# ---- pll_lock_sequencer ----
pll_lock_sequencer/util_map.png
(4 px per micron) 6 x 6 tiles, from dark purple (low) to yellow (high), 0 to 100% covered.
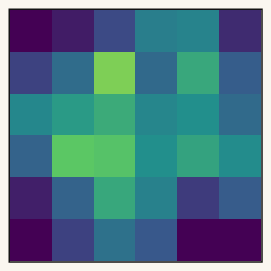

File: src/rtl/pll_lock_sequencer.sv
// Power-up / recovery sequencer for the iCE40 PLL: holds RESETB low, waits for a
// debounced LOCK, raises pll_ready, retries on timeout and falls back to bypass.
module pll_lock_sequencer #(
  parameter int RESET_HOLD_CYCLES   = 16,
  parameter int LOCK_TIMEOUT_CYCLES = 4096,
  parameter int LOCK_STABLE_CYCLES  = 64,
  parameter int MAX_RETRIES         = 3,
  parameter int CNT_WIDTH           = 16,
  parameter int RETRY_WIDTH         = 2
) (
  input  logic                   clk,
  input  logic                   reset,
  input  logic                   pll_lock,
  input  logic                   restart,
  output logic                   pll_resetb,
  output logic                   pll_bypass,
  output logic                   pll_ready,
  output logic                   pll_fail,
  output logic                   lock_lost,
  output logic [RETRY_WIDTH-1:0] retry_count,
  output logic [2:0]             state
);

  typedef enum logic [2:0] {
    S_HOLD      = 3'd0,
    S_WAIT_LOCK = 3'd1,
    S_STABLE    = 3'd2,
    S_RUN       = 3'd3,
    S_FAIL      = 3'd4
  } state_t;

  localparam logic [CNT_WIDTH-1:0]   HOLD_LAST    = CNT_WIDTH'(RESET_HOLD_CYCLES - 1);
  localparam logic [CNT_WIDTH-1:0]   TIMEOUT_LAST = CNT_WIDTH'(LOCK_TIMEOUT_CYCLES - 1);
  localparam logic [CNT_WIDTH-1:0]   STABLE_LAST  = CNT_WIDTH'(LOCK_STABLE_CYCLES - 1);
  localparam logic [RETRY_WIDTH-1:0] RETRY_MAX    = RETRY_WIDTH'(MAX_RETRIES);

  state_t                 state_q, state_d;
  logic [CNT_WIDTH-1:0]   cnt_q, cnt_d;
  logic [RETRY_WIDTH-1:0] retry_q, retry_d;
  logic                   lost_q, lost_d;
  logic                   resetb_q, resetb_d;
  logic                   bypass_q, bypass_d;
  logic                   ready_q, ready_d;
  logic                   fail_q, fail_d;
  logic                   sync1_q, lock_s_q;

  always_comb begin
    state_d = state_q;
    cnt_d   = cnt_q + CNT_WIDTH'(1);
    retry_d = retry_q;
    lost_d  = lost_q;

    if (restart) begin
      state_d = S_HOLD;
      cnt_d   = '0;
      retry_d = '0;
      lost_d  = 1'b0;
    end else begin
      unique case (state_q)
        S_HOLD: begin
          if (cnt_q == HOLD_LAST) begin
            state_d = S_WAIT_LOCK;
            cnt_d   = '0;
          end
        end
        S_WAIT_LOCK: begin
          // A lock seen on the timeout cycle wins over the retry.
          if (lock_s_q) begin
            state_d = S_STABLE;
            cnt_d   = '0;
          end else if (cnt_q == TIMEOUT_LAST) begin
            cnt_d = '0;
            if (retry_q == RETRY_MAX) begin
              state_d = S_FAIL;
            end else begin
              state_d = S_HOLD;
              retry_d = retry_q + RETRY_WIDTH'(1);
            end
          end
        end
        S_STABLE: begin
          if (!lock_s_q) begin
            state_d = S_WAIT_LOCK;
            cnt_d   = '0;
          end else if (cnt_q == STABLE_LAST) begin
            state_d = S_RUN;
            cnt_d   = '0;
          end
        end
        S_RUN: begin
          cnt_d = '0;
          if (!lock_s_q) begin
            state_d = S_HOLD;
            lost_d  = 1'b1;
            retry_d = '0;
          end
        end
        S_FAIL: begin
          cnt_d = '0;
        end
        default: begin
          state_d = S_HOLD;
          cnt_d   = '0;
        end
      endcase
    end

    // Outputs follow the next state so they change on the same edge as it.
    resetb_d = (state_d == S_WAIT_LOCK) || (state_d == S_STABLE) || (state_d == S_RUN);
    ready_d  = (state_d == S_RUN);
    bypass_d = (state_d == S_FAIL);
    fail_d   = (state_d == S_FAIL);
  end

  always_ff @(posedge clk or negedge reset) begin
    if (!reset) begin
      state_q  <= S_HOLD;
      cnt_q    <= '0;
      retry_q  <= '0;
      lost_q   <= 1'b0;
      resetb_q <= 1'b0;
      bypass_q <= 1'b0;
      ready_q  <= 1'b0;
      fail_q   <= 1'b0;
      sync1_q  <= 1'b0;
      lock_s_q <= 1'b0;
    end else begin
      state_q  <= state_d;
      cnt_q    <= cnt_d;
      retry_q  <= retry_d;
      lost_q   <= lost_d;
      resetb_q <= resetb_d;
      bypass_q <= bypass_d;
      ready_q  <= ready_d;
      fail_q   <= fail_d;
      sync1_q  <= pll_lock;
      lock_s_q <= sync1_q;
    end
  end

  assign pll_resetb  = resetb_q;
  assign pll_bypass  = bypass_q;
  assign pll_ready   = ready_q;
  assign pll_fail    = fail_q;
  assign lock_lost   = lost_q;
  assign retry_count = retry_q;
  assign state       = state_q;

endmodule

File: config.mk
export PLATFORM = sky130hd
export DESIGN_NAME = pll_lock_sequencer
export DESIGN_NICKNAME = d
export VERILOG_FILES = /design/src/rtl/pll_lock_sequencer.sv
export SDC_FILE = /design/constraint.sdc
export NUM_CORES = 1
export LEC_CHECK = 0
export CORE_MARGIN = 2
export CORE_UTILIZATION = 40
export DETAILED_ROUTE_END_ITERATION = 8
export DONT_BUFFER_PORTS = 1
export PLACE_DENSITY = 0.59
export SYNTH_ARGS = -nofsm -noshare
export SYNTH_HDL_FRONTEND = slang
export SYNTH_SLANG_ARGS = --single-unit
File: constraint.sdc
create_clock -name clk -period 5 [get_ports clk]
set_input_delay 0.5 -clock clk [delete_from_list [all_inputs] [get_ports clk]]
set_output_delay 0.5 -clock clk [all_outputs]
set_load 0.02 [all_outputs]
# ---- alu_seq ----
$ cat config.mk
export PLATFORM = sky130hd
export DESIGN_NAME = alu_seq
export DESIGN_NICKNAME = d
export VERILOG_FILES = /design/src/rtl/alu_seq.sv
export SDC_FILE = /design/constraint.sdc
export NUM_CORES = 1
export LEC_CHECK = 0
export CORE_UTILIZATION = 45
export DETAILED_ROUTE_END_ITERATION = 10
export GPL_TIMING_DRIVEN = 0
export PLACE_DENSITY = 0.62
export SETUP_SLACK_MARGIN = 0.5
export SYNTH_ARGS = -nofsm -noshare
export SYNTH_HDL_FRONTEND = slang
export SYNTH_SLANG_ARGS = --single-unit
export TNS_END_PERCENT = 1
$ cat constraint.sdc
create_clock -name clk -period 3.05 [get_ports clk]
set_input_delay 0.61 -clock clk [delete_from_list [all_inputs] [get_ports clk]]
set_output_delay 0.61 -clock clk [all_outputs]
set_load 0.01 [all_outputs]
$ cat src/rtl/alu_seq.sv
// Multi-cycle ALU. Arithmetic and logic ops finish in one cycle. Shifts, rotates and shift-add multiply
// run one bit per cycle. Zero/carry live in an internal flag register that also feeds ADC/SBC.
module alu_seq #(
  parameter int WIDTH = 8
) (
  input  logic             clk,
  input  logic             rst_n,
  input  logic             start,
  input  logic [3:0]       op,
  input  logic [WIDTH-1:0] a,
  input  logic [WIDTH-1:0] b,
  input  logic             update_z_c,
  output logic             busy,
  output logic             done,
  output logic [WIDTH-1:0] r,
  output logic [WIDTH-1:0] r_hi,
  output logic             zero,
  output logic             carry,
  output logic             dbg_state
);
  localparam int SW = $clog2(WIDTH);

  localparam logic [3:0] OP_ADD  = 4'h0;
  localparam logic [3:0] OP_ADC  = 4'h1;
  localparam logic [3:0] OP_SUB  = 4'h2;
  localparam logic [3:0] OP_SBC  = 4'h3;
  localparam logic [3:0] OP_AND  = 4'h4;
  localparam logic [3:0] OP_OR   = 4'h5;
  localparam logic [3:0] OP_XOR  = 4'h6;
  localparam logic [3:0] OP_NAND = 4'h7;
  localparam logic [3:0] OP_SHL  = 4'h8;
  localparam logic [3:0] OP_SAR  = 4'h9;
  localparam logic [3:0] OP_ROL  = 4'hA;
  localparam logic [3:0] OP_ROR  = 4'hB;
  localparam logic [3:0] OP_MUL  = 4'hC;

  typedef enum logic {S_IDLE = 1'b0, S_RUN = 1'b1} state_t;

  state_t           r_state, w_next;
  logic [3:0]       r_op;
  logic             r_uzc;
  logic [WIDTH-1:0] r_work;   // shift/rotate value, or multiplier / product low half
  logic [WIDTH-1:0] r_acc;    // product high half
  logic [WIDTH-1:0] r_mcand;
  logic [SW:0]      r_cnt;

  logic [SW-1:0]    w_s;
  logic             w_launch, w_iter, w_last;

  // Handshake: start is sampled only while busy=0. An accepted immediate op raises done for exactly
  // the next cycle; an iterative op holds busy for n cycles, then raises done for one cycle.
  // done and busy are never high together, and start during the done cycle is accepted.
  assign w_s       = b[SW-1:0];
  assign w_launch  = start && (r_state == S_IDLE);
  assign w_iter    = ((op inside {OP_SHL, OP_SAR, OP_ROL, OP_ROR}) && (w_s != '0)) || (op == OP_MUL);
  assign w_last    = (r_state == S_RUN) && (r_cnt == (SW+1)'(1));
  assign busy      = (r_state == S_RUN);
  assign dbg_state = (r_state == S_RUN);

  logic [WIDTH:0]   w_sum, w_diff;
  logic [WIDTH-1:0] w_imm_r;
  logic             w_imm_c, w_imm_cwr, w_imm_fwr;

  always_comb begin
    w_sum     = {1'b0, a} + {1'b0, b} + {{WIDTH{1'b0}}, (op == OP_ADC) & carry};
    w_diff    = {1'b0, a} - {1'b0, b} - {{WIDTH{1'b0}}, (op == OP_SBC) & carry};
    w_imm_r   = a;
    w_imm_c   = carry;
    w_imm_cwr = 1'b0;
    w_imm_fwr = 1'b1;
    case (op)
      OP_ADD, OP_ADC: begin
        w_imm_r   = w_sum[WIDTH-1:0];
        w_imm_c   = w_sum[WIDTH];
        w_imm_cwr = 1'b1;
      end
      // Bit WIDTH of the (WIDTH+1)-bit difference is the unsigned borrow.
      OP_SUB, OP_SBC: begin
        w_imm_r   = w_diff[WIDTH-1:0];
        w_imm_c   = w_diff[WIDTH];
        w_imm_cwr = 1'b1;
      end
      OP_AND:  w_imm_r = a & b;
      OP_OR:   w_imm_r = a | b;
      OP_XOR:  w_imm_r = a ^ b;
      OP_NAND: w_imm_r = ~(a & b);
      OP_SHL, OP_SAR, OP_ROL, OP_ROR, OP_MUL: w_imm_r = a;
      default: begin
        w_imm_r   = '0;
        w_imm_fwr = 1'b0;
      end
    endcase
  end

  logic [WIDTH:0]   w_madd;
  logic [WIDTH-1:0] w_step_work, w_step_acc;
  logic             w_step_c;

  always_comb begin
    w_madd      = {1'b0, r_acc} + (r_work[0] ? {1'b0, r_mcand} : '0);
    w_step_work = r_work;
    w_step_acc  = r_acc;
    w_step_c    = 1'b0;
    case (r_op)
      OP_SHL: begin w_step_work = {r_work[WIDTH-2:0], 1'b0};         w_step_c = r_work[WIDTH-1]; end
      OP_SAR: begin w_step_work = {r_work[WIDTH-1], r_work[WIDTH-1:1]}; w_step_c = r_work[0];    end
      OP_ROL: begin w_step_work = {r_work[WIDTH-2:0], r_work[WIDTH-1]}; w_step_c = r_work[WIDTH-1]; end
      OP_ROR: begin w_step_work = {r_work[0], r_work[WIDTH-1:1]};       w_step_c = r_work[0];    end
      OP_MUL: begin
        w_step_work = {w_madd[0], r_work[WIDTH-1:1]};
        w_step_acc  = w_madd[WIDTH:1];
        w_step_c    = (w_madd[WIDTH:1] != '0);
      end
      default: ;
    endcase
  end

  always_ff @(posedge clk or negedge rst_n) begin
    if (!rst_n) r_state <= S_IDLE;
    else        r_state <= w_next;
  end

  always_comb begin
    w_next = r_state;
    case (r_state)
      S_IDLE:  if (w_launch && w_iter) w_next = S_RUN;
      S_RUN:   if (w_last) w_next = S_IDLE;
      default: w_next = S_IDLE;
    endcase
  end

  always_ff @(posedge clk or negedge rst_n) begin
    if (!rst_n) begin
      r_op    <= '0;
      r_uzc   <= 1'b0;
      r_work  <= '0;
      r_acc   <= '0;
      r_mcand <= '0;
      r_cnt   <= '0;
      done    <= 1'b0;
      r       <= '0;
      r_hi    <= '0;
      zero    <= 1'b0;
      carry   <= 1'b0;
    end else begin
      done <= 1'b0;
      if (w_launch) begin
        r_op    <= op;
        r_uzc   <= update_z_c;
        r_mcand <= a;
        r_acc   <= '0;
        r_work  <= (op == OP_MUL) ? b : a;
        r_cnt   <= (op == OP_MUL) ? (SW+1)'(WIDTH) : {1'b0, w_s};
        if (!w_iter) begin
          done <= 1'b1;
          r    <= w_imm_r;
          r_hi <= '0;
          if (update_z_c && w_imm_fwr) zero  <= (w_imm_r == '0);
          if (update_z_c && w_imm_cwr) carry <= w_imm_c;
        end
      end else if (r_state == S_RUN) begin
        r_work <= w_step_work;
        r_acc  <= w_step_acc;
        r_cnt  <= r_cnt - (SW+1)'(1);
        if (w_last) begin
          done <= 1'b1;
          r    <= w_step_work;
          r_hi <= (r_op == OP_MUL) ? w_step_acc : '0;
          if (r_uzc) begin
            zero  <= (w_step_work == '0);
            carry <= w_step_c;
          end
        end
      end
    end
  end
endmodule

# ---- timer_ctrl_slave_flat ----
[src/rtl/timer_ctrl_slave_if.sv]
// ---------------------------------------------------------------------------
// timer_ctrl_slave_if
// Purpose : single-cycle register bus between a system master and the timer
//           control slave. One access per cycle when S_sel is high.
// Signals : S_sel   access strobe
//           S_wr    1 = write, 0 = read (only meaningful with S_sel)
//           S_addr  register address (3 bits)
//           S_din   write data (CNT_W bits)
//           S_dout  registered read data (CNT_W bits)
// Modports: master drives the request and samples S_dout,
//           slave samples the request and drives S_dout.
// ---------------------------------------------------------------------------
interface timer_ctrl_slave_if #(
    parameter int CNT_W = 8
) ();
    logic             S_sel;
    logic             S_wr;
    logic [2:0]       S_addr;
    logic [CNT_W-1:0] S_din;
    logic [CNT_W-1:0] S_dout;

    modport master (
        output S_sel,
        output S_wr,
        output S_addr,
        output S_din,
        input  S_dout
    );

    modport slave (
        input  S_sel,
        input  S_wr,
        input  S_addr,
        input  S_din,
        output S_dout
    );
endinterface

[src/rtl/timer_ctrl_slave.sv]
// ---------------------------------------------------------------------------
// timer_ctrl_slave
// Purpose : bus-side register slave for an 8-bit timer counter. Holds the
//           counter's control inputs (CNT_EN, LOAD_VALUE, CNT_CON), raises a
//           maskable interrupt on INTERRUPT entry, acknowledges the counter
//           with a one-cycle int_clear, and counts expiries (saturating,
//           clear-on-read).
// Ports   : clk            system clock, rising edge
//           reset          synchronous active-high reset
//           bus            register bus (timer_ctrl_slave_if.slave)
//           counter_state  counter state: 00 IDLE, 01 COUNT, 10 INTERRUPT
//           COUNT_VALUE    live counter value
//           CNT_EN         counter enable
//           LOAD_VALUE     reload value
//           CNT_CON        1 = periodic reload, 0 = one-shot
//           int_clear      interrupt acknowledge to the counter
//           o_irq          interrupt request to the system
// Register map:
//           0 LOAD   RW   LOAD_VALUE
//           1 CTRL   RW   b0 CNT_EN, b1 CNT_CON, b2 INT_EN
//           2 STATUS      b0 irq_pending (W1C), b2:1 counter_state (RO)
//           3 COUNT  RO   COUNT_VALUE
//           4 EXPIRY RO   expiry count, clear-on-read
//           5-7           read 0, writes ignored
// ---------------------------------------------------------------------------
module timer_ctrl_slave #(
    parameter int CNT_W = 8,
    parameter int EXP_W = 8
) (
    input  logic                 clk,
    input  logic                 reset,
    timer_ctrl_slave_if.slave    bus,
    input  logic [1:0]           counter_state,
    input  logic [CNT_W-1:0]     COUNT_VALUE,
    output logic                 CNT_EN,
    output logic [CNT_W-1:0]     LOAD_VALUE,
    output logic                 CNT_CON,
    output logic                 int_clear,
    output logic                 o_irq
);

    typedef enum logic [1:0] {
        ST_IDLE  = 2'b00,
        ST_COUNT = 2'b01,
        ST_INT   = 2'b10
    } cstate_e;

    localparam logic [2:0] A_LOAD   = 3'd0;
    localparam logic [2:0] A_CTRL   = 3'd1;
    localparam logic [2:0] A_STATUS = 3'd2;
    localparam logic [2:0] A_COUNT  = 3'd3;
    localparam logic [2:0] A_EXPIRY = 3'd4;

    localparam logic [EXP_W-1:0] EXP_MAX = {EXP_W{1'b1}};

    logic [CNT_W-1:0] load_reg,        load_next;
    logic             cnt_en_reg,      cnt_en_next;
    logic             cnt_con_reg,     cnt_con_next;
    logic             int_en_reg,      int_en_next;
    logic             irq_pending_reg, irq_pending_next;
    logic             clr_pend_reg,    clr_pend_next;
    logic [EXP_W-1:0] expiry_reg,      expiry_next;
    cstate_e          prev_state_reg,  prev_state_next;
    logic [CNT_W-1:0] dout_reg,        dout_next;

    logic             wr_acc;
    logic             rd_acc;
    logic             in_int;
    logic             int_entry;
    logic             w1c;
    logic             ack_now;
    logic [CNT_W-1:0] exp_rd;
    logic [CNT_W-1:0] rd_data;

    assign wr_acc    = bus.S_sel &  bus.S_wr;
    assign rd_acc    = bus.S_sel & ~bus.S_wr;
    assign in_int    = (counter_state == ST_INT);
    // Edge-detect INTERRUPT so a counter parked there counts only once.
    assign int_entry = in_int && (prev_state_reg != ST_INT);
    assign w1c       = wr_acc && (bus.S_addr == A_STATUS) && bus.S_din[0];
    assign ack_now   = clr_pend_reg && in_int;

    // Expiry counter widened/truncated onto the bus width.
    for (genvar gi = 0; gi < CNT_W; gi++) begin : g_exp_rd
        if (gi < EXP_W) begin : g_bit
            assign exp_rd[gi] = expiry_reg[gi];
        end else begin : g_zero
            assign exp_rd[gi] = 1'b0;
        end
    end

    // Read mux shows register contents as they are in the access cycle.
    always_comb begin
        rd_data = '0;
        case (bus.S_addr)
            A_LOAD:   rd_data = load_reg;
            A_CTRL:   rd_data = {{(CNT_W-3){1'b0}}, int_en_reg, cnt_con_reg, cnt_en_reg};
            A_STATUS: rd_data = {{(CNT_W-3){1'b0}}, counter_state, irq_pending_reg};
            A_COUNT:  rd_data = COUNT_VALUE;
            A_EXPIRY: rd_data = exp_rd;
            default:  rd_data = '0;
        endcase
    end

    always_comb begin
        load_next        = load_reg;
        cnt_en_next      = cnt_en_reg;
        cnt_con_next     = cnt_con_reg;
        int_en_next      = int_en_reg;
        irq_pending_next = irq_pending_reg;
        clr_pend_next    = clr_pend_reg;
        expiry_next      = expiry_reg;
        prev_state_next  = cstate_e'(counter_state);
        dout_next        = rd_acc ? rd_data : '0;

        if (wr_acc && (bus.S_addr == A_LOAD)) begin
            load_next = bus.S_din;
        end

        // A CTRL write beats the one-shot auto-disable in the same cycle.
        if (wr_acc && (bus.S_addr == A_CTRL)) begin
            cnt_en_next  = bus.S_din[0];
            cnt_con_next = bus.S_din[1];
            int_en_next  = bus.S_din[2];
        end else if (!cnt_con_reg && (counter_state == ST_COUNT)) begin
            // One-shot: drop the enable once counting so the counter does
            // not restart from IDLE after it expires.
            cnt_en_next = 1'b0;
        end

        // A fresh expiry beats a simultaneous W1C so it is never lost.
        if (int_entry) begin
            irq_pending_next = 1'b1;
        end else if (w1c) begin
            irq_pending_next = 1'b0;
        end

        // Acknowledge request is only meaningful while the counter waits in
        // INTERRUPT; it is consumed by the single int_clear pulse.
        if (w1c && in_int) begin
            clr_pend_next = 1'b1;
        end else if (!in_int || ack_now) begin
            clr_pend_next = 1'b0;
        end

        if (rd_acc && (bus.S_addr == A_EXPIRY)) begin
            expiry_next = int_entry ? EXP_W'(1) : '0;
        end else if (int_entry && (expiry_reg != EXP_MAX)) begin
            expiry_next = expiry_reg + EXP_W'(1);
        end
    end

    always_ff @(posedge clk) begin
        if (reset) begin
            load_reg        <= '0;
            cnt_en_reg      <= 1'b0;
            cnt_con_reg     <= 1'b0;
            int_en_reg      <= 1'b0;
            irq_pending_reg <= 1'b0;
            clr_pend_reg    <= 1'b0;
            expiry_reg      <= '0;
            prev_state_reg  <= ST_IDLE;
            dout_reg        <= '0;
        end else begin
            load_reg        <= load_next;
            cnt_en_reg      <= cnt_en_next;
            cnt_con_reg     <= cnt_con_next;
            int_en_reg      <= int_en_next;
            irq_pending_reg <= irq_pending_next;
            clr_pend_reg    <= clr_pend_next;
            expiry_reg      <= expiry_next;
            prev_state_reg  <= prev_state_next;
            dout_reg        <= dout_next;
        end
    end

    assign bus.S_dout = dout_reg;
    assign CNT_EN     = cnt_en_reg;
    assign LOAD_VALUE = load_reg;
    assign CNT_CON    = cnt_con_reg;
    assign o_irq      = irq_pending_reg & int_en_reg;
    // Suppressed while reset is held so a pending acknowledge never leaks out.
    assign int_clear  = ack_now && !reset;

endmodule

[src/flat_wrapper.sv]
// flat-port wrapper written by rule: the top's interface ports become plain ports
module timer_ctrl_slave_flat 
#(
    parameter int CNT_W = 8,
    parameter int EXP_W = 8
)
  (clk, reset, counter_state, COUNT_VALUE, CNT_EN, LOAD_VALUE, CNT_CON, int_clear, o_irq, bus_S_sel, bus_S_wr, bus_S_addr, bus_S_din, bus_S_dout);
  timer_ctrl_slave_if #(.CNT_W(CNT_W)) bus_i ();
  input  logic clk;
  input  logic reset;
  input  logic [1:0] counter_state;
  input  logic [CNT_W-1:0] COUNT_VALUE;
  output logic CNT_EN;
  output logic [CNT_W-1:0] LOAD_VALUE;
  output logic CNT_CON;
  output logic int_clear;
  output logic o_irq;
  input wire logic [$bits(bus_i.S_sel)-1:0] bus_S_sel;
  input wire logic [$bits(bus_i.S_wr)-1:0] bus_S_wr;
  input wire logic [$bits(bus_i.S_addr)-1:0] bus_S_addr;
  input wire logic [$bits(bus_i.S_din)-1:0] bus_S_din;
  output wire logic [$bits(bus_i.S_dout)-1:0] bus_S_dout;
  assign bus_i.S_sel = bus_S_sel;
  assign bus_i.S_wr = bus_S_wr;
  assign bus_i.S_addr = bus_S_addr;
  assign bus_i.S_din = bus_S_din;
  assign bus_S_dout = bus_i.S_dout;
  timer_ctrl_slave #(.CNT_W(CNT_W), .EXP_W(EXP_W)) u_core (.clk(clk), .reset(reset), .bus(bus_i), .counter_state(counter_state), .COUNT_VALUE(COUNT_VALUE), .CNT_EN(CNT_EN), .LOAD_VALUE(LOAD_VALUE), .CNT_CON(CNT_CON), .int_clear(int_clear), .o_irq(o_irq));
endmodule
[config.mk]
export PLATFORM = sky130hd
export DESIGN_NAME = timer_ctrl_slave_flat
export DESIGN_NICKNAME = d
export VERILOG_FILES = /design/src/rtl/timer_ctrl_slave_if.sv /design/src/rtl/timer_ctrl_slave.sv /design/src/flat_wrapper.sv
export SDC_FILE = /design/constraint.sdc
export NUM_CORES = 1
export LEC_CHECK = 0
export ABC_AREA = 0
export CAP_MARGIN = 15
export CORE_MARGIN = 2
export CORE_UTILIZATION = 45
export DETAILED_ROUTE_END_ITERATION = 8
export PLACE_DENSITY = 0.82
export SLEW_MARGIN = 20
export SYNTH_ARGS = -nofsm -noshare
export SYNTH_HDL_FRONTEND = slang
export SYNTH_SLANG_ARGS = --single-unit
[constraint.sdc]
create_clock -name clk -period 3.7 [get_ports clk]
set_input_delay 0.37 -clock clk [delete_from_list [all_inputs] [get_ports clk]]
set_output_delay 0.37 -clock clk [all_outputs]
set_load 0.01 [all_outputs]
pll_lock_sequencer/clock_nets.png
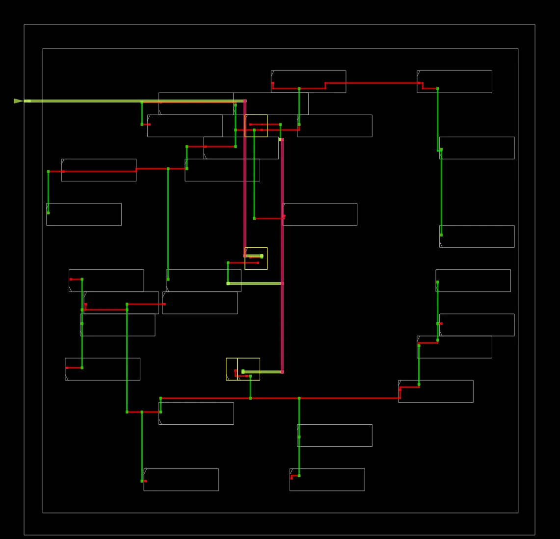
flop count: 27
clock tree sinks: 27

Notes on pll_lock_sequencer/util_map.png above:
mean over tiles = 36%
tiles over 75% full = 2.8%
fullest tile = 80%
densest ninth of the die = center
emptiest ninth of the die = south-east
nearly empty tiles = 11%
floorplan core density: 41.4%
fin util: 44.0%
area of the core: 0.00334 sq mm

==> notes.md, pll_lock_sequencer <==
The flow run is done. Looking at the worst setup and hold paths, the clock pins of their registers show a slew of 140 ps. Switching power landed at 77.9 uW. Relative contribution of the clock network to total power landed at 29.2%. At the pin with the least slew margin, the transition time is 1320 ps. Total number of nets in the final design landed at 145.

Mean area per synthesized cell landed at 10.0 sq um. Clock tree synthesis selected as its root buffer the cell clkbuf_4. Of all the cell area in the finished design, non-clock buffers hold 2.05%.

The flow ran to the end, and the final reports show no timing, DRC or antenna violations. The vertical die dimension reported for this design is 62.8 microns. The number of global-route vias before repair was 1087. Looking at the global route congestion table, the highest-usage layer is met2. Per the layout area report, the combinational fraction of cell area is 44.9%.

Power in sequential cells landed at 224 uW. Count of multi-input gates landed at 100. The wire length recorded after detailed routing is 2830 microns.
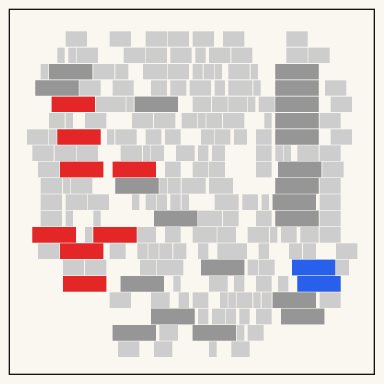
timer_ctrl_slave_flat/ff_map.png
(6 px per micron) Other sequential cells in the stronger gray, the rest of the logic in the fainter gray.
u_core.prev_state_reg -> blue  # placed flops 2
u_core.LOAD_VALUE -> red  # placed flops 8, where west
total sequential power: 342 uW
register share of the cell area: 31.5%
FF/Latch Area: 621 sq um

==> notes.md, timer_ctrl_slave_flat <==
The flow run is done. The run finished with clean final reports. The endpoint identified for the worst register-to-register timing path is u_core.exp_rd[3]$_SDFFE_PP0P_. In this run the worst hold path is classified as flip-flop to flip-flop. As reported, the later end of the worst-skew pair has a clock insertion delay of 330 ps.

Looking at the clock tree report, the H-tree level count equals 2. Routing usage on met3 landed at 7.04%. Data arrival time at the worst-slack endpoint landed at 2110 ps. Final sum of negative setup slack landed at 0 ps.

Number of buffers added on ports landed at 44. Number of design-rule violations left by the first detailed-router iteration landed at 53. Post-synthesis, Yosys gives the total cell area as 0.00144 sq mm. Sequential cell fraction of total power landed at 56.3%. Routing resource usage on met2 recorded by global route was 37.5%.

The clock buffers instantiated in the layout total 6. For this run, the number of Yosys warnings is 0. The cell-mix breakdown from Yosys lists the XOR/XNOR area share as 0%. The worst setup path is captured at a primary output. Overall die width landed at 60.6 microns. The cell that appears most often on the critical path is clkdlybuf4s50_1. From synthesis to final layout, the design area changed by 36.7%. Fill cells in the final layout number 288. After synthesis, the largest area contributor takes up 43.1% of total cell area.

Per the cell usage report, the commonest logic cell in the layout is clkdlybuf4s50_1. The worst setup path is launched from a primary input. The final antenna diode tally reported by the flow is 0. Reported clock group power landed at 193 uW. Number of antenna violations at the first check in global routing landed at 0.
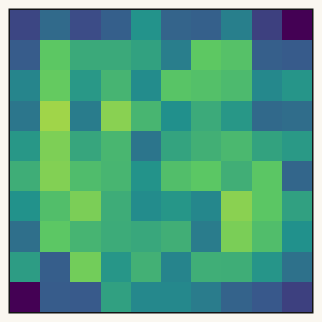
alu_seq/util_map.png
(3 px per micron) 10 x 10 tiles, from dark purple (low) to yellow (high), 0 to 100% covered.
tiles over 75% full = 9.0%
nearly empty tiles = 2.0%
emptiest ninth of the die = north-east
area of the core: 0.00933 sq mm
floorplan core density: 47.0%

==> notes.md, alu_seq <==
The flow run is done. The synthesized netlist devotes 21.3% of its cell area to simple gates. 0 antenna diodes ended up in the layout. Routing resource usage on met1 recorded by global route was 34.9%. Global-route wire length before repair landed at 21200 microns. Clock tree buffer depth landed at 2. Count of inverters not on the clock network in the layout landed at 32.

Summed over all nets, the half-perimeter wirelength after detailed placement is 10000 microns. The die covers 0.0101 sq mm. The run finished with clean final reports. Final standard cell utilization of the core landed at 59.2%. Clock latency reported for the late side of the worst-skew pair landed at 320 ps. The switching component of the power was reported as 1700 uW.

Number of buffers added for setup after CTS landed at 10. Of the total power, the share spent switching nets is 44.8%. Final-layout clock buffer total landed at 6. The cell sequence reported for the critical path is buf_6, buf_6, buf_6, nor3_4, nand3_2, fa_2, fa_2, nor2_1, a21oi_2, o221ai_2, o211ai_1, nor4b_4, nand3b_1, o21ai_1.

Number of non-clock buffers in the layout landed at 83. According to the finish report, the design has a final net count of 651. Following the worst setup path forward leads to its endpoint at zero$_DFFE_PN0P_.

The H-tree was split into 2 levels. As logged by OpenROAD, the buffers inserted on ports number 44.

# ---- phy_rx_link_ctrl ----
phy_rx_link_ctrl/port_trees.png
(6 px per micron)
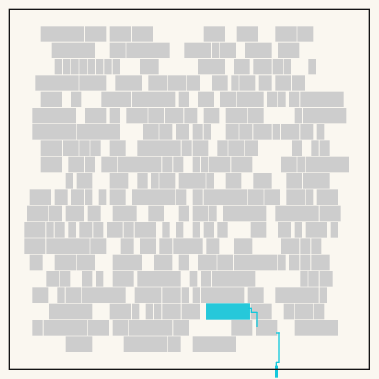

<file path="config.mk">
export PLATFORM = sky130hd
export DESIGN_NAME = phy_rx_link_ctrl
export DESIGN_NICKNAME = d
export VERILOG_FILES = /design/src/rtl/phy_rx_link_ctrl.sv
export SDC_FILE = /design/constraint.sdc
export NUM_CORES = 1
export LEC_CHECK = 0
export CORE_MARGIN = 2
export CORE_UTILIZATION = 54
export DETAILED_ROUTE_END_ITERATION = 10
export HOLD_SLACK_MARGIN = 0.05
export PLACE_DENSITY = 0.79
export SYNTH_ARGS = -nofsm -noshare
export SYNTH_HDL_FRONTEND = slang
export SYNTH_SLANG_ARGS = --single-unit
</file>
<file path="constraint.sdc">
create_clock -name clk_4f -period 2.55 [get_ports clk_4f]
set_input_delay 0.6375 -clock clk_4f [delete_from_list [all_inputs] [get_ports clk_4f]]
set_output_delay 0.6375 -clock clk_4f [all_outputs]
set_load 0.02 [all_outputs]
</file>
<file path="src/rtl/phy_rx_link_ctrl.sv">
// rtl/phy_rx_link_ctrl.sv - two-lane receive PHY link training and supervision FSM
module phy_rx_link_ctrl #(
  parameter int ALIGN_CNT     = 4,
  parameter int MAX_SKEW      = 3,
  parameter int TIMEOUT       = 64,
  parameter int RECOVERY_WAIT = 8,
  parameter int MAX_RETRY     = 3
) (
  input  logic       clk_4f,
  input  logic       reset,
  input  logic       enable,
  input  logic       active_0,
  input  logic       active_1,
  input  logic       valid_0,
  input  logic       valid_1,
  output logic       link_up,
  output logic       rx_gate,
  output logic [2:0] state,
  output logic [7:0] retrain_cnt,
  output logic [1:0] lane_err,
  output logic       fault
);

  localparam int TW = $clog2(TIMEOUT + 1);
  localparam int GW = $clog2(ALIGN_CNT + 1);
  localparam int SW = $clog2(MAX_SKEW + 1);
  localparam int RW = $clog2(RECOVERY_WAIT + 1);

  typedef enum logic [2:0] {
    S_DIS   = 3'd0,
    S_WAIT  = 3'd1,
    S_ALIGN = 3'd2,
    S_UP    = 3'd3,
    S_REC   = 3'd4,
    S_FAULT = 3'd5
  } state_t;

  state_t        state_q, state_n;
  logic [TW-1:0] timer_q, timer_n;
  logic [GW-1:0] good_q, good_n;
  logic [SW-1:0] skew_q, skew_n;
  logic [RW-1:0] rwait_q, rwait_n;
  logic [7:0]    retrain_n;
  logic [1:0]    lane_err_n;
  logic          go_rec;
  logic [1:0]    blame;
  logic [1:0]    drop;
  logic [1:0]    vbits;
  logic          lone;

  assign drop  = {~active_1, ~active_0};
  assign vbits = {valid_1, valid_0};
  assign lone  = valid_0 ^ valid_1;
  assign state = state_q;

  always_comb begin
    state_n    = state_q;
    timer_n    = timer_q;
    good_n     = good_q;
    skew_n     = skew_q;
    rwait_n    = rwait_q;
    retrain_n  = retrain_cnt;
    lane_err_n = lane_err;
    go_rec     = 1'b0;
    blame      = 2'b00;
    if (!enable) begin
      state_n    = S_DIS;
      timer_n    = '0;
      good_n     = '0;
      skew_n     = '0;
      rwait_n    = '0;
      retrain_n  = '0;
      lane_err_n = '0;
    end else begin
      case (state_q)
        S_DIS: begin
          state_n = S_WAIT;
          timer_n = '0;
        end
        S_WAIT: begin
          timer_n = timer_q + TW'(1);
          if (active_0 && active_1) begin
            state_n = S_ALIGN;
            good_n  = '0;
            skew_n  = '0;
          end else if (timer_q == TW'(TIMEOUT - 1)) begin
            go_rec = 1'b1;
            blame  = drop;
          end
        end
        S_ALIGN: begin
          if (|drop) begin
            go_rec = 1'b1;
            blame  = drop;
          end else if (valid_0 && valid_1) begin
            if (good_q == GW'(ALIGN_CNT - 1)) state_n = S_UP;
            else good_n = good_q + GW'(1);
          end else if (lone) begin
            // Skew tolerance is cumulative over the whole ALIGN visit.
            good_n = '0;
            if (skew_q == SW'(MAX_SKEW - 1)) begin
              go_rec = 1'b1;
              blame  = vbits;
            end else begin
              skew_n = skew_q + SW'(1);
            end
          end
        end
        S_UP: begin
          if (|drop) begin
            go_rec = 1'b1;
            blame  = drop;
          end else if (lone) begin
            go_rec = 1'b1;
            blame  = vbits;
          end
        end
        S_REC: begin
          if (retrain_cnt >= 8'(MAX_RETRY)) begin
            state_n = S_FAULT;
          end else if (rwait_q == RW'(RECOVERY_WAIT - 1)) begin
            state_n = S_WAIT;
            timer_n = '0;
          end else begin
            rwait_n = rwait_q + RW'(1);
          end
        end
        S_FAULT: state_n = S_FAULT;
        default: state_n = S_DIS;
      endcase
      if (go_rec) begin
        state_n    = S_REC;
        rwait_n    = '0;
        lane_err_n = lane_err | blame;
        if (retrain_cnt != 8'hFF) retrain_n = retrain_cnt + 8'd1;
      end
    end
  end

  // Flags decode the next state so they change on the same edge as state.
  always_ff @(posedge clk_4f) begin
    if (!reset) begin
      state_q     <= S_DIS;
      timer_q     <= '0;
      good_q      <= '0;
      skew_q      <= '0;
      rwait_q     <= '0;
      retrain_cnt <= '0;
      lane_err    <= '0;
      link_up     <= 1'b0;
      rx_gate     <= 1'b0;
      fault       <= 1'b0;
    end else begin
      state_q     <= state_n;
      timer_q     <= timer_n;
      good_q      <= good_n;
      skew_q      <= skew_n;
      rwait_q     <= rwait_n;
      retrain_cnt <= retrain_n;
      lane_err    <= lane_err_n;
      link_up     <= (state_n == S_UP);
      rx_gate     <= (state_n == S_UP);
      fault       <= (state_n == S_FAULT);
    end
  end

endmodule

</file>
# ---- ps2_movement_decoder ----
`src/rtl/ps2_movement_decoder.sv`:
```
// PS/2 set-2 receiver that tracks held movement keys and drives one-hot movement flags.
// Define PS2_WASD_EN to also map the non-extended W/A/S/D keys onto the arrow-key held bits.
module ps2_movement_decoder #(
  parameter int TIMEOUT_CYCLES = 100000,
  parameter int TIMER_WIDTH    = 17
) (
  input  logic       clock,
  input  logic       resetn,
  input  logic       ps2_clk,
  input  logic       ps2_dat,
  output logic       turn_right,
  output logic       turn_left,
  output logic       move_forward,
  output logic       move_backward,
  output logic [3:0] held_keys,
  output logic       scan_valid,
  output logic [7:0] scan_code,
  output logic       frame_error
);

  typedef enum logic [1:0] {RX_IDLE, RX_DATA, RX_PARITY, RX_STOP} rx_state_t;
  typedef enum logic [1:0] {P_IDLE, P_E0, P_F0, P_E0F0} pfx_state_t;

  // Held-bit / flag index: {right,left,up,down}
  localparam logic [1:0] KEY_DOWN  = 2'd0;
  localparam logic [1:0] KEY_UP    = 2'd1;
  localparam logic [1:0] KEY_LEFT  = 2'd2;
  localparam logic [1:0] KEY_RIGHT = 2'd3;

  localparam logic [TIMER_WIDTH-1:0] TIMER_LAST = TIMER_WIDTH'(TIMEOUT_CYCLES - 1);

  logic [1:0]             clk_sync_q, clk_sync_d;
  logic [1:0]             dat_sync_q, dat_sync_d;
  logic                   clk_prev_q, clk_prev_d;
  rx_state_t              rx_state_q, rx_state_d;
  logic [2:0]             bit_cnt_q, bit_cnt_d;
  logic [7:0]             shift_q, shift_d;
  logic                   parity_q, parity_d;
  logic [TIMER_WIDTH-1:0] timer_q, timer_d;
  logic                   scan_valid_q, scan_valid_d;
  logic [7:0]             scan_code_q, scan_code_d;
  logic                   frame_error_q, frame_error_d;
  pfx_state_t             pfx_q, pfx_d;
  logic [3:0]             held_q, held_d;
  logic [1:0]             last_key_q, last_key_d;
  logic                   last_valid_q, last_valid_d;
  logic [3:0]             flags_q, flags_d;

  logic                   ps2_fall;
  logic                   bit_in;
  logic                   good_byte;
  logic                   ext_hit;
  logic [1:0]             ext_idx;
`ifdef PS2_WASD_EN
  logic                   wasd_hit;
  logic [1:0]             wasd_idx;
`endif

  // Two-flop synchronizers plus a delayed copy of the clock for edge detection
  always_comb begin
    clk_sync_d = {clk_sync_q[0], ps2_clk};
    dat_sync_d = {dat_sync_q[0], ps2_dat};
    clk_prev_d = clk_sync_q[1];
  end

  assign ps2_fall = clk_prev_q & ~clk_sync_q[1];
  assign bit_in   = dat_sync_q[1];

  always_comb begin
    rx_state_d    = rx_state_q;
    bit_cnt_d     = bit_cnt_q;
    shift_d       = shift_q;
    parity_d      = parity_q;
    timer_d       = timer_q;
    scan_valid_d  = 1'b0;
    scan_code_d   = scan_code_q;
    frame_error_d = 1'b0;
    good_byte     = 1'b0;
    if (ps2_fall) begin
      // An edge always wins over a coincident timeout
      timer_d = '0;
      case (rx_state_q)
        RX_IDLE: begin
          if (!bit_in) begin
            rx_state_d = RX_DATA;
            bit_cnt_d  = 3'd0;
          end
        end
        RX_DATA: begin
          shift_d   = {bit_in, shift_q[7:1]};
          bit_cnt_d = bit_cnt_q + 3'd1;
          if (bit_cnt_q == 3'd7) begin
            rx_state_d = RX_PARITY;
          end
        end
        RX_PARITY: begin
          parity_d   = bit_in;
          rx_state_d = RX_STOP;
        end
        RX_STOP: begin
          rx_state_d = RX_IDLE;
          if (bit_in && (^{shift_q, parity_q})) begin
            scan_valid_d = 1'b1;
            scan_code_d  = shift_q;
            good_byte    = 1'b1;
          end else begin
            frame_error_d = 1'b1;
          end
        end
        default: rx_state_d = RX_IDLE;
      endcase
    end else if (rx_state_q != RX_IDLE) begin
      if (timer_q == TIMER_LAST) begin
        frame_error_d = 1'b1;
        rx_state_d    = RX_IDLE;
        timer_d       = '0;
      end else begin
        timer_d = timer_q + 1'b1;
      end
    end
  end

  always_comb begin
    ext_hit = 1'b1;
    ext_idx = KEY_UP;
    case (shift_q)
      8'h75:   ext_idx = KEY_UP;
      8'h72:   ext_idx = KEY_DOWN;
      8'h6B:   ext_idx = KEY_LEFT;
      8'h74:   ext_idx = KEY_RIGHT;
      default: ext_hit = 1'b0;
    endcase
  end

`ifdef PS2_WASD_EN
  always_comb begin
    wasd_hit = 1'b1;
    wasd_idx = KEY_UP;
    case (shift_q)
      8'h1D:   wasd_idx = KEY_UP;
      8'h1B:   wasd_idx = KEY_DOWN;
      8'h1C:   wasd_idx = KEY_LEFT;
      8'h23:   wasd_idx = KEY_RIGHT;
      default: wasd_hit = 1'b0;
    endcase
  end
`endif

  // Prefix tracking runs on the same cycle the byte is accepted, so held bits land with scan_valid
  always_comb begin
    pfx_d        = pfx_q;
    held_d       = held_q;
    last_key_d   = last_key_q;
    last_valid_d = last_valid_q;
    if (good_byte) begin
      case (pfx_q)
        P_IDLE: begin
          if (shift_q == 8'hE0) begin
            pfx_d = P_E0;
          end else if (shift_q == 8'hF0) begin
            pfx_d = P_F0;
          end else begin
`ifdef PS2_WASD_EN
            if (wasd_hit) begin
              held_d[wasd_idx] = 1'b1;
              last_key_d       = wasd_idx;
              last_valid_d     = 1'b1;
            end
`endif
            pfx_d = P_IDLE;
          end
        end
        P_E0: begin
          if (shift_q == 8'hF0) begin
            pfx_d = P_E0F0;
          end else begin
            if (ext_hit) begin
              held_d[ext_idx] = 1'b1;
              last_key_d      = ext_idx;
              last_valid_d    = 1'b1;
            end
            pfx_d = P_IDLE;
          end
        end
        P_F0: begin
`ifdef PS2_WASD_EN
          if (wasd_hit) begin
            held_d[wasd_idx] = 1'b0;
          end
`endif
          pfx_d = P_IDLE;
        end
        P_E0F0: begin
          if (ext_hit) begin
            held_d[ext_idx] = 1'b0;
          end
          pfx_d = P_IDLE;
        end
        default: pfx_d = P_IDLE;
      endcase
    end
  end

  // Most recent make wins while held; otherwise fall back to up > down > right > left
  always_comb begin
    flags_d = 4'b0000;
    if (held_q != 4'b0000) begin
      if (last_valid_q && held_q[last_key_q]) begin
        flags_d[last_key_q] = 1'b1;
      end else if (held_q[KEY_UP]) begin
        flags_d[KEY_UP] = 1'b1;
      end else if (held_q[KEY_DOWN]) begin
        flags_d[KEY_DOWN] = 1'b1;
      end else if (held_q[KEY_RIGHT]) begin
        flags_d[KEY_RIGHT] = 1'b1;
      end else begin
        flags_d[KEY_LEFT] = 1'b1;
      end
    end
  end

  always_ff @(posedge clock or negedge resetn) begin
    if (!resetn) begin
      clk_sync_q    <= 2'b11;
      dat_sync_q    <= 2'b11;
      clk_prev_q    <= 1'b1;
      rx_state_q    <= RX_IDLE;
      bit_cnt_q     <= 3'd0;
      shift_q       <= 8'h00;
      parity_q      <= 1'b0;
      timer_q       <= '0;
      scan_valid_q  <= 1'b0;
      scan_code_q   <= 8'h00;
      frame_error_q <= 1'b0;
      pfx_q         <= P_IDLE;
      held_q        <= 4'b0000;
      last_key_q    <= KEY_DOWN;
      last_valid_q  <= 1'b0;
      flags_q       <= 4'b0000;
    end else begin
      clk_sync_q    <= clk_sync_d;
      dat_sync_q    <= dat_sync_d;
      clk_prev_q    <= clk_prev_d;
      rx_state_q    <= rx_state_d;
      bit_cnt_q     <= bit_cnt_d;
      shift_q       <= shift_d;
      parity_q      <= parity_d;
      timer_q       <= timer_d;
      scan_valid_q  <= scan_valid_d;
      scan_code_q   <= scan_code_d;
      frame_error_q <= frame_error_d;
      pfx_q         <= pfx_d;
      held_q        <= held_d;
      last_key_q    <= last_key_d;
      last_valid_q  <= last_valid_d;
      flags_q       <= flags_d;
    end
  end

  assign turn_right    = flags_q[KEY_RIGHT];
  assign turn_left     = flags_q[KEY_LEFT];
  assign move_forward  = flags_q[KEY_UP];
  assign move_backward = flags_q[KEY_DOWN];
  assign held_keys     = held_q;
  assign scan_valid    = scan_valid_q;
  assign scan_code     = scan_code_q;
  assign frame_error   = frame_error_q;

endmodule

```
`config.mk`:
```
export PLATFORM = sky130hd
export DESIGN_NAME = ps2_movement_decoder
export DESIGN_NICKNAME = d
export VERILOG_FILES = /design/src/rtl/ps2_movement_decoder.sv
export SDC_FILE = /design/constraint.sdc
export NUM_CORES = 1
export LEC_CHECK = 0
export CORE_ASPECT_RATIO = 1.2
export CORE_UTILIZATION = 55
export CTS_BUF_LIST = sky130_fd_sc_hd__clkbuf_8
export CTS_CLUSTER_SIZE = 20
export DETAILED_ROUTE_END_ITERATION = 10
export PLACE_DENSITY_LB_ADDON = 0.1
export SLEW_MARGIN = 10
export SYNTH_ARGS = -nofsm -noshare
export SYNTH_HDL_FRONTEND = slang
export SYNTH_SLANG_ARGS = --single-unit
export TNS_END_PERCENT = 20
```
`constraint.sdc`:
```
create_clock -name clock -period 5.45 [get_ports clock]
set_input_delay 1.635 -clock clock [delete_from_list [all_inputs] [get_ports clock]]
set_output_delay 1.635 -clock clock [all_outputs]
set_load 0.01 [all_outputs]
```
# ---- rr_mux_arbiter ----
--- src/rtl/rr_mux_arbiter.sv ---
// rr_mux_arbiter
//   Two-source round-robin arbiter. It drives the select of a 2:1 mux and
//   registers the chosen word into a single-entry output stage.
//
// Ports
//   clk, rst_n           : clock; synchronous active-low reset
//   I0, I0_valid, I0_ready : source 0 data / valid / ready (ready is combinational)
//   I1, I1_valid, I1_ready : source 1 data / valid / ready (ready is combinational)
//   A                    : registered select of the last accepted source
//   Q, Q_valid, Q_ready  : registered output data / valid / downstream ready
//
// Handshake: a word moves across an interface on a rising edge where its
//   valid and ready are both 1. Valid never depends on ready. Q and Q_valid
//   hold steady while Q_valid=1 and Q_ready=0. The input readies are
//   combinational from the valids, Q_ready and the stage state. There is no
//   path from input data to Q other than through the register.

module rr_mux_arbiter #(
    parameter int WIDTH = 1
) (
    input  logic             clk,
    input  logic             rst_n,
    input  logic [WIDTH-1:0] I0,
    input  logic             I0_valid,
    output logic             I0_ready,
    input  logic [WIDTH-1:0] I1,
    input  logic             I1_valid,
    output logic             I1_ready,
    output logic             A,
    output logic [WIDTH-1:0] Q,
    output logic             Q_valid,
    input  logic             Q_ready
);

    typedef enum logic {
        EMPTY = 1'b0,
        FULL  = 1'b1
    } state_t;

    state_t state;
    logic   last;        // source granted most recently; the other wins a tie
    logic   can_accept;
    logic   grant;       // winning source when grant_en is set
    logic   grant_en;

    // Gating with rst_n keeps both readies low while reset is held, so no
    // source believes it was accepted on a reset edge.
    assign can_accept = rst_n && ((state == EMPTY) || (Q_valid && Q_ready));

    always_comb begin
        grant = I1_valid;
        if (I0_valid && I1_valid) begin
            grant = ~last;
        end
        grant_en = can_accept && (I0_valid || I1_valid);
    end

    assign I0_ready = grant_en && !grant;
    assign I1_ready = grant_en && grant;
    assign Q_valid  = (state == FULL);

    always_ff @(posedge clk) begin
        if (!rst_n) begin
            state <= EMPTY;
            Q     <= '0;
            A     <= 1'b0;
            last  <= 1'b1;
        end else begin
            case (state)
                EMPTY: begin
                    if (grant_en) begin
                        Q     <= grant ? I1 : I0;
                        A     <= grant;
                        last  <= grant;
                        state <= FULL;
                    end
                end
                FULL: begin
                    if (grant_en) begin
                        // Drain and refill on the same edge.
                        Q     <= grant ? I1 : I0;
                        A     <= grant;
                        last  <= grant;
                        state <= FULL;
                    end else if (Q_ready) begin
                        // Q and A keep their last values once drained.
                        state <= EMPTY;
                    end
                end
                default: state <= EMPTY;
            endcase
        end
    end

endmodule

--- config.mk ---
export PLATFORM = sky130hd
export DESIGN_NAME = rr_mux_arbiter
export DESIGN_NICKNAME = d
export VERILOG_FILES = /design/src/rtl/rr_mux_arbiter.sv
export SDC_FILE = /design/constraint.sdc
export NUM_CORES = 1
export LEC_CHECK = 0
export CAP_MARGIN = 20
export CORE_AREA = 2 2 39 41
export DETAILED_ROUTE_END_ITERATION = 6
export DIE_AREA = 0 0 41 43
export DONT_BUFFER_PORTS = 1
export PLACE_DENSITY_LB_ADDON = 0.1
export SLEW_MARGIN = 0
export SYNTH_ARGS = -nofsm -noshare
export SYNTH_HDL_FRONTEND = slang
export SYNTH_SLANG_ARGS = --single-unit
--- constraint.sdc ---
create_clock -name clk -period 1.6 [get_ports clk]
set_clock_uncertainty 0.1 [all_clocks]
set_input_delay 0.16 -clock clk [delete_from_list [all_inputs] [get_ports clk]]
set_output_delay 0.16 -clock clk [all_outputs]
set_load 0.005 [all_outputs]
# ---- result_window_acc ----
`config.mk`:
```
export PLATFORM = sky130hd
export DESIGN_NAME = result_window_acc
export DESIGN_NICKNAME = d
export VERILOG_FILES = /design/src/rtl/result_window_pkg.sv /design/src/rtl/result_acc_add.sv /design/src/rtl/result_window_acc.sv
export SDC_FILE = /design/constraint.sdc
export NUM_CORES = 1
export LEC_CHECK = 0
export ABC_AREA = 1
export CAP_MARGIN = 20
export CORE_MARGIN = 10
export CORE_UTILIZATION = 53
export DETAILED_ROUTE_END_ITERATION = 12
export GPL_ROUTABILITY_DRIVEN = 0
export PLACE_DENSITY = 0.78
export SYNTH_ARGS = -nofsm -noshare
export SYNTH_HDL_FRONTEND = slang
export SYNTH_HIERARCHICAL = 1
export SYNTH_SLANG_ARGS = --single-unit
```
`constraint.sdc`:
```
create_clock -name clk -period 2.4 [get_ports clk]
set_input_delay 0.36 -clock clk [delete_from_list [all_inputs] [get_ports clk]]
set_output_delay 0.36 -clock clk [all_outputs]
set_load 0.01 [all_outputs]
```
`src/rtl/result_window_pkg.sv`:
```
// rtl/result_window_pkg.sv - shared types and constants for result_window_acc
package result_window_pkg;

  typedef enum logic {
    ACC  = 1'b0,
    HOLD = 1'b1
  } state_t;

  localparam int DEF_DATAWIDTH = 8;
  localparam int DEF_WINDOW    = 4;

  // Counter must hold the value WINDOW itself, not just WINDOW-1.
  function automatic int cnt_width(input int window);
    return $clog2(window + 1);
  endfunction

endpackage

```
`src/rtl/result_acc_add.sv`:
```
// rtl/result_acc_add.sv - accumulator adder with carry-out; saturates when RESULT_WINDOW_ACC_SAT_EN is defined
module result_acc_add #(
  parameter int W = 16
) (
  input  logic [W-1:0] a,
  input  logic [W-1:0] b,
  output logic [W-1:0] sum,
  output logic         carry
);

  logic [W:0] full;

  assign full  = {1'b0, a} + {1'b0, b};
  assign carry = full[W];

`ifdef RESULT_WINDOW_ACC_SAT_EN
  // An all-ones operand plus anything either stays all-ones or carries, so saturation is sticky.
  assign sum = carry ? {W{1'b1}} : full[W-1:0];
`else
  assign sum = full[W-1:0];
`endif

endmodule

```
`src/rtl/result_window_acc.sv`:
```
// rtl/result_window_acc.sv - windowed sum/max accumulator of x/z; optional saturation via RESULT_WINDOW_ACC_SAT_EN
module result_window_acc
  import result_window_pkg::*;
#(
  parameter int DATAWIDTH = DEF_DATAWIDTH,
  parameter int WINDOW    = DEF_WINDOW,
  parameter int CNTW      = cnt_width(WINDOW)
) (
  input  logic                   clk,
  input  logic                   rst,
  input  logic                   in_valid,
  output logic                   in_ready,
  input  logic [2*DATAWIDTH-1:0] x,
  input  logic [DATAWIDTH-1:0]   z,
  input  logic                   flush,
  output logic                   out_valid,
  input  logic                   out_ready,
  output logic [2*DATAWIDTH-1:0] sum,
  output logic [DATAWIDTH-1:0]   zmax,
  output logic [CNTW-1:0]        count,
  output logic                   ovf
);

  localparam logic [CNTW-1:0] WIN_CNT = CNTW'(WINDOW);

  state_t state, state_nx;

  logic [2*DATAWIDTH-1:0] acc_sum, add_sum, post_sum;
  logic [DATAWIDTH-1:0]   acc_max, post_max;
  logic [CNTW-1:0]        acc_cnt, post_cnt;
  logic                   acc_ovf, post_ovf, add_carry;
  logic                   accept, close;

  result_acc_add #(.W(2*DATAWIDTH)) u_add (
    .a     (acc_sum),
    .b     (x),
    .sum   (add_sum),
    .carry (add_carry)
  );

  assign in_ready  = (state == ACC) & rst;
  assign out_valid = (state == HOLD);
  assign accept    = in_valid & in_ready;

  // Post-accept view of the accumulators: what a close in this cycle must capture.
  assign post_sum = accept ? add_sum : acc_sum;
  assign post_ovf = acc_ovf | (accept & add_carry);
  assign post_max = (accept && (z > acc_max)) ? z : acc_max;
  assign post_cnt = acc_cnt + {{(CNTW-1){1'b0}}, accept};

  assign close = (state == ACC) &&
                 ((accept && (post_cnt == WIN_CNT)) || (flush && (post_cnt != '0)));

  always_comb begin
    state_nx = state;
    case (state)
      ACC:  if (close)     state_nx = HOLD;
      HOLD: if (out_ready) state_nx = ACC;
    endcase
  end

  always_ff @(posedge clk) begin
    if (!rst) begin
      state   <= ACC;
      acc_sum <= '0;
      acc_max <= '0;
      acc_cnt <= '0;
      acc_ovf <= 1'b0;
      sum     <= '0;
      zmax    <= '0;
      count   <= '0;
      ovf     <= 1'b0;
    end else begin
      state <= state_nx;
      if (close) begin
        sum     <= post_sum;
        zmax    <= post_max;
        count   <= post_cnt;
        ovf     <= post_ovf;
        acc_sum <= '0;
        acc_max <= '0;
        acc_cnt <= '0;
        acc_ovf <= 1'b0;
      end else if (accept) begin
        acc_sum <= post_sum;
        acc_max <= post_max;
        acc_cnt <= post_cnt;
        acc_ovf <= post_ovf;
      end
    end
  end

endmodule

```
result_window_acc/ff_map.png
(4 px per micron) Other sequential cells in the stronger gray, the rest of the logic in the fainter gray.
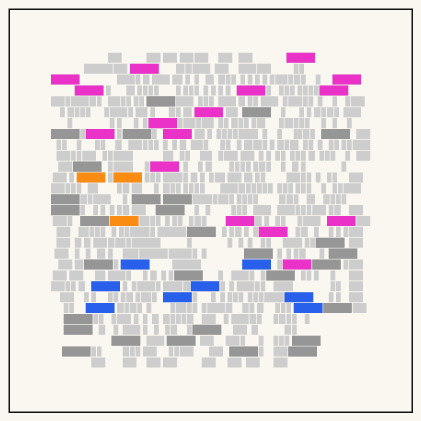
acc_max -> blue  # placed flops 8
acc_sum -> magenta  # placed flops 16
acc_cnt -> orange  # placed flops 3
total sequential power: 1040 uW
fin util: 68.3%
register share of the cell area: 26.5%

==> notes.md, result_window_acc <==
The flow run is done. The netlist uses 31 different library cells. In this run the tool buffered the top-level ports with 58 buffer cells. Per the skew report, the later register of the worst-skew pair sees a clock latency of 330 ps. Setup repair after global routing left no endpoint under its margin. Share of synthesized registers carrying an async set or reset landed at 0%. The flow ran to the end, and the final reports show no timing, DRC or antenna violations. Pre-CTS setup slack landed at -90.5 ps. Proportion of cell area spent on the clock network landed at 3.77%. Worst-case reg-to-reg path depth landed at 14. Among cell families on the critical path, the largest total delay comes from simple AND/OR/NAND/NOR gates. Per the hold report, the tightest min-delay path originates at sum[11]$_SDFFE_PN0P_. The plain and repair buffers instantiated in the layout total 69. Sequential elements use 33.3% of the synthesized area.

Sequential cell fraction of total power landed at 42.4%. Clock tree buffer depth landed at 2. Mean area per synthesized cell landed at 6.43 sq um.
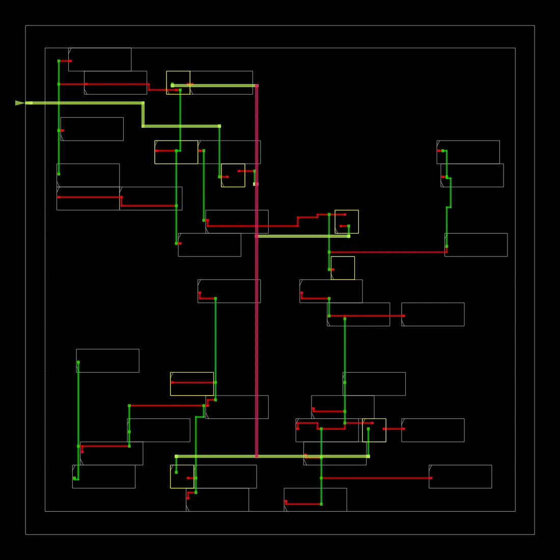
phy_rx_link_ctrl/clock_nets.png
clock tree sinks: 31
clock buffers created by TritonCTS: 5
power consumed by the clock network: 339 uW
clock latency at the later pin of the worst-skew pair: 340 ps
Clock Buffer Count: 7

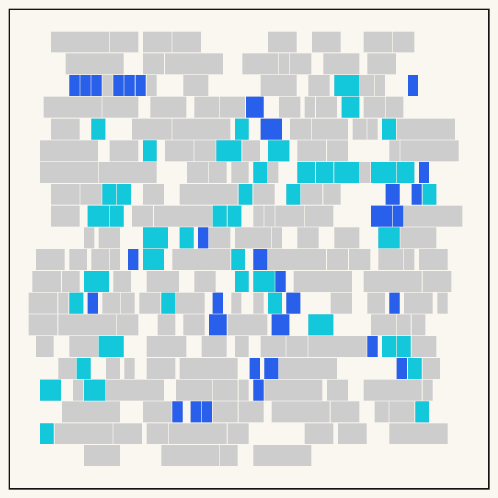
phy_rx_link_ctrl/gates.png
(8 px per micron)
aoi and oai cells -> cyan  # cells 44, most used a21oi_1
nor cells -> blue  # cells 32, most used nor2_1, where all over the die
most used logic cell in the final layout: dfxtp_1
multi-input logic portion of the cell area: 47.1%
Final Instance Count excl. Fillers: 274

## Picture notes: phy_rx_link_ctrl/port_trees.png
rx_gate -> cyan  # bits 1, direction output, edge south, end cells 1, wire 11.0 microns
I/O Pins: 23
tally of buffers added on design ports: 22

==> notes.md, phy_rx_link_ctrl <==
The flow run is done. Measured along the y axis, the die boundary spans 59.8 microns. Number of flip-flops in the largest register landed at 8. Overall routed net length landed at 4070 microns. Per the GRT log, the top usage layer is met2.

The warning tally printed by Yosys for this design is 0. After detailed placement, the design holds a cell count of 266. The internal power of the cells totals 687 uW. Sum of buffers and inverters on the critical path landed at 3.

On the final layout, the worst clock skew is 3.94 ps. Measured against the total synthesized area, the mux share comes to 2.98%. Count of antenna diodes in the layout landed at 0. The number of multi-input combinational cells in the layout is 154. Worst-case reg-to-reg path depth landed at 7. Clock slew at the register clock pins of the worst setup and hold paths landed at 100 ps. The worst setup path is launched from a primary input. The total overflow left after global routing is 0. Post-synth tally of flip-flops with integrated enable landed at 0.

The clock H-tree reported by CTS has 2 levels. The type recorded for the worst min-delay path is flip-flop to flip-flop. In this run, power in flip-flops and latches comes to 487 uW. The capture point of the critical path was reported as retrain_cnt[7]$_SDFFE_PN0P_. The run finished with clean final reports.

Arithmetic-cell share of the synthesized area counting full adders, half adders and majority gates landed at 7.45%. The startpoint identified for the worst register-to-register timing path is timer_q[0]$_SDFFE_PN0P_. For reference, the critical path is launched at valid_1. Maximum resistive drop on vdd landed at 348 uV. Routing usage on met3 landed at 6.93%. The report lists the number of cells resized after CTS as 0.
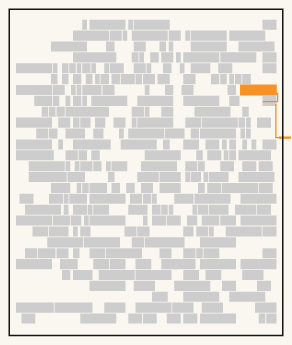
ps2_movement_decoder/port_trees.png
(4 px per micron)
move_backward -> orange  # bits 1, direction output, edge east, end cells 1, wire 15.7 microns
I/O Pins: 22
tally of buffers added on design ports: 21

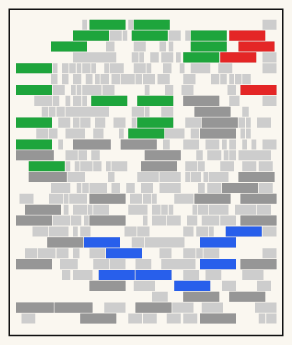
ps2_movement_decoder/ff_map.png
(4 px per micron) Other sequential cells in the stronger gray, the rest of the logic in the fainter gray.
flags_q -> red  # placed flops 4, where north-east
shift_q -> blue  # placed flops 8
timer_q -> green  # placed flops 17
FF/Latch Area: 0.00148 sq mm
fin util: 67.5%
register share of the cell area: 44.2%

==> notes.md, ps2_movement_decoder <==
The flow run is done. Time the worst path needs with I/O delays and setup landed at 2970 ps. Looking at the hold checks, the worst path lands on dat_sync_q[1]$_DFF_PN1_. Number of setup violations in the final report landed at 0. Per the gpl log, the routability congestion estimate is 0.806. Max capacitance violation total landed at 0.

Detailed-route DRC error count landed at 0. The run finished with clean final reports. The largest total area in the synthesized netlist belongs to dfrtp_1. Critical path depth in cells landed at 1.

Setup slack on the worst reg-to-reg path comes out at 2900 ps. Length of routed wiring on met1 landed at 2400 microns. STA classifies the critical path endpoint as a primary output. Met2 layer usage reported by global route landed at 32.8%. The transition time recorded at the tightest slew-check pin is 755 ps. Overall routed net length landed at 5010 microns.

In the floorplan report the effective utilization is 57.8%. Per the CTS log, the root buffer master is clkbuf_8. Count of inverters not on the clock network in the layout landed at 8. Data required time of the worst path landed at 3820 ps. The largest cell class by area is sequential cells.

The register with the most flip-flops in the layout has 17 of them. The main area contributors are dfrtp_1, mux2_2, dfstp_2. TritonCTS sink count landed at 59. Area fraction in mux cells landed at 12.5%.

STA classifies the critical path startpoint as a flip-flop. Number of buffers added for setup after CTS landed at 0. The number of global-route vias before repair is 1812.

Among all flip-flop cells after synthesis, the most frequent one is dfrtp_1. In this run the number of H-tree levels came out at 3.
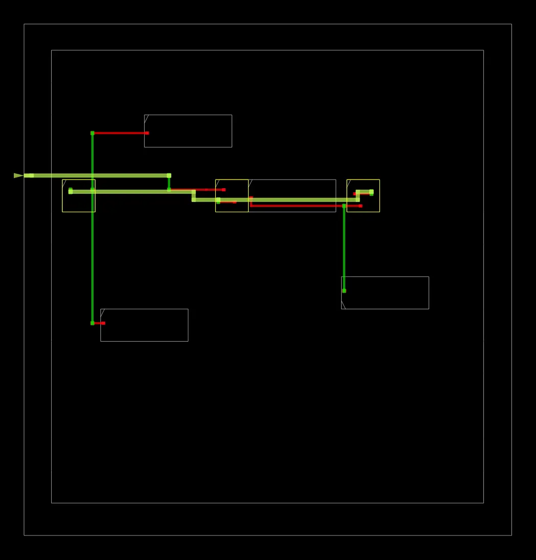
rr_mux_arbiter/clock_nets.png
clock latency at the later pin of the worst-skew pair: 240 ps
Clock Buffer Count: 3
power consumed by the clock network: 127 uW

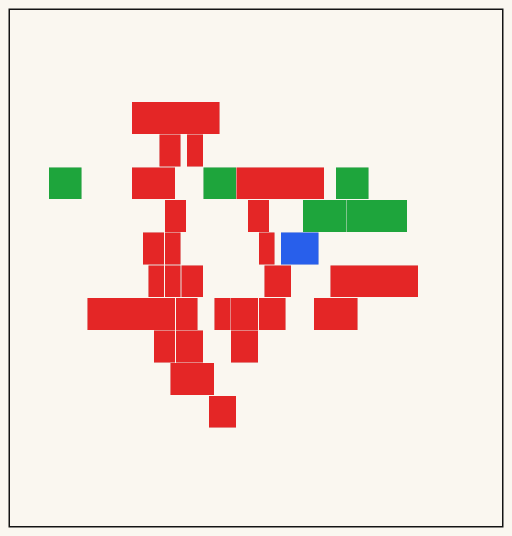
rr_mux_arbiter/sizing.png
(12 px per micron)
x3 and x4 -> green  # cells 5, share 16%
x2 -> blue  # cells 1, share 3.1%
x1 and smaller -> red  # cells 26, share 81%
count of plain and timing-repair buffers: 3
Synth-to-Final Area Change: 34.9%
setup slack of the critical path after layout: 74.9 ps
design area: 280 sq um

==> notes.md, rr_mux_arbiter <==
The flow run is done. Number of hold violations in the final report landed at 0. The number of global-route vias before repair is 207. The report lists the power per cell area as 988 mW/mm^2.

Routed length per instance landed at 11.7 microns. Power attributed to combinational cells is 35.2 uW. Per the final report, the share of cell area in non-clock buffers is 10.7%. Leaving out fill and tap cells, the most frequent cell in the layout is dfxtp_1. The cell sequence reported for the critical path is and2b_4, o21ai_2, a31oi_1, dlygate4sd3_1. Number of levels the H-tree was split into landed at 1. In the layout the commonest cells are dfxtp_1, a21oi_1, clkbuf_4, dlygate4sd3_1. The run finished with clean final reports. Routed length on met3 landed at 73 microns. Final antenna-violating net count landed at 0.

On the critical path the data arrives at 1610 ps. The critical path endpoint has a required time of 1680 ps. Per the OpenROAD power report, leakage power amounts to 0.000118 uW.

Per the OpenROAD floorplan log, the area of the core is 0.00138 sq mm. HPWL reported at the end of detailed placement landed at 429 microns. The launch point of the critical path was reported as Q_valid$_SDFF_PN0_.

Final sum of negative setup slack landed at 0 ps. CTS saw 4 sinks. TritonCTS built the clock tree. Power in sequential cells landed at 115 uW. Share of cells above drive strength 1 landed at 18.8%. After global routing the overflow that remains totals 0. Count of inverters not on the clock network in the layout landed at 2.

==> notes/layouts.md <==
Pictures saved along the way, in no particular order.

Cell area per tile.
panel A
(3 px per micron) 7 x 8 tiles, from dark purple (low) to yellow (high), 0 to 100% covered.
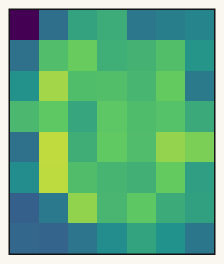
panel B
(3 px per micron) 10 x 10 tiles, from dark purple (low) to yellow (high), 0 to 100% covered.
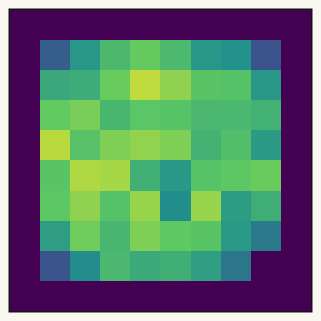
panel C
(6 px per micron) 8 x 9 tiles, from dark purple (low) to yellow (high), 0 to 100% covered.
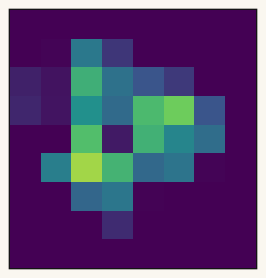
panel D
(4 px per micron) 12 x 12 tiles, from dark purple (low) to yellow (high), 0 to 100% covered.
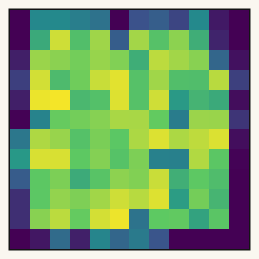
Of these, smallest die: panel C
Of these, largest die: panel B
result_window_acc is panel B.
ps2_movement_decoder is panel A.
phy_rx_link_ctrl is panel D.
rr_mux_arbiter is panel C.


# ---- sr_cmd_gen ----
sr_cmd_gen/gates.png
(6 px per micron)
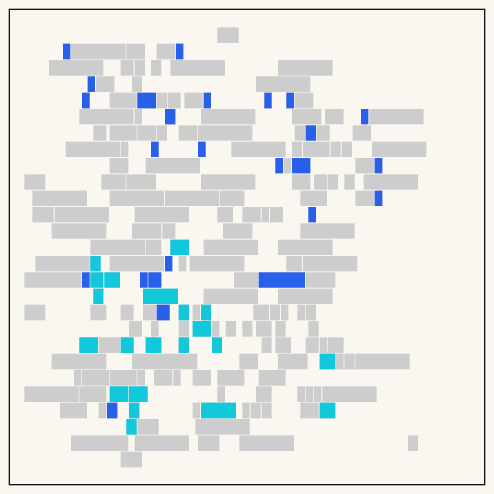

`src/rtl/sr_cmd_gen.sv`:
```
// sr_cmd_gen: button synchronizer, debouncer and pulse sequencer
// that drives the active-low set/reset inputs of a NAND SR latch.
module sr_cmd_gen #(
  parameter int DEBOUNCE_CYCLES = 4,
  parameter int PULSE_CYCLES    = 2,
  parameter int CNT_W           = 8
) (
  input  logic clk,
  input  logic rst_n,
  input  logic set_btn,
  input  logic reset_btn,
  output logic set_n,
  output logic reset_n,
  output logic busy,
  output logic conflict
);

  localparam logic [CNT_W-1:0] LP_DB_LAST =
    CNT_W'(DEBOUNCE_CYCLES - 1);
  localparam logic [CNT_W-1:0] LP_PL_LAST =
    CNT_W'(PULSE_CYCLES - 1);

  typedef enum logic [1:0] {
    IDLE,
    SET_P,
    RST_P,
    GAP
  } state_t;

  // channel 0 = set, channel 1 = reset
  logic [1:0]       w_btn;
  logic [1:0]       r_s1;
  logic [1:0]       r_s2;
  logic [1:0]       r_db;
  logic [1:0]       r_db_d;
  logic [1:0]       r_pend;
  logic [CNT_W-1:0] r_db_cnt [2];
  logic [1:0]       w_rise;
  logic [1:0]       w_req;

  state_t           r_state;
  logic [CNT_W-1:0] r_pl_cnt;
  logic             r_set_n;
  logic             r_rst_n;
  logic             r_busy;
  logic             r_conflict;

  assign w_btn  = {reset_btn, set_btn};
  assign w_rise = r_db & ~r_db_d;
  assign w_req  = r_pend | w_rise;

  // two-flop synchronizer for both raw buttons
  always_ff @(posedge clk or negedge rst_n) begin
    if (!rst_n) begin
      r_s1 <= '0;
      r_s2 <= '0;
    end else begin
      r_s1 <= w_btn;
      r_s2 <= r_s1;
    end
  end

  // debounce: level follows synced value after a stable run
  always_ff @(posedge clk or negedge rst_n) begin
    if (!rst_n) begin
      r_db   <= '0;
      r_db_d <= '0;
      for (int i = 0; i < 2; i++) r_db_cnt[i] <= '0;
    end else begin
      r_db_d <= r_db;
      for (int i = 0; i < 2; i++) begin
        if (r_s2[i] != r_db[i]) begin
          if (r_db_cnt[i] == LP_DB_LAST) begin
            r_db[i]     <= r_s2[i];
            r_db_cnt[i] <= '0;
          end else begin
            r_db_cnt[i] <= r_db_cnt[i] + 1'b1;
          end
        end else begin
          r_db_cnt[i] <= '0;
        end
      end
    end
  end

  // pulse sequencer with pending flags and registered outputs
  always_ff @(posedge clk or negedge rst_n) begin
    if (!rst_n) begin
      r_state    <= IDLE;
      r_pl_cnt   <= '0;
      r_set_n    <= 1'b1;
      r_rst_n    <= 1'b1;
      r_busy     <= 1'b0;
      r_pend     <= '0;
      r_conflict <= 1'b0;
    end else begin
      r_conflict <= &w_rise;
      r_pend     <= w_req;
      unique case (r_state)
        IDLE: begin
          if (w_req[1]) begin
            r_state   <= RST_P;
            r_rst_n   <= 1'b0;
            r_busy    <= 1'b1;
            r_pl_cnt  <= '0;
            r_pend[1] <= 1'b0;
          end else if (w_req[0]) begin
            r_state   <= SET_P;
            r_set_n   <= 1'b0;
            r_busy    <= 1'b1;
            r_pl_cnt  <= '0;
            r_pend[0] <= 1'b0;
          end
        end
        SET_P: begin
          if (r_pl_cnt == LP_PL_LAST) begin
            r_state <= GAP;
            r_set_n <= 1'b1;
          end else begin
            r_pl_cnt <= r_pl_cnt + 1'b1;
          end
        end
        RST_P: begin
          if (r_pl_cnt == LP_PL_LAST) begin
            r_state <= GAP;
            r_rst_n <= 1'b1;
          end else begin
            r_pl_cnt <= r_pl_cnt + 1'b1;
          end
        end
        GAP: begin
          r_state <= IDLE;
          r_busy  <= 1'b0;
        end
        default: begin
          r_state <= IDLE;
          r_set_n <= 1'b1;
          r_rst_n <= 1'b1;
          r_busy  <= 1'b0;
        end
      endcase
    end
  end

  assign set_n    = r_set_n;
  assign reset_n  = r_rst_n;
  assign busy     = r_busy;
  assign conflict = r_conflict;

endmodule

```
`config.mk`:
```
export PLATFORM = sky130hd
export DESIGN_NAME = sr_cmd_gen
export DESIGN_NICKNAME = d
export VERILOG_FILES = /design/src/rtl/sr_cmd_gen.sv
export SDC_FILE = /design/constraint.sdc
export NUM_CORES = 1
export LEC_CHECK = 0
export CAP_MARGIN = 20
export CORE_MARGIN = 2
export CORE_UTILIZATION = 35
export DETAILED_ROUTE_END_ITERATION = 8
export GPL_ROUTABILITY_DRIVEN = 0
export PLACE_DENSITY = 0.55
export SLEW_MARGIN = 20
export SYNTH_ARGS = -nofsm -noshare
export SYNTH_HDL_FRONTEND = slang
export SYNTH_SLANG_ARGS = --single-unit
```
`constraint.sdc`:
```
create_clock -name clk -period 3.76 [get_ports clk]
set_clock_uncertainty 0.2 [all_clocks]
set_input_delay 0.376 -clock clk [delete_from_list [all_inputs] [get_ports clk]]
set_output_delay 0.376 -clock clk [all_outputs]
set_load 0.005 [all_outputs]
```
# ---- ring_sequencer ----
[config.mk]
export PLATFORM = sky130hd
export DESIGN_NAME = ring_sequencer
export DESIGN_NICKNAME = d
export VERILOG_FILES = /design/src/rtl/ring_seq_pkg.sv /design/src/rtl/ring_pos_encoder.sv /design/src/rtl/ring_sequencer.sv
export SDC_FILE = /design/constraint.sdc
export NUM_CORES = 1
export LEC_CHECK = 0
export ABC_AREA = 1
export CORE_ASPECT_RATIO = 0.9
export CORE_MARGIN = 1.5
export CORE_UTILIZATION = 49
export CTS_BUF_LIST = sky130_fd_sc_hd__clkbuf_4 sky130_fd_sc_hd__clkbuf_8
export DETAILED_ROUTE_END_ITERATION = 6
export HOLD_SLACK_MARGIN = 0.15
export PLACE_DENSITY = 0.86
export SETUP_SLACK_MARGIN = 0.15
export SLEW_MARGIN = 20
export SYNTH_ARGS = -nofsm -noshare
export SYNTH_HDL_FRONTEND = slang
export SYNTH_SLANG_ARGS = --single-unit
export TNS_END_PERCENT = 1
[constraint.sdc]
create_clock -name CLK -period 1.7 [get_ports CLK]
set_input_delay 0.51 -clock CLK [delete_from_list [all_inputs] [get_ports CLK]]
set_output_delay 0.51 -clock CLK [all_outputs]
set_load 0.05 [all_outputs]
[src/rtl/ring_seq_pkg.sv]
// Shared constants and helpers for the ring sequencer: output encodings and
// the index-width rule used to size idx and load_idx.
package ring_seq_pkg;

  localparam int OUT_ONEHOT = 0;
  localparam int OUT_THERM  = 1;

  localparam int MIN_N = 2;
  localparam int MAX_N = 64;

  // A two-position ring still needs one index bit, so clog2 is floored at 1.
  function automatic int idx_width(input int n);
    return (n <= 2) ? 1 : $clog2(n);
  endfunction

endpackage

[src/rtl/ring_pos_encoder.sv]
// Combinational index-to-position encoder (one-hot or thermometer); its output
// is captured by the Out register in ring_sequencer.
module ring_pos_encoder
  import ring_seq_pkg::*;
#(
  parameter  int N        = 4,
  parameter  int OUT_MODE = OUT_ONEHOT,
  localparam int IDX_W    = idx_width(N)
) (
  input  logic [IDX_W-1:0] i_idx,
  output logic [N-1:0]     o_out
);

  always_comb begin
    o_out = '0;
    for (int k = 0; k < N; k++) begin
      if (OUT_MODE == OUT_THERM) begin
        o_out[k] = (IDX_W'(k) <= i_idx);
      end else begin
        o_out[k] = (IDX_W'(k) == i_idx);
      end
    end
  end

endmodule

[src/rtl/ring_sequencer.sv]
// Ring position sequencer: up/down stepping by 1 or 2 around N positions with
// load, crossing pulse, revolution counter and illegal-load flag, all registered.
module ring_sequencer
  import ring_seq_pkg::*;
#(
  parameter  int N        = 4,
  parameter  int REV_W    = 8,
  parameter  int OUT_MODE = OUT_ONEHOT,
  localparam int IDX_W    = idx_width(N)
) (
  input  logic             CLK,
  input  logic             reset,
  input  logic             en,
  input  logic             X,
  input  logic             step2,
  input  logic             load,
  input  logic [IDX_W-1:0] load_idx,
  output logic [N-1:0]     Out,
  output logic [IDX_W-1:0] idx,
  output logic             wrap,
  output logic [REV_W-1:0] rev_cnt,
  output logic             load_err
);

  // Two spare bits keep idx + step and idx + N - step from overflowing.
  localparam int               SUM_W   = IDX_W + 2;
  localparam logic [SUM_W-1:0] N_S     = SUM_W'(N);
  localparam logic [N-1:0]     OUT_RST = N'(1);

  logic [IDX_W-1:0] r_idx;
  logic [N-1:0]     r_out;
  logic             r_wrap;
  logic [REV_W-1:0] r_rev;
  logic             r_load_err;

  logic [SUM_W-1:0] w_step;
  logic [SUM_W-1:0] w_cur;
  logic [SUM_W-1:0] w_up;
  logic [SUM_W-1:0] w_down;
  logic             w_cross;
  logic             w_load_ok;
  logic             w_load_bad;
  logic             w_advance;
  logic [IDX_W-1:0] w_adv_idx;
  logic [IDX_W-1:0] w_idx_next;
  logic [N-1:0]     w_out_next;

  // Any load, legal or not, blocks the advance so a bad load is a pure hold.
  always_comb begin
    w_step     = step2 ? SUM_W'(2) : SUM_W'(1);
    w_cur      = SUM_W'(r_idx);
    w_up       = w_cur + w_step;
    w_down     = w_cur + N_S - w_step;
    w_load_ok  = load && (SUM_W'(load_idx) < N_S);
    w_load_bad = load && !w_load_ok;
    w_advance  = !load && en;
    w_cross    = 1'b0;
    w_adv_idx  = r_idx;
    if (X) begin
      w_cross   = (w_up >= N_S);
      w_adv_idx = w_cross ? IDX_W'(w_up - N_S) : IDX_W'(w_up);
    end else begin
      w_cross   = (w_cur < w_step);
      w_adv_idx = w_cross ? IDX_W'(w_down) : IDX_W'(w_cur - w_step);
    end
    w_idx_next = r_idx;
    if (w_load_ok) begin
      w_idx_next = load_idx;
    end else if (w_advance) begin
      w_idx_next = w_adv_idx;
    end
  end

  ring_pos_encoder #(
    .N        (N),
    .OUT_MODE (OUT_MODE)
  ) u_enc (
    .i_idx (w_idx_next),
    .o_out (w_out_next)
  );

  always_ff @(posedge CLK or negedge reset) begin
    if (!reset) begin
      r_idx      <= '0;
      r_out      <= OUT_RST;
      r_wrap     <= 1'b0;
      r_rev      <= '0;
      r_load_err <= 1'b0;
    end else begin
      r_idx      <= w_idx_next;
      r_out      <= w_out_next;
      r_wrap     <= w_advance && w_cross;
      r_load_err <= w_load_bad;
      if (w_load_ok) begin
        r_rev <= '0;
      end else if (w_advance && w_cross) begin
        r_rev <= r_rev + REV_W'(1);
      end
    end
  end

  assign Out      = r_out;
  assign idx      = r_idx;
  assign wrap     = r_wrap;
  assign rev_cnt  = r_rev;
  assign load_err = r_load_err;

endmodule
# ---- tx_sender ----
`src/rtl/tx_sender.sv`:
```
// Serial frame transmitter: free-running link clock plus flag/header/payload/CRC-8
// framing on tx_line, with a start/busy/done request handshake.
module tx_sender #(
    parameter int unsigned CLK_DIV  = 4,
    parameter int unsigned GAP_BITS = 8
) (
    input  logic         clk,
    input  logic         rst,
    input  logic         start,
    input  logic [1:0]   dest_id,
    input  logic [1:0]   src_id,
    input  logic [127:0] payload,
    output logic         tx_clk,
    output logic         tx_line,
    output logic         busy,
    output logic         done,
    output logic [7:0]   frame_cnt
);

    localparam int unsigned DIV_W     = (CLK_DIV > 1) ? $clog2(CLK_DIV) : 1;
    localparam int unsigned FLAG_BITS = 8;
    localparam int unsigned DATA_BITS = 132;
    localparam int unsigned CRC_BITS  = 8;
    localparam int unsigned SHIFT_W   = FLAG_BITS + DATA_BITS;
    localparam int unsigned CNT_MAX   = (GAP_BITS > DATA_BITS) ? GAP_BITS : DATA_BITS;
    localparam int unsigned CNT_W     = $clog2(CNT_MAX + 1);

    localparam logic [7:0] FLAG_BYTE = 8'h7E;
    localparam logic [7:0] CRC_POLY  = 8'h07;

    typedef enum logic [2:0] {
        S_IDLE,
        S_FLAG,
        S_DATA,
        S_CRC,
        S_GAP
    } state_e;

    logic [DIV_W-1:0]   div_q, div_d;
    logic               tx_clk_q, tx_clk_d;
    logic               bit_tick_c;

    state_e             state_q, state_d;
    logic [SHIFT_W-1:0] shift_q, shift_d;
    logic [7:0]         crc_q, crc_d;
    logic [CNT_W-1:0]   cnt_q, cnt_d;
    logic               line_q, line_d;
    logic               busy_q, busy_d;
    logic               done_q, done_d;
    logic [7:0]         frame_cnt_q, frame_cnt_d;

    // One serial CRC-8 step, MSB-first, no reflection.
    function automatic logic [7:0] crc8_step(input logic [7:0] crc, input logic b);
        return {crc[6:0], 1'b0} ^ (((crc[7] ^ b) == 1'b1) ? CRC_POLY : 8'h00);
    endfunction

    // Link clock divider; a bit boundary is the falling edge of tx_clk.
    always_comb begin
        div_d      = div_q + DIV_W'(1);
        tx_clk_d   = tx_clk_q;
        bit_tick_c = 1'b0;
        if (div_q == DIV_W'(CLK_DIV - 1)) begin
            div_d      = '0;
            tx_clk_d   = ~tx_clk_q;
            bit_tick_c = tx_clk_q;
        end
    end

    always_ff @(posedge clk) begin
        if (rst) begin
            div_q    <= '0;
            tx_clk_q <= 1'b0;
        end else begin
            div_q    <= div_d;
            tx_clk_q <= tx_clk_d;
        end
    end

    // Framing FSM: next state and datapath updates.
    always_comb begin
        state_d     = state_q;
        shift_d     = shift_q;
        crc_d       = crc_q;
        cnt_d       = cnt_q;
        line_d      = line_q;
        busy_d      = busy_q;
        done_d      = 1'b0;
        frame_cnt_d = frame_cnt_q;

        case (state_q)
            S_IDLE: begin
                line_d = 1'b1;
                busy_d = 1'b0;
                // The done cycle still reads IDLE; a start there is dropped.
                if (start && !done_q) begin
                    shift_d = {FLAG_BYTE, dest_id, src_id, payload};
                    crc_d   = 8'h00;
                    cnt_d   = '0;
                    busy_d  = 1'b1;
                    state_d = S_FLAG;
                end
            end

            S_FLAG: begin
                if (bit_tick_c) begin
                    line_d  = shift_q[SHIFT_W-1];
                    shift_d = {shift_q[SHIFT_W-2:0], 1'b0};
                    if (cnt_q == CNT_W'(FLAG_BITS - 1)) begin
                        cnt_d   = '0;
                        state_d = S_DATA;
                    end else begin
                        cnt_d = cnt_q + CNT_W'(1);
                    end
                end
            end

            S_DATA: begin
                if (bit_tick_c) begin
                    line_d  = shift_q[SHIFT_W-1];
                    shift_d = {shift_q[SHIFT_W-2:0], 1'b0};
                    crc_d   = crc8_step(crc_q, shift_q[SHIFT_W-1]);
                    if (cnt_q == CNT_W'(DATA_BITS - 1)) begin
                        cnt_d   = '0;
                        state_d = S_CRC;
                    end else begin
                        cnt_d = cnt_q + CNT_W'(1);
                    end
                end
            end

            S_CRC: begin
                // The CRC register doubles as the output shifter.
                if (bit_tick_c) begin
                    line_d = crc_q[7];
                    crc_d  = {crc_q[6:0], 1'b0};
                    if (cnt_q == CNT_W'(CRC_BITS - 1)) begin
                        cnt_d   = '0;
                        state_d = S_GAP;
                    end else begin
                        cnt_d = cnt_q + CNT_W'(1);
                    end
                end
            end

            S_GAP: begin
                if (bit_tick_c) begin
                    line_d = 1'b1;
                    if (cnt_q == CNT_W'(GAP_BITS)) begin
                        cnt_d       = '0;
                        done_d      = 1'b1;
                        busy_d      = 1'b0;
                        frame_cnt_d = frame_cnt_q + 8'd1;
                        state_d     = S_IDLE;
                    end else begin
                        cnt_d = cnt_q + CNT_W'(1);
                    end
                end
            end

            default: begin
                line_d  = 1'b1;
                busy_d  = 1'b0;
                state_d = S_IDLE;
            end
        endcase
    end

    always_ff @(posedge clk) begin
        if (rst) begin
            state_q     <= S_IDLE;
            shift_q     <= '0;
            crc_q       <= 8'h00;
            cnt_q       <= '0;
            line_q      <= 1'b1;
            busy_q      <= 1'b0;
            done_q      <= 1'b0;
            frame_cnt_q <= 8'h00;
        end else begin
            state_q     <= state_d;
            shift_q     <= shift_d;
            crc_q       <= crc_d;
            cnt_q       <= cnt_d;
            line_q      <= line_d;
            busy_q      <= busy_d;
            done_q      <= done_d;
            frame_cnt_q <= frame_cnt_d;
        end
    end

    assign tx_clk    = tx_clk_q;
    assign tx_line   = line_q;
    assign busy      = busy_q;
    assign done      = done_q;
    assign frame_cnt = frame_cnt_q;

endmodule
```
`config.mk`:
```
export PLATFORM = sky130hd
export DESIGN_NAME = tx_sender
export DESIGN_NICKNAME = d
export VERILOG_FILES = /design/src/rtl/tx_sender.sv
export SDC_FILE = /design/constraint.sdc
export NUM_CORES = 1
export LEC_CHECK = 0
export CORE_ASPECT_RATIO = 0.8
export CORE_MARGIN = 1
export CORE_UTILIZATION = 54
export CTS_BUF_LIST = sky130_fd_sc_hd__clkbuf_8
export DETAILED_ROUTE_END_ITERATION = 6
export HOLD_SLACK_MARGIN = 0.02
export MAX_ROUTING_LAYER = met4
export PLACE_DENSITY = 0.82
export RECOVER_POWER = 100
export SYNTH_ARGS = -nofsm -noshare
export SYNTH_HDL_FRONTEND = slang
export SYNTH_SLANG_ARGS = --single-unit
```
`constraint.sdc`:
```
create_clock -name clk -period 2.98 [get_ports clk]
set_input_delay 0.447 -clock clk [delete_from_list [all_inputs] [get_ports clk]]
set_output_delay 0.447 -clock clk [all_outputs]
set_load 0.02 [all_outputs]
```
# ---- jtag_driver ----
**src/rtl/jtag_driver.sv**
```systemverilog
// jtag_driver: clocked JTAG master issuing TAP reset, IR/DR scans and idle
// cycles RTI-to-RTI; ports: cmd_* request, rsp_* capture, tck/tms/tdi/trst_n/tdo.
module jtag_driver #(
  parameter int MAX_LEN = 32,
  parameter int CLK_DIV = 2,
  parameter int LEN_W   = $clog2(MAX_LEN + 1)
) (
  input  logic               clk,
  input  logic               rst_n,
  input  logic               cmd_valid,
  output logic               cmd_ready,
  input  logic [1:0]         cmd_op,
  input  logic [LEN_W-1:0]   cmd_len,
  input  logic [MAX_LEN-1:0] cmd_data,
  output logic               rsp_valid,
  output logic [MAX_LEN-1:0] rsp_data,
  output logic               tck,
  output logic               tms,
  output logic               tdi,
  output logic               trst_n,
  input  logic               tdo
);

  localparam int CNT_W = $clog2(MAX_LEN + 8);
  localparam int DIV_W = $clog2(CLK_DIV + 1);
  localparam int SI_W  = (MAX_LEN > 1) ? $clog2(MAX_LEN) : 1;

  typedef enum logic [2:0] {
    S_RST, S_IDLE, S_LOAD, S_LO, S_HI
  } state_e;

  typedef struct packed {
    logic            tms;
    logic            shift;
    logic [SI_W-1:0] idx;
  } bit_t;

  // Bit b of a command: optional TLR->RTI prefix, header,
  // shift bits, then Exit1 -> Update -> RTI.
  function automatic bit_t decode_bit(
    input logic [1:0]       op,
    input logic             pre,
    input logic [CNT_W-1:0] n,
    input logic [CNT_W-1:0] b
  );
    bit_t r;
    logic [CNT_W-1:0] j;
    logic [CNT_W-1:0] h;
    r = '0;
    j = b - CNT_W'(pre);
    h = (op == 2'd1) ? CNT_W'(4) : CNT_W'(3);
    if (pre && b == '0) begin
      r.tms = 1'b0;
    end else begin
      unique case (1'b1)
        op == 2'd0: r.tms = (j != CNT_W'(5));
        op == 2'd3: r.tms = 1'b0;
        default: begin
          if (j < h) begin
            r.tms = (op == 2'd1) ? (j < CNT_W'(2)) : (j == '0);
          end else if (j < h + n) begin
            r.shift = 1'b1;
            r.idx   = SI_W'(j - h);
            r.tms   = (j == h + n - 1'b1);
          end else begin
            r.tms = (j == h + n);
          end
        end
      endcase
    end
    return r;
  endfunction

  state_e             state_q, state_d;
  logic               tck_q, tck_d;
  logic               tms_q, tms_d;
  logic               tdi_q, tdi_d;
  logic               trst_n_q, trst_n_d;
  logic               cmd_ready_q, cmd_ready_d;
  logic               rsp_valid_q, rsp_valid_d;
  logic [MAX_LEN-1:0] rsp_data_q, rsp_data_d;
  logic [MAX_LEN-1:0] cap_q, cap_d;
  logic [MAX_LEN-1:0] data_q, data_d;
  logic [1:0]         op_q, op_d;
  logic [CNT_W-1:0]   len_q, len_d;
  logic               pre_q, pre_d;
  logic [CNT_W-1:0]   nbits_q, nbits_d;
  logic [CNT_W-1:0]   bit_q, bit_d;
  logic [DIV_W-1:0]   div_q, div_d;
  logic               tlr_q, tlr_d;
  logic               shift_q, shift_d;
  logic [SI_W-1:0]    sidx_q, sidx_d;

  logic [LEN_W-1:0]   len_c;
  logic [CNT_W-1:0]   len_n;
  logic [CNT_W-1:0]   body_c;
  logic [CNT_W-1:0]   nbits_c;
  logic               pre_c;
  logic [CNT_W-1:0]   nb;
  bit_t               nxt;
  logic               ld;
  logic               fin;

  assign len_c = (cmd_len > LEN_W'(MAX_LEN)) ?
                 LEN_W'(MAX_LEN) : cmd_len;
  assign len_n = CNT_W'(len_c);
  // Leaving TLR needs one TMS=0 bit; an empty idle skips it.
  assign pre_c = tlr_q && (cmd_op != 2'd0) &&
                 !(cmd_op == 2'd3 && len_c == '0);

  always_comb begin
    body_c = '0;
    unique case (cmd_op)
      2'd0: body_c = CNT_W'(6);
      2'd1: body_c = (len_n == '0) ? '0 : len_n + CNT_W'(6);
      2'd2: body_c = (len_n == '0) ? '0 : len_n + CNT_W'(5);
      2'd3: body_c = len_n;
    endcase
  end

  assign nbits_c = body_c + CNT_W'(pre_c);
  assign nb  = (state_q == S_LOAD) ? '0 : bit_q + 1'b1;
  assign nxt = decode_bit(op_q, pre_q, len_q, nb);

  always_comb begin
    state_d     = state_q;
    tck_d       = tck_q;
    tms_d       = tms_q;
    tdi_d       = tdi_q;
    trst_n_d    = 1'b1;
    cmd_ready_d = cmd_ready_q;
    rsp_valid_d = 1'b0;
    rsp_data_d  = rsp_data_q;
    cap_d       = cap_q;
    data_d      = data_q;
    op_d        = op_q;
    len_d       = len_q;
    pre_d       = pre_q;
    nbits_d     = nbits_q;
    bit_d       = bit_q;
    div_d       = div_q;
    tlr_d       = tlr_q;
    shift_d     = shift_q;
    sidx_d      = sidx_q;
    ld          = 1'b0;
    fin         = 1'b0;
    unique case (state_q)
      S_RST: begin
        cmd_ready_d = 1'b1;
        state_d     = S_IDLE;
      end
      S_IDLE: begin
        if (cmd_valid && cmd_ready_q) begin
          op_d        = cmd_op;
          len_d       = len_n;
          data_d      = cmd_data;
          pre_d       = pre_c;
          nbits_d     = nbits_c;
          cap_d       = '0;
          cmd_ready_d = 1'b0;
          tlr_d       = tlr_q && (nbits_c == '0);
          state_d     = S_LOAD;
        end
      end
      S_LOAD: begin
        if (nbits_q == '0) fin = 1'b1;
        else               ld  = 1'b1;
      end
      S_LO: begin
        if (div_q == DIV_W'(CLK_DIV - 1)) begin
          tck_d   = 1'b1;
          div_d   = '0;
          state_d = S_HI;
          if (shift_q) cap_d[sidx_q] = tdo;
        end else begin
          div_d = div_q + 1'b1;
        end
      end
      S_HI: begin
        if (div_q == DIV_W'(CLK_DIV - 1)) begin
          tck_d = 1'b0;
          if (bit_q == nbits_q - 1'b1) fin = 1'b1;
          else                         ld  = 1'b1;
        end else begin
          div_d = div_q + 1'b1;
        end
      end
      default: state_d = S_RST;
    endcase
    if (ld) begin
      tms_d   = nxt.tms;
      tdi_d   = nxt.shift ? data_q[nxt.idx] : 1'b0;
      shift_d = nxt.shift;
      sidx_d  = nxt.idx;
      bit_d   = nb;
      div_d   = '0;
      state_d = S_LO;
    end
    if (fin) begin
      rsp_valid_d = 1'b1;
      rsp_data_d  = cap_q;
      cmd_ready_d = 1'b1;
      shift_d     = 1'b0;
      div_d       = '0;
      state_d     = S_IDLE;
    end
  end

  always_ff @(posedge clk or negedge rst_n) begin
    if (!rst_n) begin
      state_q     <= S_RST;
      tck_q       <= 1'b0;
      tms_q       <= 1'b1;
      tdi_q       <= 1'b0;
      trst_n_q    <= 1'b0;
      cmd_ready_q <= 1'b0;
      rsp_valid_q <= 1'b0;
      rsp_data_q  <= '0;
      cap_q       <= '0;
      data_q      <= '0;
      op_q        <= '0;
      len_q       <= '0;
      pre_q       <= 1'b0;
      nbits_q     <= '0;
      bit_q       <= '0;
      div_q       <= '0;
      tlr_q       <= 1'b1;
      shift_q     <= 1'b0;
      sidx_q      <= '0;
    end else begin
      state_q     <= state_d;
      tck_q       <= tck_d;
      tms_q       <= tms_d;
      tdi_q       <= tdi_d;
      trst_n_q    <= trst_n_d;
      cmd_ready_q <= cmd_ready_d;
      rsp_valid_q <= rsp_valid_d;
      rsp_data_q  <= rsp_data_d;
      cap_q       <= cap_d;
      data_q      <= data_d;
      op_q        <= op_d;
      len_q       <= len_d;
      pre_q       <= pre_d;
      nbits_q     <= nbits_d;
      bit_q       <= bit_d;
      div_q       <= div_d;
      tlr_q       <= tlr_d;
      shift_q     <= shift_d;
      sidx_q      <= sidx_d;
    end
  end

  assign tck       = tck_q;
  assign tms       = tms_q;
  assign tdi       = tdi_q;
  assign trst_n    = trst_n_q;
  assign cmd_ready = cmd_ready_q;
  assign rsp_valid = rsp_valid_q;
  assign rsp_data  = rsp_data_q;

endmodule

```
**config.mk**
```make
export PLATFORM = sky130hd
export DESIGN_NAME = jtag_driver
export DESIGN_NICKNAME = d
export VERILOG_FILES = /design/src/rtl/jtag_driver.sv
export SDC_FILE = /design/constraint.sdc
export NUM_CORES = 1
export LEC_CHECK = 0
export ABC_AREA = 1
export CAP_MARGIN = 5
export CORE_AREA = 4 4 110 133
export CTS_CLUSTER_SIZE = 12
export DETAILED_ROUTE_END_ITERATION = 8
export DIE_AREA = 0 0 114 137
export PLACE_DENSITY_LB_ADDON = 0.2
export SYNTH_ARGS = -nofsm -noshare
export SYNTH_HDL_FRONTEND = slang
export SYNTH_SLANG_ARGS = --single-unit
export TNS_END_PERCENT = 50
```
**constraint.sdc**
```tcl
create_clock -name clk -period 4.45 [get_ports clk]
set_input_delay 0.6675 -clock clk [delete_from_list [all_inputs] [get_ports clk]]
set_output_delay 0.6675 -clock clk [all_outputs]
set_load 0.01 [all_outputs]
```
jtag_driver/gates.png
(3 px per micron)
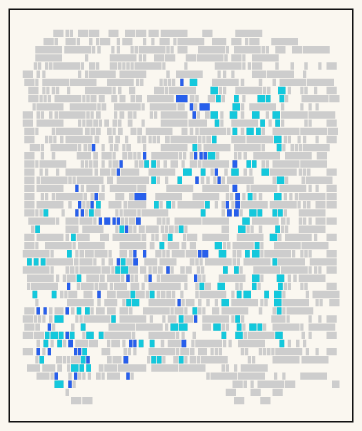
aoi and oai cells -> cyan  # cells 131, most used o21ai_0
nor cells -> blue  # cells 68, most used nor2_1
Final Instance Count excl. Fillers: 1217
most used logic cell in the final layout: nand2_1

==> notes.md, jtag_driver <==
The flow run is done. The run finished with clean final reports. The number of global-route vias before repair came to 5923. Overall die width landed at 114 microns. Number of hold violations in the final report landed at 0.

Flip-flop and latch area landed at 0.00338 sq mm. For this run, the register share of the synthesized area comes to 45.4%. STA classifies the critical path endpoint as a flip-flop. Simple-gate share of the synthesized area landed at 29.7%.

Yosys stat chip area landed at 0.00744 sq mm. The class occupying the most area after layout is reported as multi-input combinational cells. For reference, compound AND-OR and OR-AND cells occupy 10.4% of the area reported after synthesis. Final antenna-violating net count landed at 0. Global routing used 21.7% of the available tracks. Summing over the stages, the warning tally comes to 30.

According to the dpl log, the detail-placed design has an HPWL of 11300 microns. Number of design-rule violations left by the first detailed-router iteration landed at 428. Critical path depth in cells landed at 26. Net switching fraction of the power landed at 20.4%. The most critical hold endpoint after final layout shows a slack of 438 ps.

The fraction of final cell area spent on clock buffers and inverters in this run is 6.60%. Mean area per synthesized cell landed at 7.70 sq um.
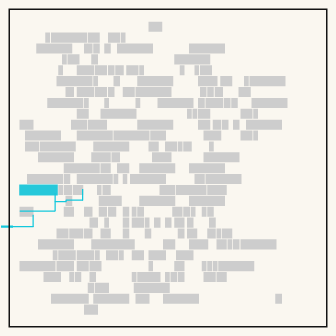
sr_cmd_gen/port_trees.png
(4 px per micron)
set_n -> cyan  # bits 1, direction output, edge west, end cells 1, wire 31.3 microns
I/O Pins: 8
tally of buffers added on design ports: 7

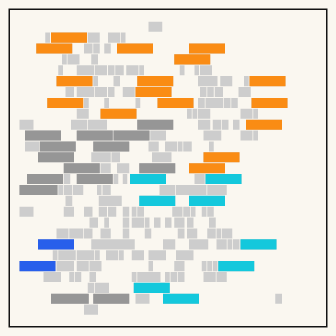
sr_cmd_gen/ff_map.png
(4 px per micron) Other sequential cells in the stronger gray, the rest of the logic in the fainter gray.
r_state -> blue  # placed flops 2
r_db_cnt -> orange  # placed flops 16
r_pl_cnt -> cyan  # placed flops 8
not colored = 14
FF/Latch Area: 0.00100 sq mm
total sequential power: 626 uW
register share of the cell area: 45.1%
fin util: 40.7%

About sr_cmd_gen/gates.png:
aoi and oai cells -> cyan  # cells 21, most used a21oi_1
nor cells -> blue  # cells 25, most used nor2_1
most used logic cell in the final layout: dfrtp_1
multi-input logic portion of the cell area: 41.6%

==> notes.md, sr_cmd_gen <==
The flow run is done. Final worst hold slack landed at -6.07 ps. The layout has 538 filler cells. In the final layout, the clock buffer count is 5. Final critical-path setup slack landed at 1370 ps. For this run, the top clock speed supported by timing is 418 MHz. STA reports the tightest min-delay check as being of type primary input to async pin.

Overall routed net length landed at 3480 microns. The run finished, with violations left. The worst setup path is captured at a flip-flop.

Sorting the synthesized cells by how often they occur yields dfrtp_1, nand3_1, nor2_1, nand2_1, xor2_1. For reference, simple AND, OR, NAND and NOR cells occupy 23.8% of the area reported after synthesis. Post-route cell area landed at 0.00223 sq mm. In the final design, more cell area goes to sequential cells than to any other class.

After floorplanning, the core was sized to cover 0.00547 sq mm. Clock buffer count from CTS landed at 5. The checks that failed: hold timing.

The cell count after synthesis came out at 184. Looking at the setup timing report, the critical path kind is flip-flop to flip-flop. During tapcell insertion the tool placed 72 well taps. For reference, the final report shows the hold violation count at 5.
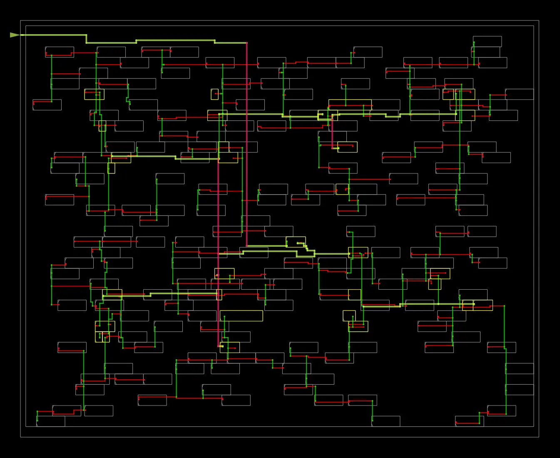
tx_sender/clock_nets.png
clk_skew: 15.1 ps
clock buffers created by TritonCTS: 17
clock latency at the later pin of the worst-skew pair: 450 ps

==> notes.md, tx_sender <==
The flow run is done. The run finished with clean final reports. Routing usage on met3 landed at 7.06%. Instance area after placement landed at 0.00902 sq mm. Share of the cycle needed by the critical path after routing landed at 83.6%. Number of design-rule violations left by the first detailed-router iteration landed at 457. STA classifies the critical path startpoint as a flip-flop.

The group that draws the most power in this run is combinational cells. Measured against the total synthesized area, the mux share comes to 0.133%. For reference, the most critical setup path is categorized as flip-flop to flip-flop.

Sequential cell fraction of total power landed at 39.9%. Setup repair after global routing left no endpoint under its margin. Number of hold buffers added after cts landed at 0. The count of cells in the finished layout, fillers not included, comes to 1250. The post-route report lists met1 wire length as 8250 microns. Counting every net in the synthesized netlist gives 1104. Routed length on met2 landed at 7350 microns.

The report counts max-capacitance violations totalling 0. Overall power after layout landed at 8380 uW. Wire segments on met3 add up to 1110 microns in the final route. Register fraction of the total cell area landed at 36.9%.
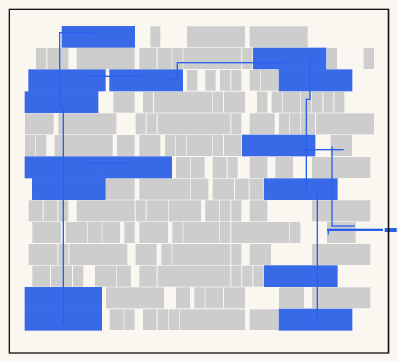
ring_sequencer/port_trees.png
(8 px per micron)
reset -> blue  # bits 1, direction input, edge east, end cells 15, wire 129 microns
I/O Pins: 24
tally of buffers added on design ports: 22

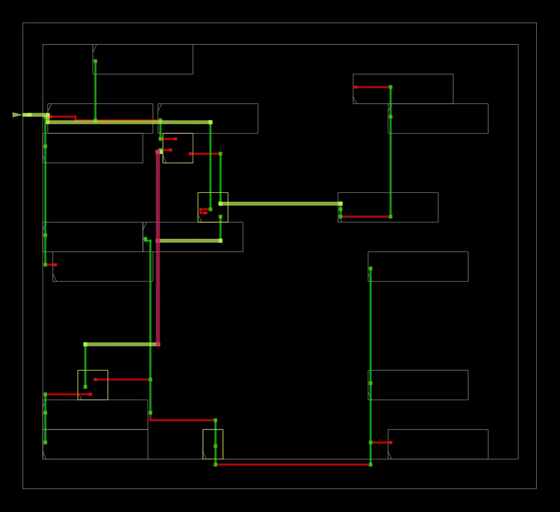
ring_sequencer/clock_nets.png
clk_skew: 1.32 ps
clock latency at the later pin of the worst-skew pair: 290 ps
Clock Buffer Count: 3
clock buffers created by TritonCTS: 3

==> notes.md, ring_sequencer <==
The flow run is done. The report puts the cell count of the worst reg-to-reg path at 9. After routing, the total negative slack on setup checks comes to 0 ps. Highest net fanout along the worst path landed at 3. TritonCTS sink count landed at 15. The post-placement cell area is 0.00133 sq mm. Power per cell area landed at 784 mW/mm^2.

The run finished with clean final reports. Yosys stat counts 105 cells in the synthesized netlist. The number of global-route vias before repair was 865. In this design, the stage delay of the slowest critical-path cell is 510 ps. Entering global routing, the biggest net connects 16 pins. Compared with the post-synthesis result, the final layout area differs by 62.1%. Recorded from the global router log, the overflow total was 0.

The type recorded for the worst min-delay path is primary input to async pin. Data arrival time at the worst-slack endpoint landed at 1820 ps. Global-route wire length before repair landed at 3490 microns. The power report lists cell-internal power as 679 uW. Initial standard-cell utilization of the core landed at 51.8%.

The tree is rooted in a clkbuf_4.

==> notes/layouts.md <==
Pictures saved along the way, in no particular order.

Cell area per tile.
Plate I
(2 px per micron) 13 x 11 tiles, from dark purple (low) to yellow (high), 0 to 100% covered.
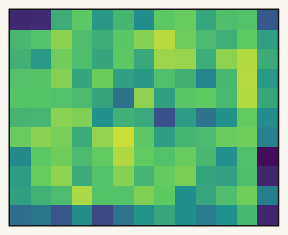
Plate II
(6 px per micron) 9 x 9 tiles, from dark purple (low) to yellow (high), 0 to 100% covered.
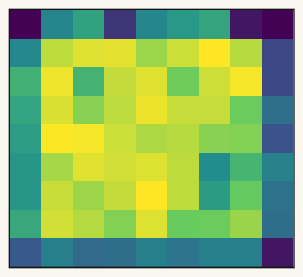
Plate III
(4 px per micron) 8 x 8 tiles, from dark purple (low) to yellow (high), 0 to 100% covered.
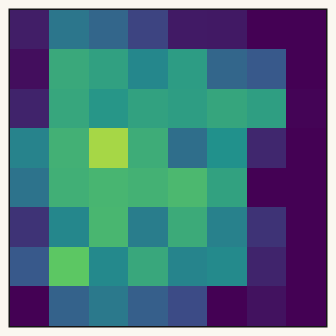
Plate IV
(2 px per micron) 11 x 14 tiles, from dark purple (low) to yellow (high), 0 to 100% covered.
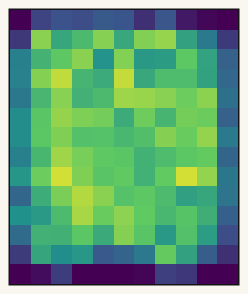
Plate II comes from ring_sequencer.
Plate IV comes from jtag_driver.
Plate III comes from sr_cmd_gen.
Plate I comes from tx_sender.
- highest utilization: Plate II


# ---- regfile_sb ----
regfile_sb/util_map.png
32 x 32 tiles, from dark purple (low) to yellow (high), 0 to 100% covered.
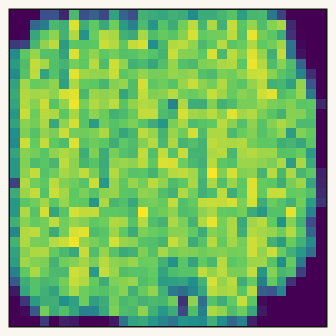

### src/rtl/regfile_pkg.sv
// rtl/regfile_pkg.sv - shared types and defaults for the scoreboarded register file
package regfile_pkg;

    typedef enum logic {
        ST_INIT  = 1'b0,
        ST_READY = 1'b1
    } rf_state_t;

    localparam int DEF_WIDTH  = 32;
    localparam int DEF_DEPTH  = 32;
    localparam int DEF_NUM_RD = 2;

    // Write port count is architectural: port 1 always wins over port 0.
    localparam int NUM_WR = 2;

endpackage

### src/rtl/regfile_scoreboard.sv
// rtl/regfile_scoreboard.sv - per-register busy bits for hazard detection
// Ports: clk, rst_n (async low); en (updates and lookups enabled once ready);
//        iss_en/iss_addr set busy; we/wa/wb_clr clear busy; ra -> rbusy lookups.
module regfile_scoreboard
    import regfile_pkg::*;
#(
    parameter  int DEPTH    = DEF_DEPTH,
    parameter  int NUM_RD   = DEF_NUM_RD,
    parameter  int ZERO_REG = 1,
    localparam int AW       = $clog2(DEPTH)
) (
    input  logic                 clk,
    input  logic                 rst_n,
    input  logic                 en,
    input  logic                 iss_en,
    input  logic [AW-1:0]        iss_addr,
    input  logic [NUM_WR-1:0]    we,
    input  logic [NUM_WR*AW-1:0] wa,
    input  logic [NUM_WR-1:0]    wb_clr,
    input  logic [NUM_RD*AW-1:0] ra,
    output logic [NUM_RD-1:0]    rbusy
);

    logic [DEPTH-1:0] busy;
    logic [DEPTH-1:0] busy_nxt;

    // Clears are applied first so a same-edge issue to the same register wins.
    always_comb begin
        busy_nxt = busy;
        if (en) begin
            for (int j = 0; j < NUM_WR; j++) begin
                if (we[j] && wb_clr[j]) begin
                    busy_nxt[wa[j*AW +: AW]] = 1'b0;
                end
            end
            if (iss_en) begin
                busy_nxt[iss_addr] = 1'b1;
            end
        end
        if (ZERO_REG != 0) begin
            busy_nxt[0] = 1'b0;
        end
    end

    always_ff @(posedge clk or negedge rst_n) begin
        if (!rst_n) begin
            busy <= '0;
        end else begin
            busy <= busy_nxt;
        end
    end

    // Lookups show the pre-edge state; no forwarding of same-cycle set/clear.
    for (genvar k = 0; k < NUM_RD; k++) begin : g_lookup
        assign rbusy[k] = en & busy[ra[k*AW +: AW]];
    end

endmodule

### src/rtl/regfile_sb.sv
// rtl/regfile_sb.sv - parametrised multi-port register file with scoreboard
// Ports: clk, rst_n (async low), ready; ra/rd/rbusy read ports (packed per port);
//        we0/wa0/wd0, we1/wa1/wd1 write ports (port 1 wins); iss_en/iss_addr issue;
//        wb_clr per-write-port busy clear.
module regfile_sb
    import regfile_pkg::*;
#(
    parameter  int WIDTH    = DEF_WIDTH,
    parameter  int DEPTH    = DEF_DEPTH,
    parameter  int NUM_RD   = DEF_NUM_RD,
    parameter  int ZERO_REG = 1,
    parameter  int BYPASS   = 1,
    localparam int AW       = $clog2(DEPTH)
) (
    input  logic                    clk,
    input  logic                    rst_n,
    output logic                    ready,
    input  logic [NUM_RD*AW-1:0]    ra,
    output logic [NUM_RD*WIDTH-1:0] rd,
    output logic [NUM_RD-1:0]       rbusy,
    input  logic                    we0,
    input  logic                    we1,
    input  logic [AW-1:0]           wa0,
    input  logic [AW-1:0]           wa1,
    input  logic [WIDTH-1:0]        wd0,
    input  logic [WIDTH-1:0]        wd1,
    input  logic                    iss_en,
    input  logic [AW-1:0]           iss_addr,
    input  logic [NUM_WR-1:0]       wb_clr
);

    localparam logic [AW:0] INIT_LAST = (AW+1)'(DEPTH - 1);

    rf_state_t        state, state_nxt;
    logic [AW:0]      init_cnt, init_cnt_nxt;
    logic [WIDTH-1:0] mem [DEPTH];
    logic             active;
    logic             out_en;
    logic             w0_ok, w1_ok;

    assign active = (state == ST_READY);
    // rst_n is folded in so outputs are quiet even before the first reset edge.
    assign out_en = active & rst_n;
    assign ready  = out_en;

    // The counter is one bit wider than the index; it stops counting once the
    // state leaves INIT rather than wrapping.
    always_comb begin
        state_nxt    = state;
        init_cnt_nxt = init_cnt;
        if (state == ST_INIT) begin
            init_cnt_nxt = init_cnt + (AW+1)'(1);
            if (init_cnt == INIT_LAST) begin
                state_nxt = ST_READY;
            end
        end
    end

    always_ff @(posedge clk or negedge rst_n) begin
        if (!rst_n) begin
            state    <= ST_INIT;
            init_cnt <= '0;
        end else begin
            state    <= state_nxt;
            init_cnt <= init_cnt_nxt;
        end
    end

    // Qualified writes: only once ready, and never to the hardwired zero register.
    assign w0_ok = active && we0 && !((ZERO_REG != 0) && (wa0 == '0));
    assign w1_ok = active && we1 && !((ZERO_REG != 0) && (wa1 == '0));

    // Storage has no reset; the INIT sweep zeroes it one entry per cycle.
    // Port 1 is assigned last so it wins on an address collision.
    always_ff @(posedge clk) begin
        if (!active) begin
            mem[init_cnt[AW-1:0]] <= '0;
        end else begin
            if (w0_ok) mem[wa0] <= wd0;
            if (w1_ok) mem[wa1] <= wd1;
        end
    end

    for (genvar k = 0; k < NUM_RD; k++) begin : g_rd
        logic [AW-1:0]    a;
        logic [WIDTH-1:0] v;

        assign a = ra[k*AW +: AW];

        always_comb begin
            v = mem[a];
            if (BYPASS != 0) begin
                if (w1_ok && (wa1 == a)) begin
                    v = wd1;
                end else if (w0_ok && (wa0 == a)) begin
                    v = wd0;
                end
            end
            if ((ZERO_REG != 0) && (a == '0)) begin
                v = '0;
            end
            if (!out_en) begin
                v = '0;
            end
        end

        assign rd[k*WIDTH +: WIDTH] = v;
    end

    regfile_scoreboard #(
        .DEPTH    (DEPTH),
        .NUM_RD   (NUM_RD),
        .ZERO_REG (ZERO_REG)
    ) u_scoreboard (
        .clk      (clk),
        .rst_n    (rst_n),
        .en       (out_en),
        .iss_en   (iss_en),
        .iss_addr (iss_addr),
        .we       ({we1, we0}),
        .wa       ({wa1, wa0}),
        .wb_clr   (wb_clr),
        .ra       (ra),
        .rbusy    (rbusy)
    );

endmodule

### config.mk
export PLATFORM = sky130hd
export DESIGN_NAME = regfile_sb
export DESIGN_NICKNAME = d
export VERILOG_FILES = /design/src/rtl/regfile_pkg.sv /design/src/rtl/regfile_scoreboard.sv /design/src/rtl/regfile_sb.sv
export SDC_FILE = /design/constraint.sdc
export NUM_CORES = 2
export LEC_CHECK = 0
export CORE_MARGIN = 2
export CORE_UTILIZATION = 63
export CTS_CLUSTER_SIZE = 30
export DETAILED_ROUTE_END_ITERATION = 10
export PLACE_DENSITY_LB_ADDON = 0.25
export SYNTH_ARGS = -nofsm -noshare
export SYNTH_HDL_FRONTEND = slang
export SYNTH_SLANG_ARGS = --single-unit
### constraint.sdc
create_clock -name clk -period 6 [get_ports clk]
set_clock_uncertainty 0.1 [all_clocks]
set_input_delay 1.2 -clock clk [delete_from_list [all_inputs] [get_ports clk]]
set_output_delay 1.2 -clock clk [all_outputs]
set_load 0.005 [all_outputs]
# ---- uart_rx_fifo ----
[src/rtl/uart_rx_fifo.sv]
// uart_rx_fifo: show-ahead receive FIFO between the uart_rx bit engine and the
// UART register interface. Pushes on the rising edge of in_valid and pops on
// rd_pop. It keeps sticky overflow/break flags and drives a clock request.
// Optional level interrupt: define UART_RX_FIFO_IRQ_EN to enable irq/irq_thresh.
module uart_rx_fifo #(
  parameter int unsigned DEPTH = 16,
  parameter int unsigned WIDTH = 8,
  localparam int unsigned CW = $clog2(DEPTH) + 1
) (
  input  logic             g_clk,
  input  logic             g_resetn,
  output logic             g_clk_req,
  input  logic             in_valid,
  input  logic [WIDTH-1:0] in_data,
  input  logic             in_break,
  input  logic             rd_pop,
  output logic [WIDTH-1:0] rd_data,
  output logic             rd_valid,
  output logic [CW-1:0]    count,
  output logic             overflow,
  output logic             brk,
  input  logic             clr_flags,
  input  logic             flush,
  input  logic [CW-1:0]    irq_thresh,
  output logic             irq
);

  localparam int unsigned AW = $clog2(DEPTH);

  logic [WIDTH-1:0] mem_q [DEPTH];
  logic [AW-1:0]    wr_ptr_q, wr_ptr_d;
  logic [AW-1:0]    rd_ptr_q, rd_ptr_d;
  logic [CW-1:0]    count_q, count_d;
  logic             in_valid_q, in_valid_d;
  logic             overflow_q, overflow_d;
  logic             brk_q, brk_d;
  logic             push, pop, full, wr_en, ovf_set;

  // Push/pop qualification, pointer/count next state and sticky flags.
  always_comb begin
    full       = (count_q == CW'(DEPTH));
    push       = in_valid & ~in_valid_q;
    pop        = rd_pop & (count_q != '0);
    // A full FIFO still accepts the byte when a pop frees a slot in the same cycle.
    wr_en      = push & (~full | pop) & ~flush;
    ovf_set    = push & full & ~pop & ~flush;
    in_valid_d = in_valid;
    wr_ptr_d   = wr_ptr_q;
    rd_ptr_d   = rd_ptr_q;
    count_d    = count_q;
    if (flush) begin
      wr_ptr_d = '0;
      rd_ptr_d = '0;
      count_d  = '0;
    end else begin
      if (wr_en) wr_ptr_d = wr_ptr_q + AW'(1);
      if (pop)   rd_ptr_d = rd_ptr_q + AW'(1);
      count_d = count_q + CW'(wr_en) - CW'(pop);
    end
    overflow_d = (overflow_q & ~clr_flags) | ovf_set;
    brk_d      = (brk_q & ~clr_flags) | in_break;
  end

  // Control state registers.
  always_ff @(posedge g_clk or negedge g_resetn) begin
    if (!g_resetn) begin
      wr_ptr_q   <= '0;
      rd_ptr_q   <= '0;
      count_q    <= '0;
      in_valid_q <= 1'b0;
      overflow_q <= 1'b0;
      brk_q      <= 1'b0;
    end else begin
      wr_ptr_q   <= wr_ptr_d;
      rd_ptr_q   <= rd_ptr_d;
      count_q    <= count_d;
      in_valid_q <= in_valid_d;
      overflow_q <= overflow_d;
      brk_q      <= brk_d;
    end
  end

  // Storage array; contents are not reset.
  always_ff @(posedge g_clk) begin
    if (wr_en) mem_q[wr_ptr_q] <= in_data;
  end

  assign rd_valid  = (count_q != '0);
  assign rd_data   = rd_valid ? mem_q[rd_ptr_q] : '0;
  assign count     = count_q;
  assign overflow  = overflow_q;
  assign brk       = brk_q;
  assign g_clk_req = in_valid | rd_valid | flush;

`ifdef UART_RX_FIFO_IRQ_EN
  logic irq_q, irq_d;

  // Level interrupt evaluated on the post-edge occupancy.
  always_comb begin
    irq_d = (count_d >= irq_thresh) && (irq_thresh != '0);
  end

  // Interrupt register.
  always_ff @(posedge g_clk or negedge g_resetn) begin
    if (!g_resetn) irq_q <= 1'b0;
    else           irq_q <= irq_d;
  end

  assign irq = irq_q;
`else
  logic unused_irq_thresh;
  assign unused_irq_thresh = ^irq_thresh;
  assign irq = 1'b0;
`endif

endmodule
[config.mk]
export PLATFORM = sky130hd
export DESIGN_NAME = uart_rx_fifo
export DESIGN_NICKNAME = d
export VERILOG_FILES = /design/src/rtl/uart_rx_fifo.sv
export SDC_FILE = /design/constraint.sdc
export NUM_CORES = 1
export LEC_CHECK = 0
export CAP_MARGIN = 10
export CORE_MARGIN = 2
export CORE_UTILIZATION = 50
export DETAILED_ROUTE_END_ITERATION = 8
export MAX_ROUTING_LAYER = met4
export PLACE_DENSITY = 0.8
export REMOVE_ABC_BUFFERS = 1
export SKIP_CTS_REPAIR_TIMING = 1
export SYNTH_ARGS = -nofsm -noshare
export SYNTH_HDL_FRONTEND = slang
export SYNTH_SLANG_ARGS = --single-unit
[constraint.sdc]
create_clock -name g_clk -period 5.7 [get_ports g_clk]
set_input_delay 0.57 -clock g_clk [delete_from_list [all_inputs] [get_ports g_clk]]
set_output_delay 0.57 -clock g_clk [all_outputs]
set_load 0.005 [all_outputs]
regfile_sb/clock_nets.png
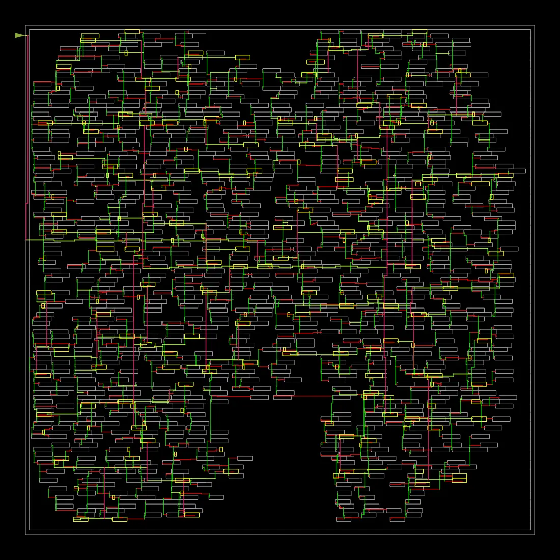
flop count: 1062
power consumed by the clock network: 6920 uW
Clock Buffer Count: 140

## Picture notes: regfile_sb/util_map.png
mean over tiles = 67%
fullest tile = 100%
nearly empty tiles = 7.5%
floorplan core density: 63.4%
fin util: 70.8%

==> notes.md, regfile_sb <==
The flow run is done. Non-clock buffering overhead in the final layout landed at 6.11%. Number of non-clock buffers in the layout landed at 413. For the worst reg-to-reg path, the startpoint reported by OpenROAD is active$_DFF_PN0_. Among all stages on the critical path, the maximum delay recorded is 710 ps. Listed in order, past its start point the critical path passes buf_8, nand2b_2, buf_12, o221ai_1, a21o_1, a32oi_1, o22ai_1, a221o_1, clkdlybuf4s50_1. Clock slew at the register clock pins of the worst setup and hold paths landed at 60 ps.

Per the layout area report, the combinational fraction of cell area is 40.3%. The first routing iteration left 9338 violations. STA classifies the critical path startpoint as a primary input. The clock network takes up 5.15% of total cell area after layout. Routed length per instance landed at 34.4 microns.

The worst register-to-register path ends at mem[0][21]$_DFFE_PP_. In this run, power in flip-flops and latches comes to 8230 uW. Arithmetic-cell share of the synthesized area counting full adders, half adders and majority gates landed at 0.0202%. Number of flip-flops in the largest register landed at 1024. Worst slew margin relative to its limit landed at 16.3%.

Buffers inserted during clock tree synthesis total 113. The count of nets left with antenna violations once routing finished came out at 0. Looking at the critical path, the single cell with the biggest stage delay is a32oi_1.

In this run the vertical extent of the chip is 318 microns. The top cell types in the final layout, fill and taps aside, are o21ai_0, nand2_1, edfxtp_1. The flow ran to the end, and the final reports show no timing, DRC or antenna violations. Number of hold violations in the final report landed at 0. In the final layout, flip-flops and latches take up 45.7% of the cell area.

The script extracted a net switching power of 4360 uW. Entering global routing, the biggest net connects 84 pins. Count of antenna diodes in the layout landed at 3.

Time the worst path needs with I/O delays and setup landed at 5810 ps. Maximum resistive drop on vdd landed at 243 uV.
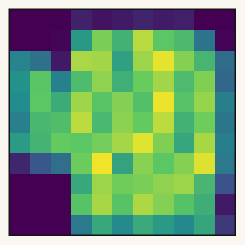
uart_rx_fifo/util_map.png
(2 px per micron) 11 x 11 tiles, from dark purple (low) to yellow (high), 0 to 100% covered.
densest ninth of the die = center
tiles over 75% full = 32%
nearly empty tiles = 15%
floorplan core density: 51.4%
fin util: 60.4%
area of the core: 0.0114 sq mm

==> notes.md, uart_rx_fifo <==
The flow run is done. The endpoint identified for the worst register-to-register timing path is count[4]$_DFF_PN0_. Routed length per instance landed at 21.0 microns. Setup repair after global routing left no endpoint under its margin. The script logs the ratio of routed vias to standard cells as 5.73.

Looking at the clock tree report, the root buffer type is clkbuf_16. The netlist uses 34 different library cells. The largest share of the power goes to registers. After synthesis, the largest family of logic cells by area is multiplexers.

Once iteration 0 of detailed routing completed, the report listed 283 DRC markers. In this run, synthesis inferred 128 flip-flops with an integrated enable. Flip-flop and latch area landed at 0.00425 sq mm. Arithmetic-cell share of the synthesized area counting full adders, half adders and majority gates landed at 2.69%. The worst setup path is of the flip-flop to primary output kind.

Fraction of power consumed by combinational cells landed at 21.2%. Detailed-route DRC error count landed at 0. The run finished with clean final reports.

Clock skew landed at 11.8 ps. Yosys attributes the largest share of cell area to edfxtp_1, mux4_2, dfrtp_1. Of the total standard cell area in the layout, the multi-input combinational portion is 21.6%. Clock tree buffer depth landed at 2. Leaving out fill and tap cells, the most frequent cell in the layout is edfxtp_1. The synthesis log from Yosys contains 0 warnings.


==> screenshots <==
The clock network.
image #1
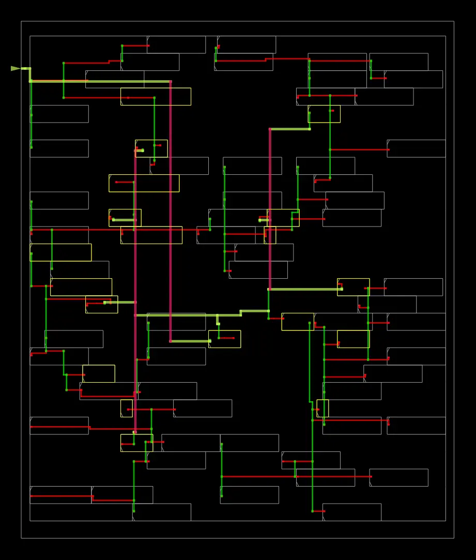
image #2
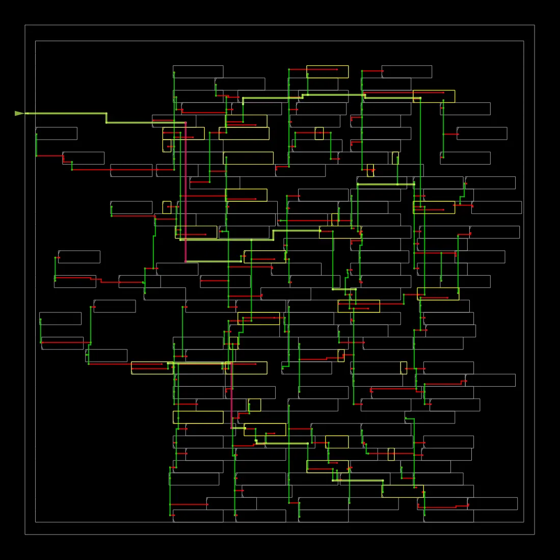
image #3
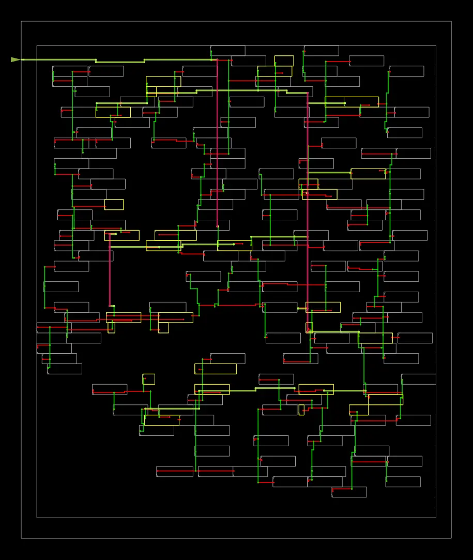
image #4
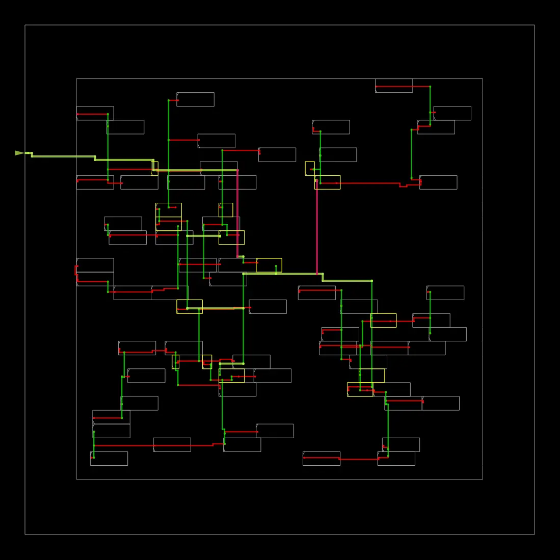
image #5
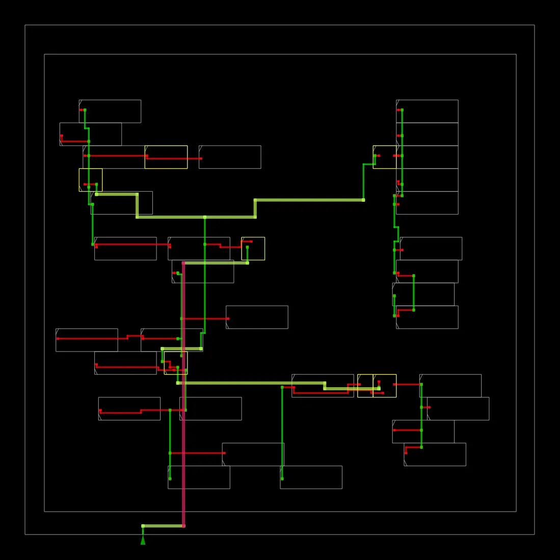
image #6
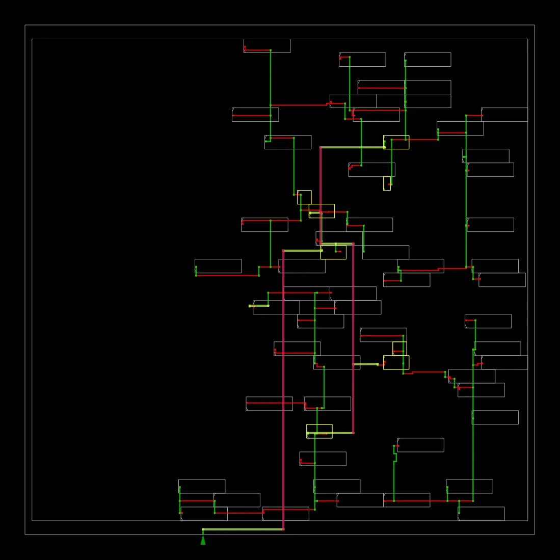
- image #4 = result_window_acc
- image #5 = timer_ctrl_slave_flat
- image #3 = jtag_driver
- image #1 = ps2_movement_decoder
- image #2 = uart_rx_fifo
- image #6 = alu_seq
Of these, fewest sequential cells: image #5


==> layout pictures side by side <==
Nets reached from selected ports.
picture 1
(6 px per micron)
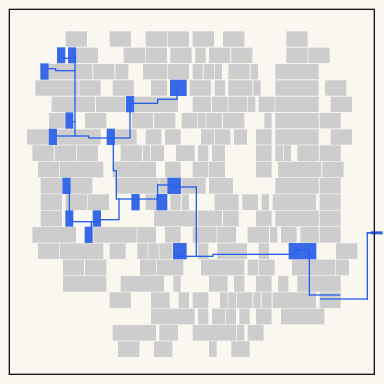
picture 2
(8 px per micron)
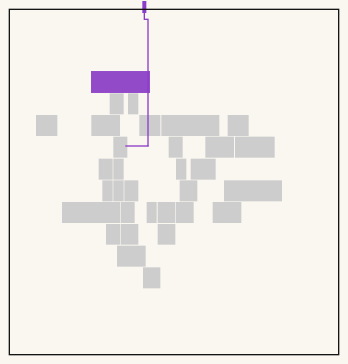
picture 3
(3 px per micron)
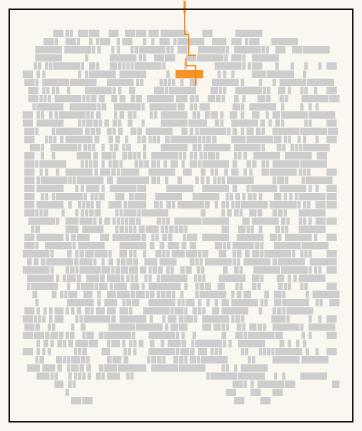
picture 4
(3 px per micron)
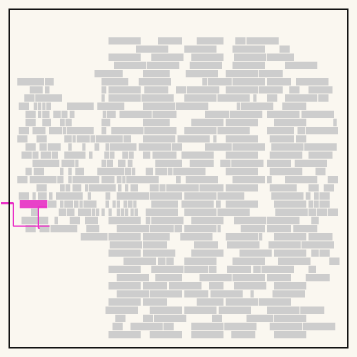
picture 5
(4 px per micron)
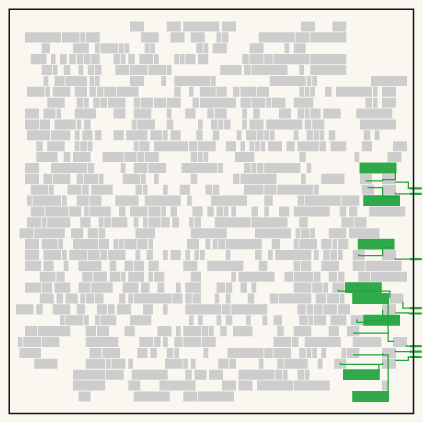
picture 6
(6 px per micron)
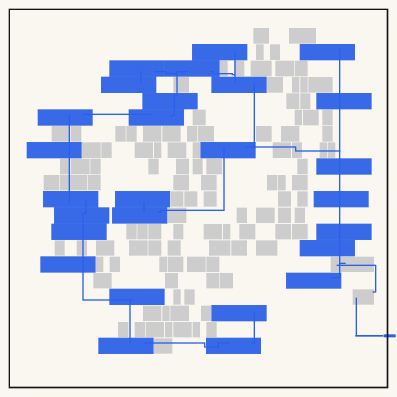
| from | picture |
|---|---|
| timer_ctrl_slave_flat | picture 1 |
| rr_mux_arbiter | picture 2 |
| jtag_driver | picture 3 |
| alu_seq | picture 5 |
| pll_lock_sequencer | picture 6 |
| uart_rx_fifo | picture 4 |
Of these, largest die: picture 3
Of these, smallest die: picture 2

Power figures rest on the tool's default switching activity, not on a simulated workload.
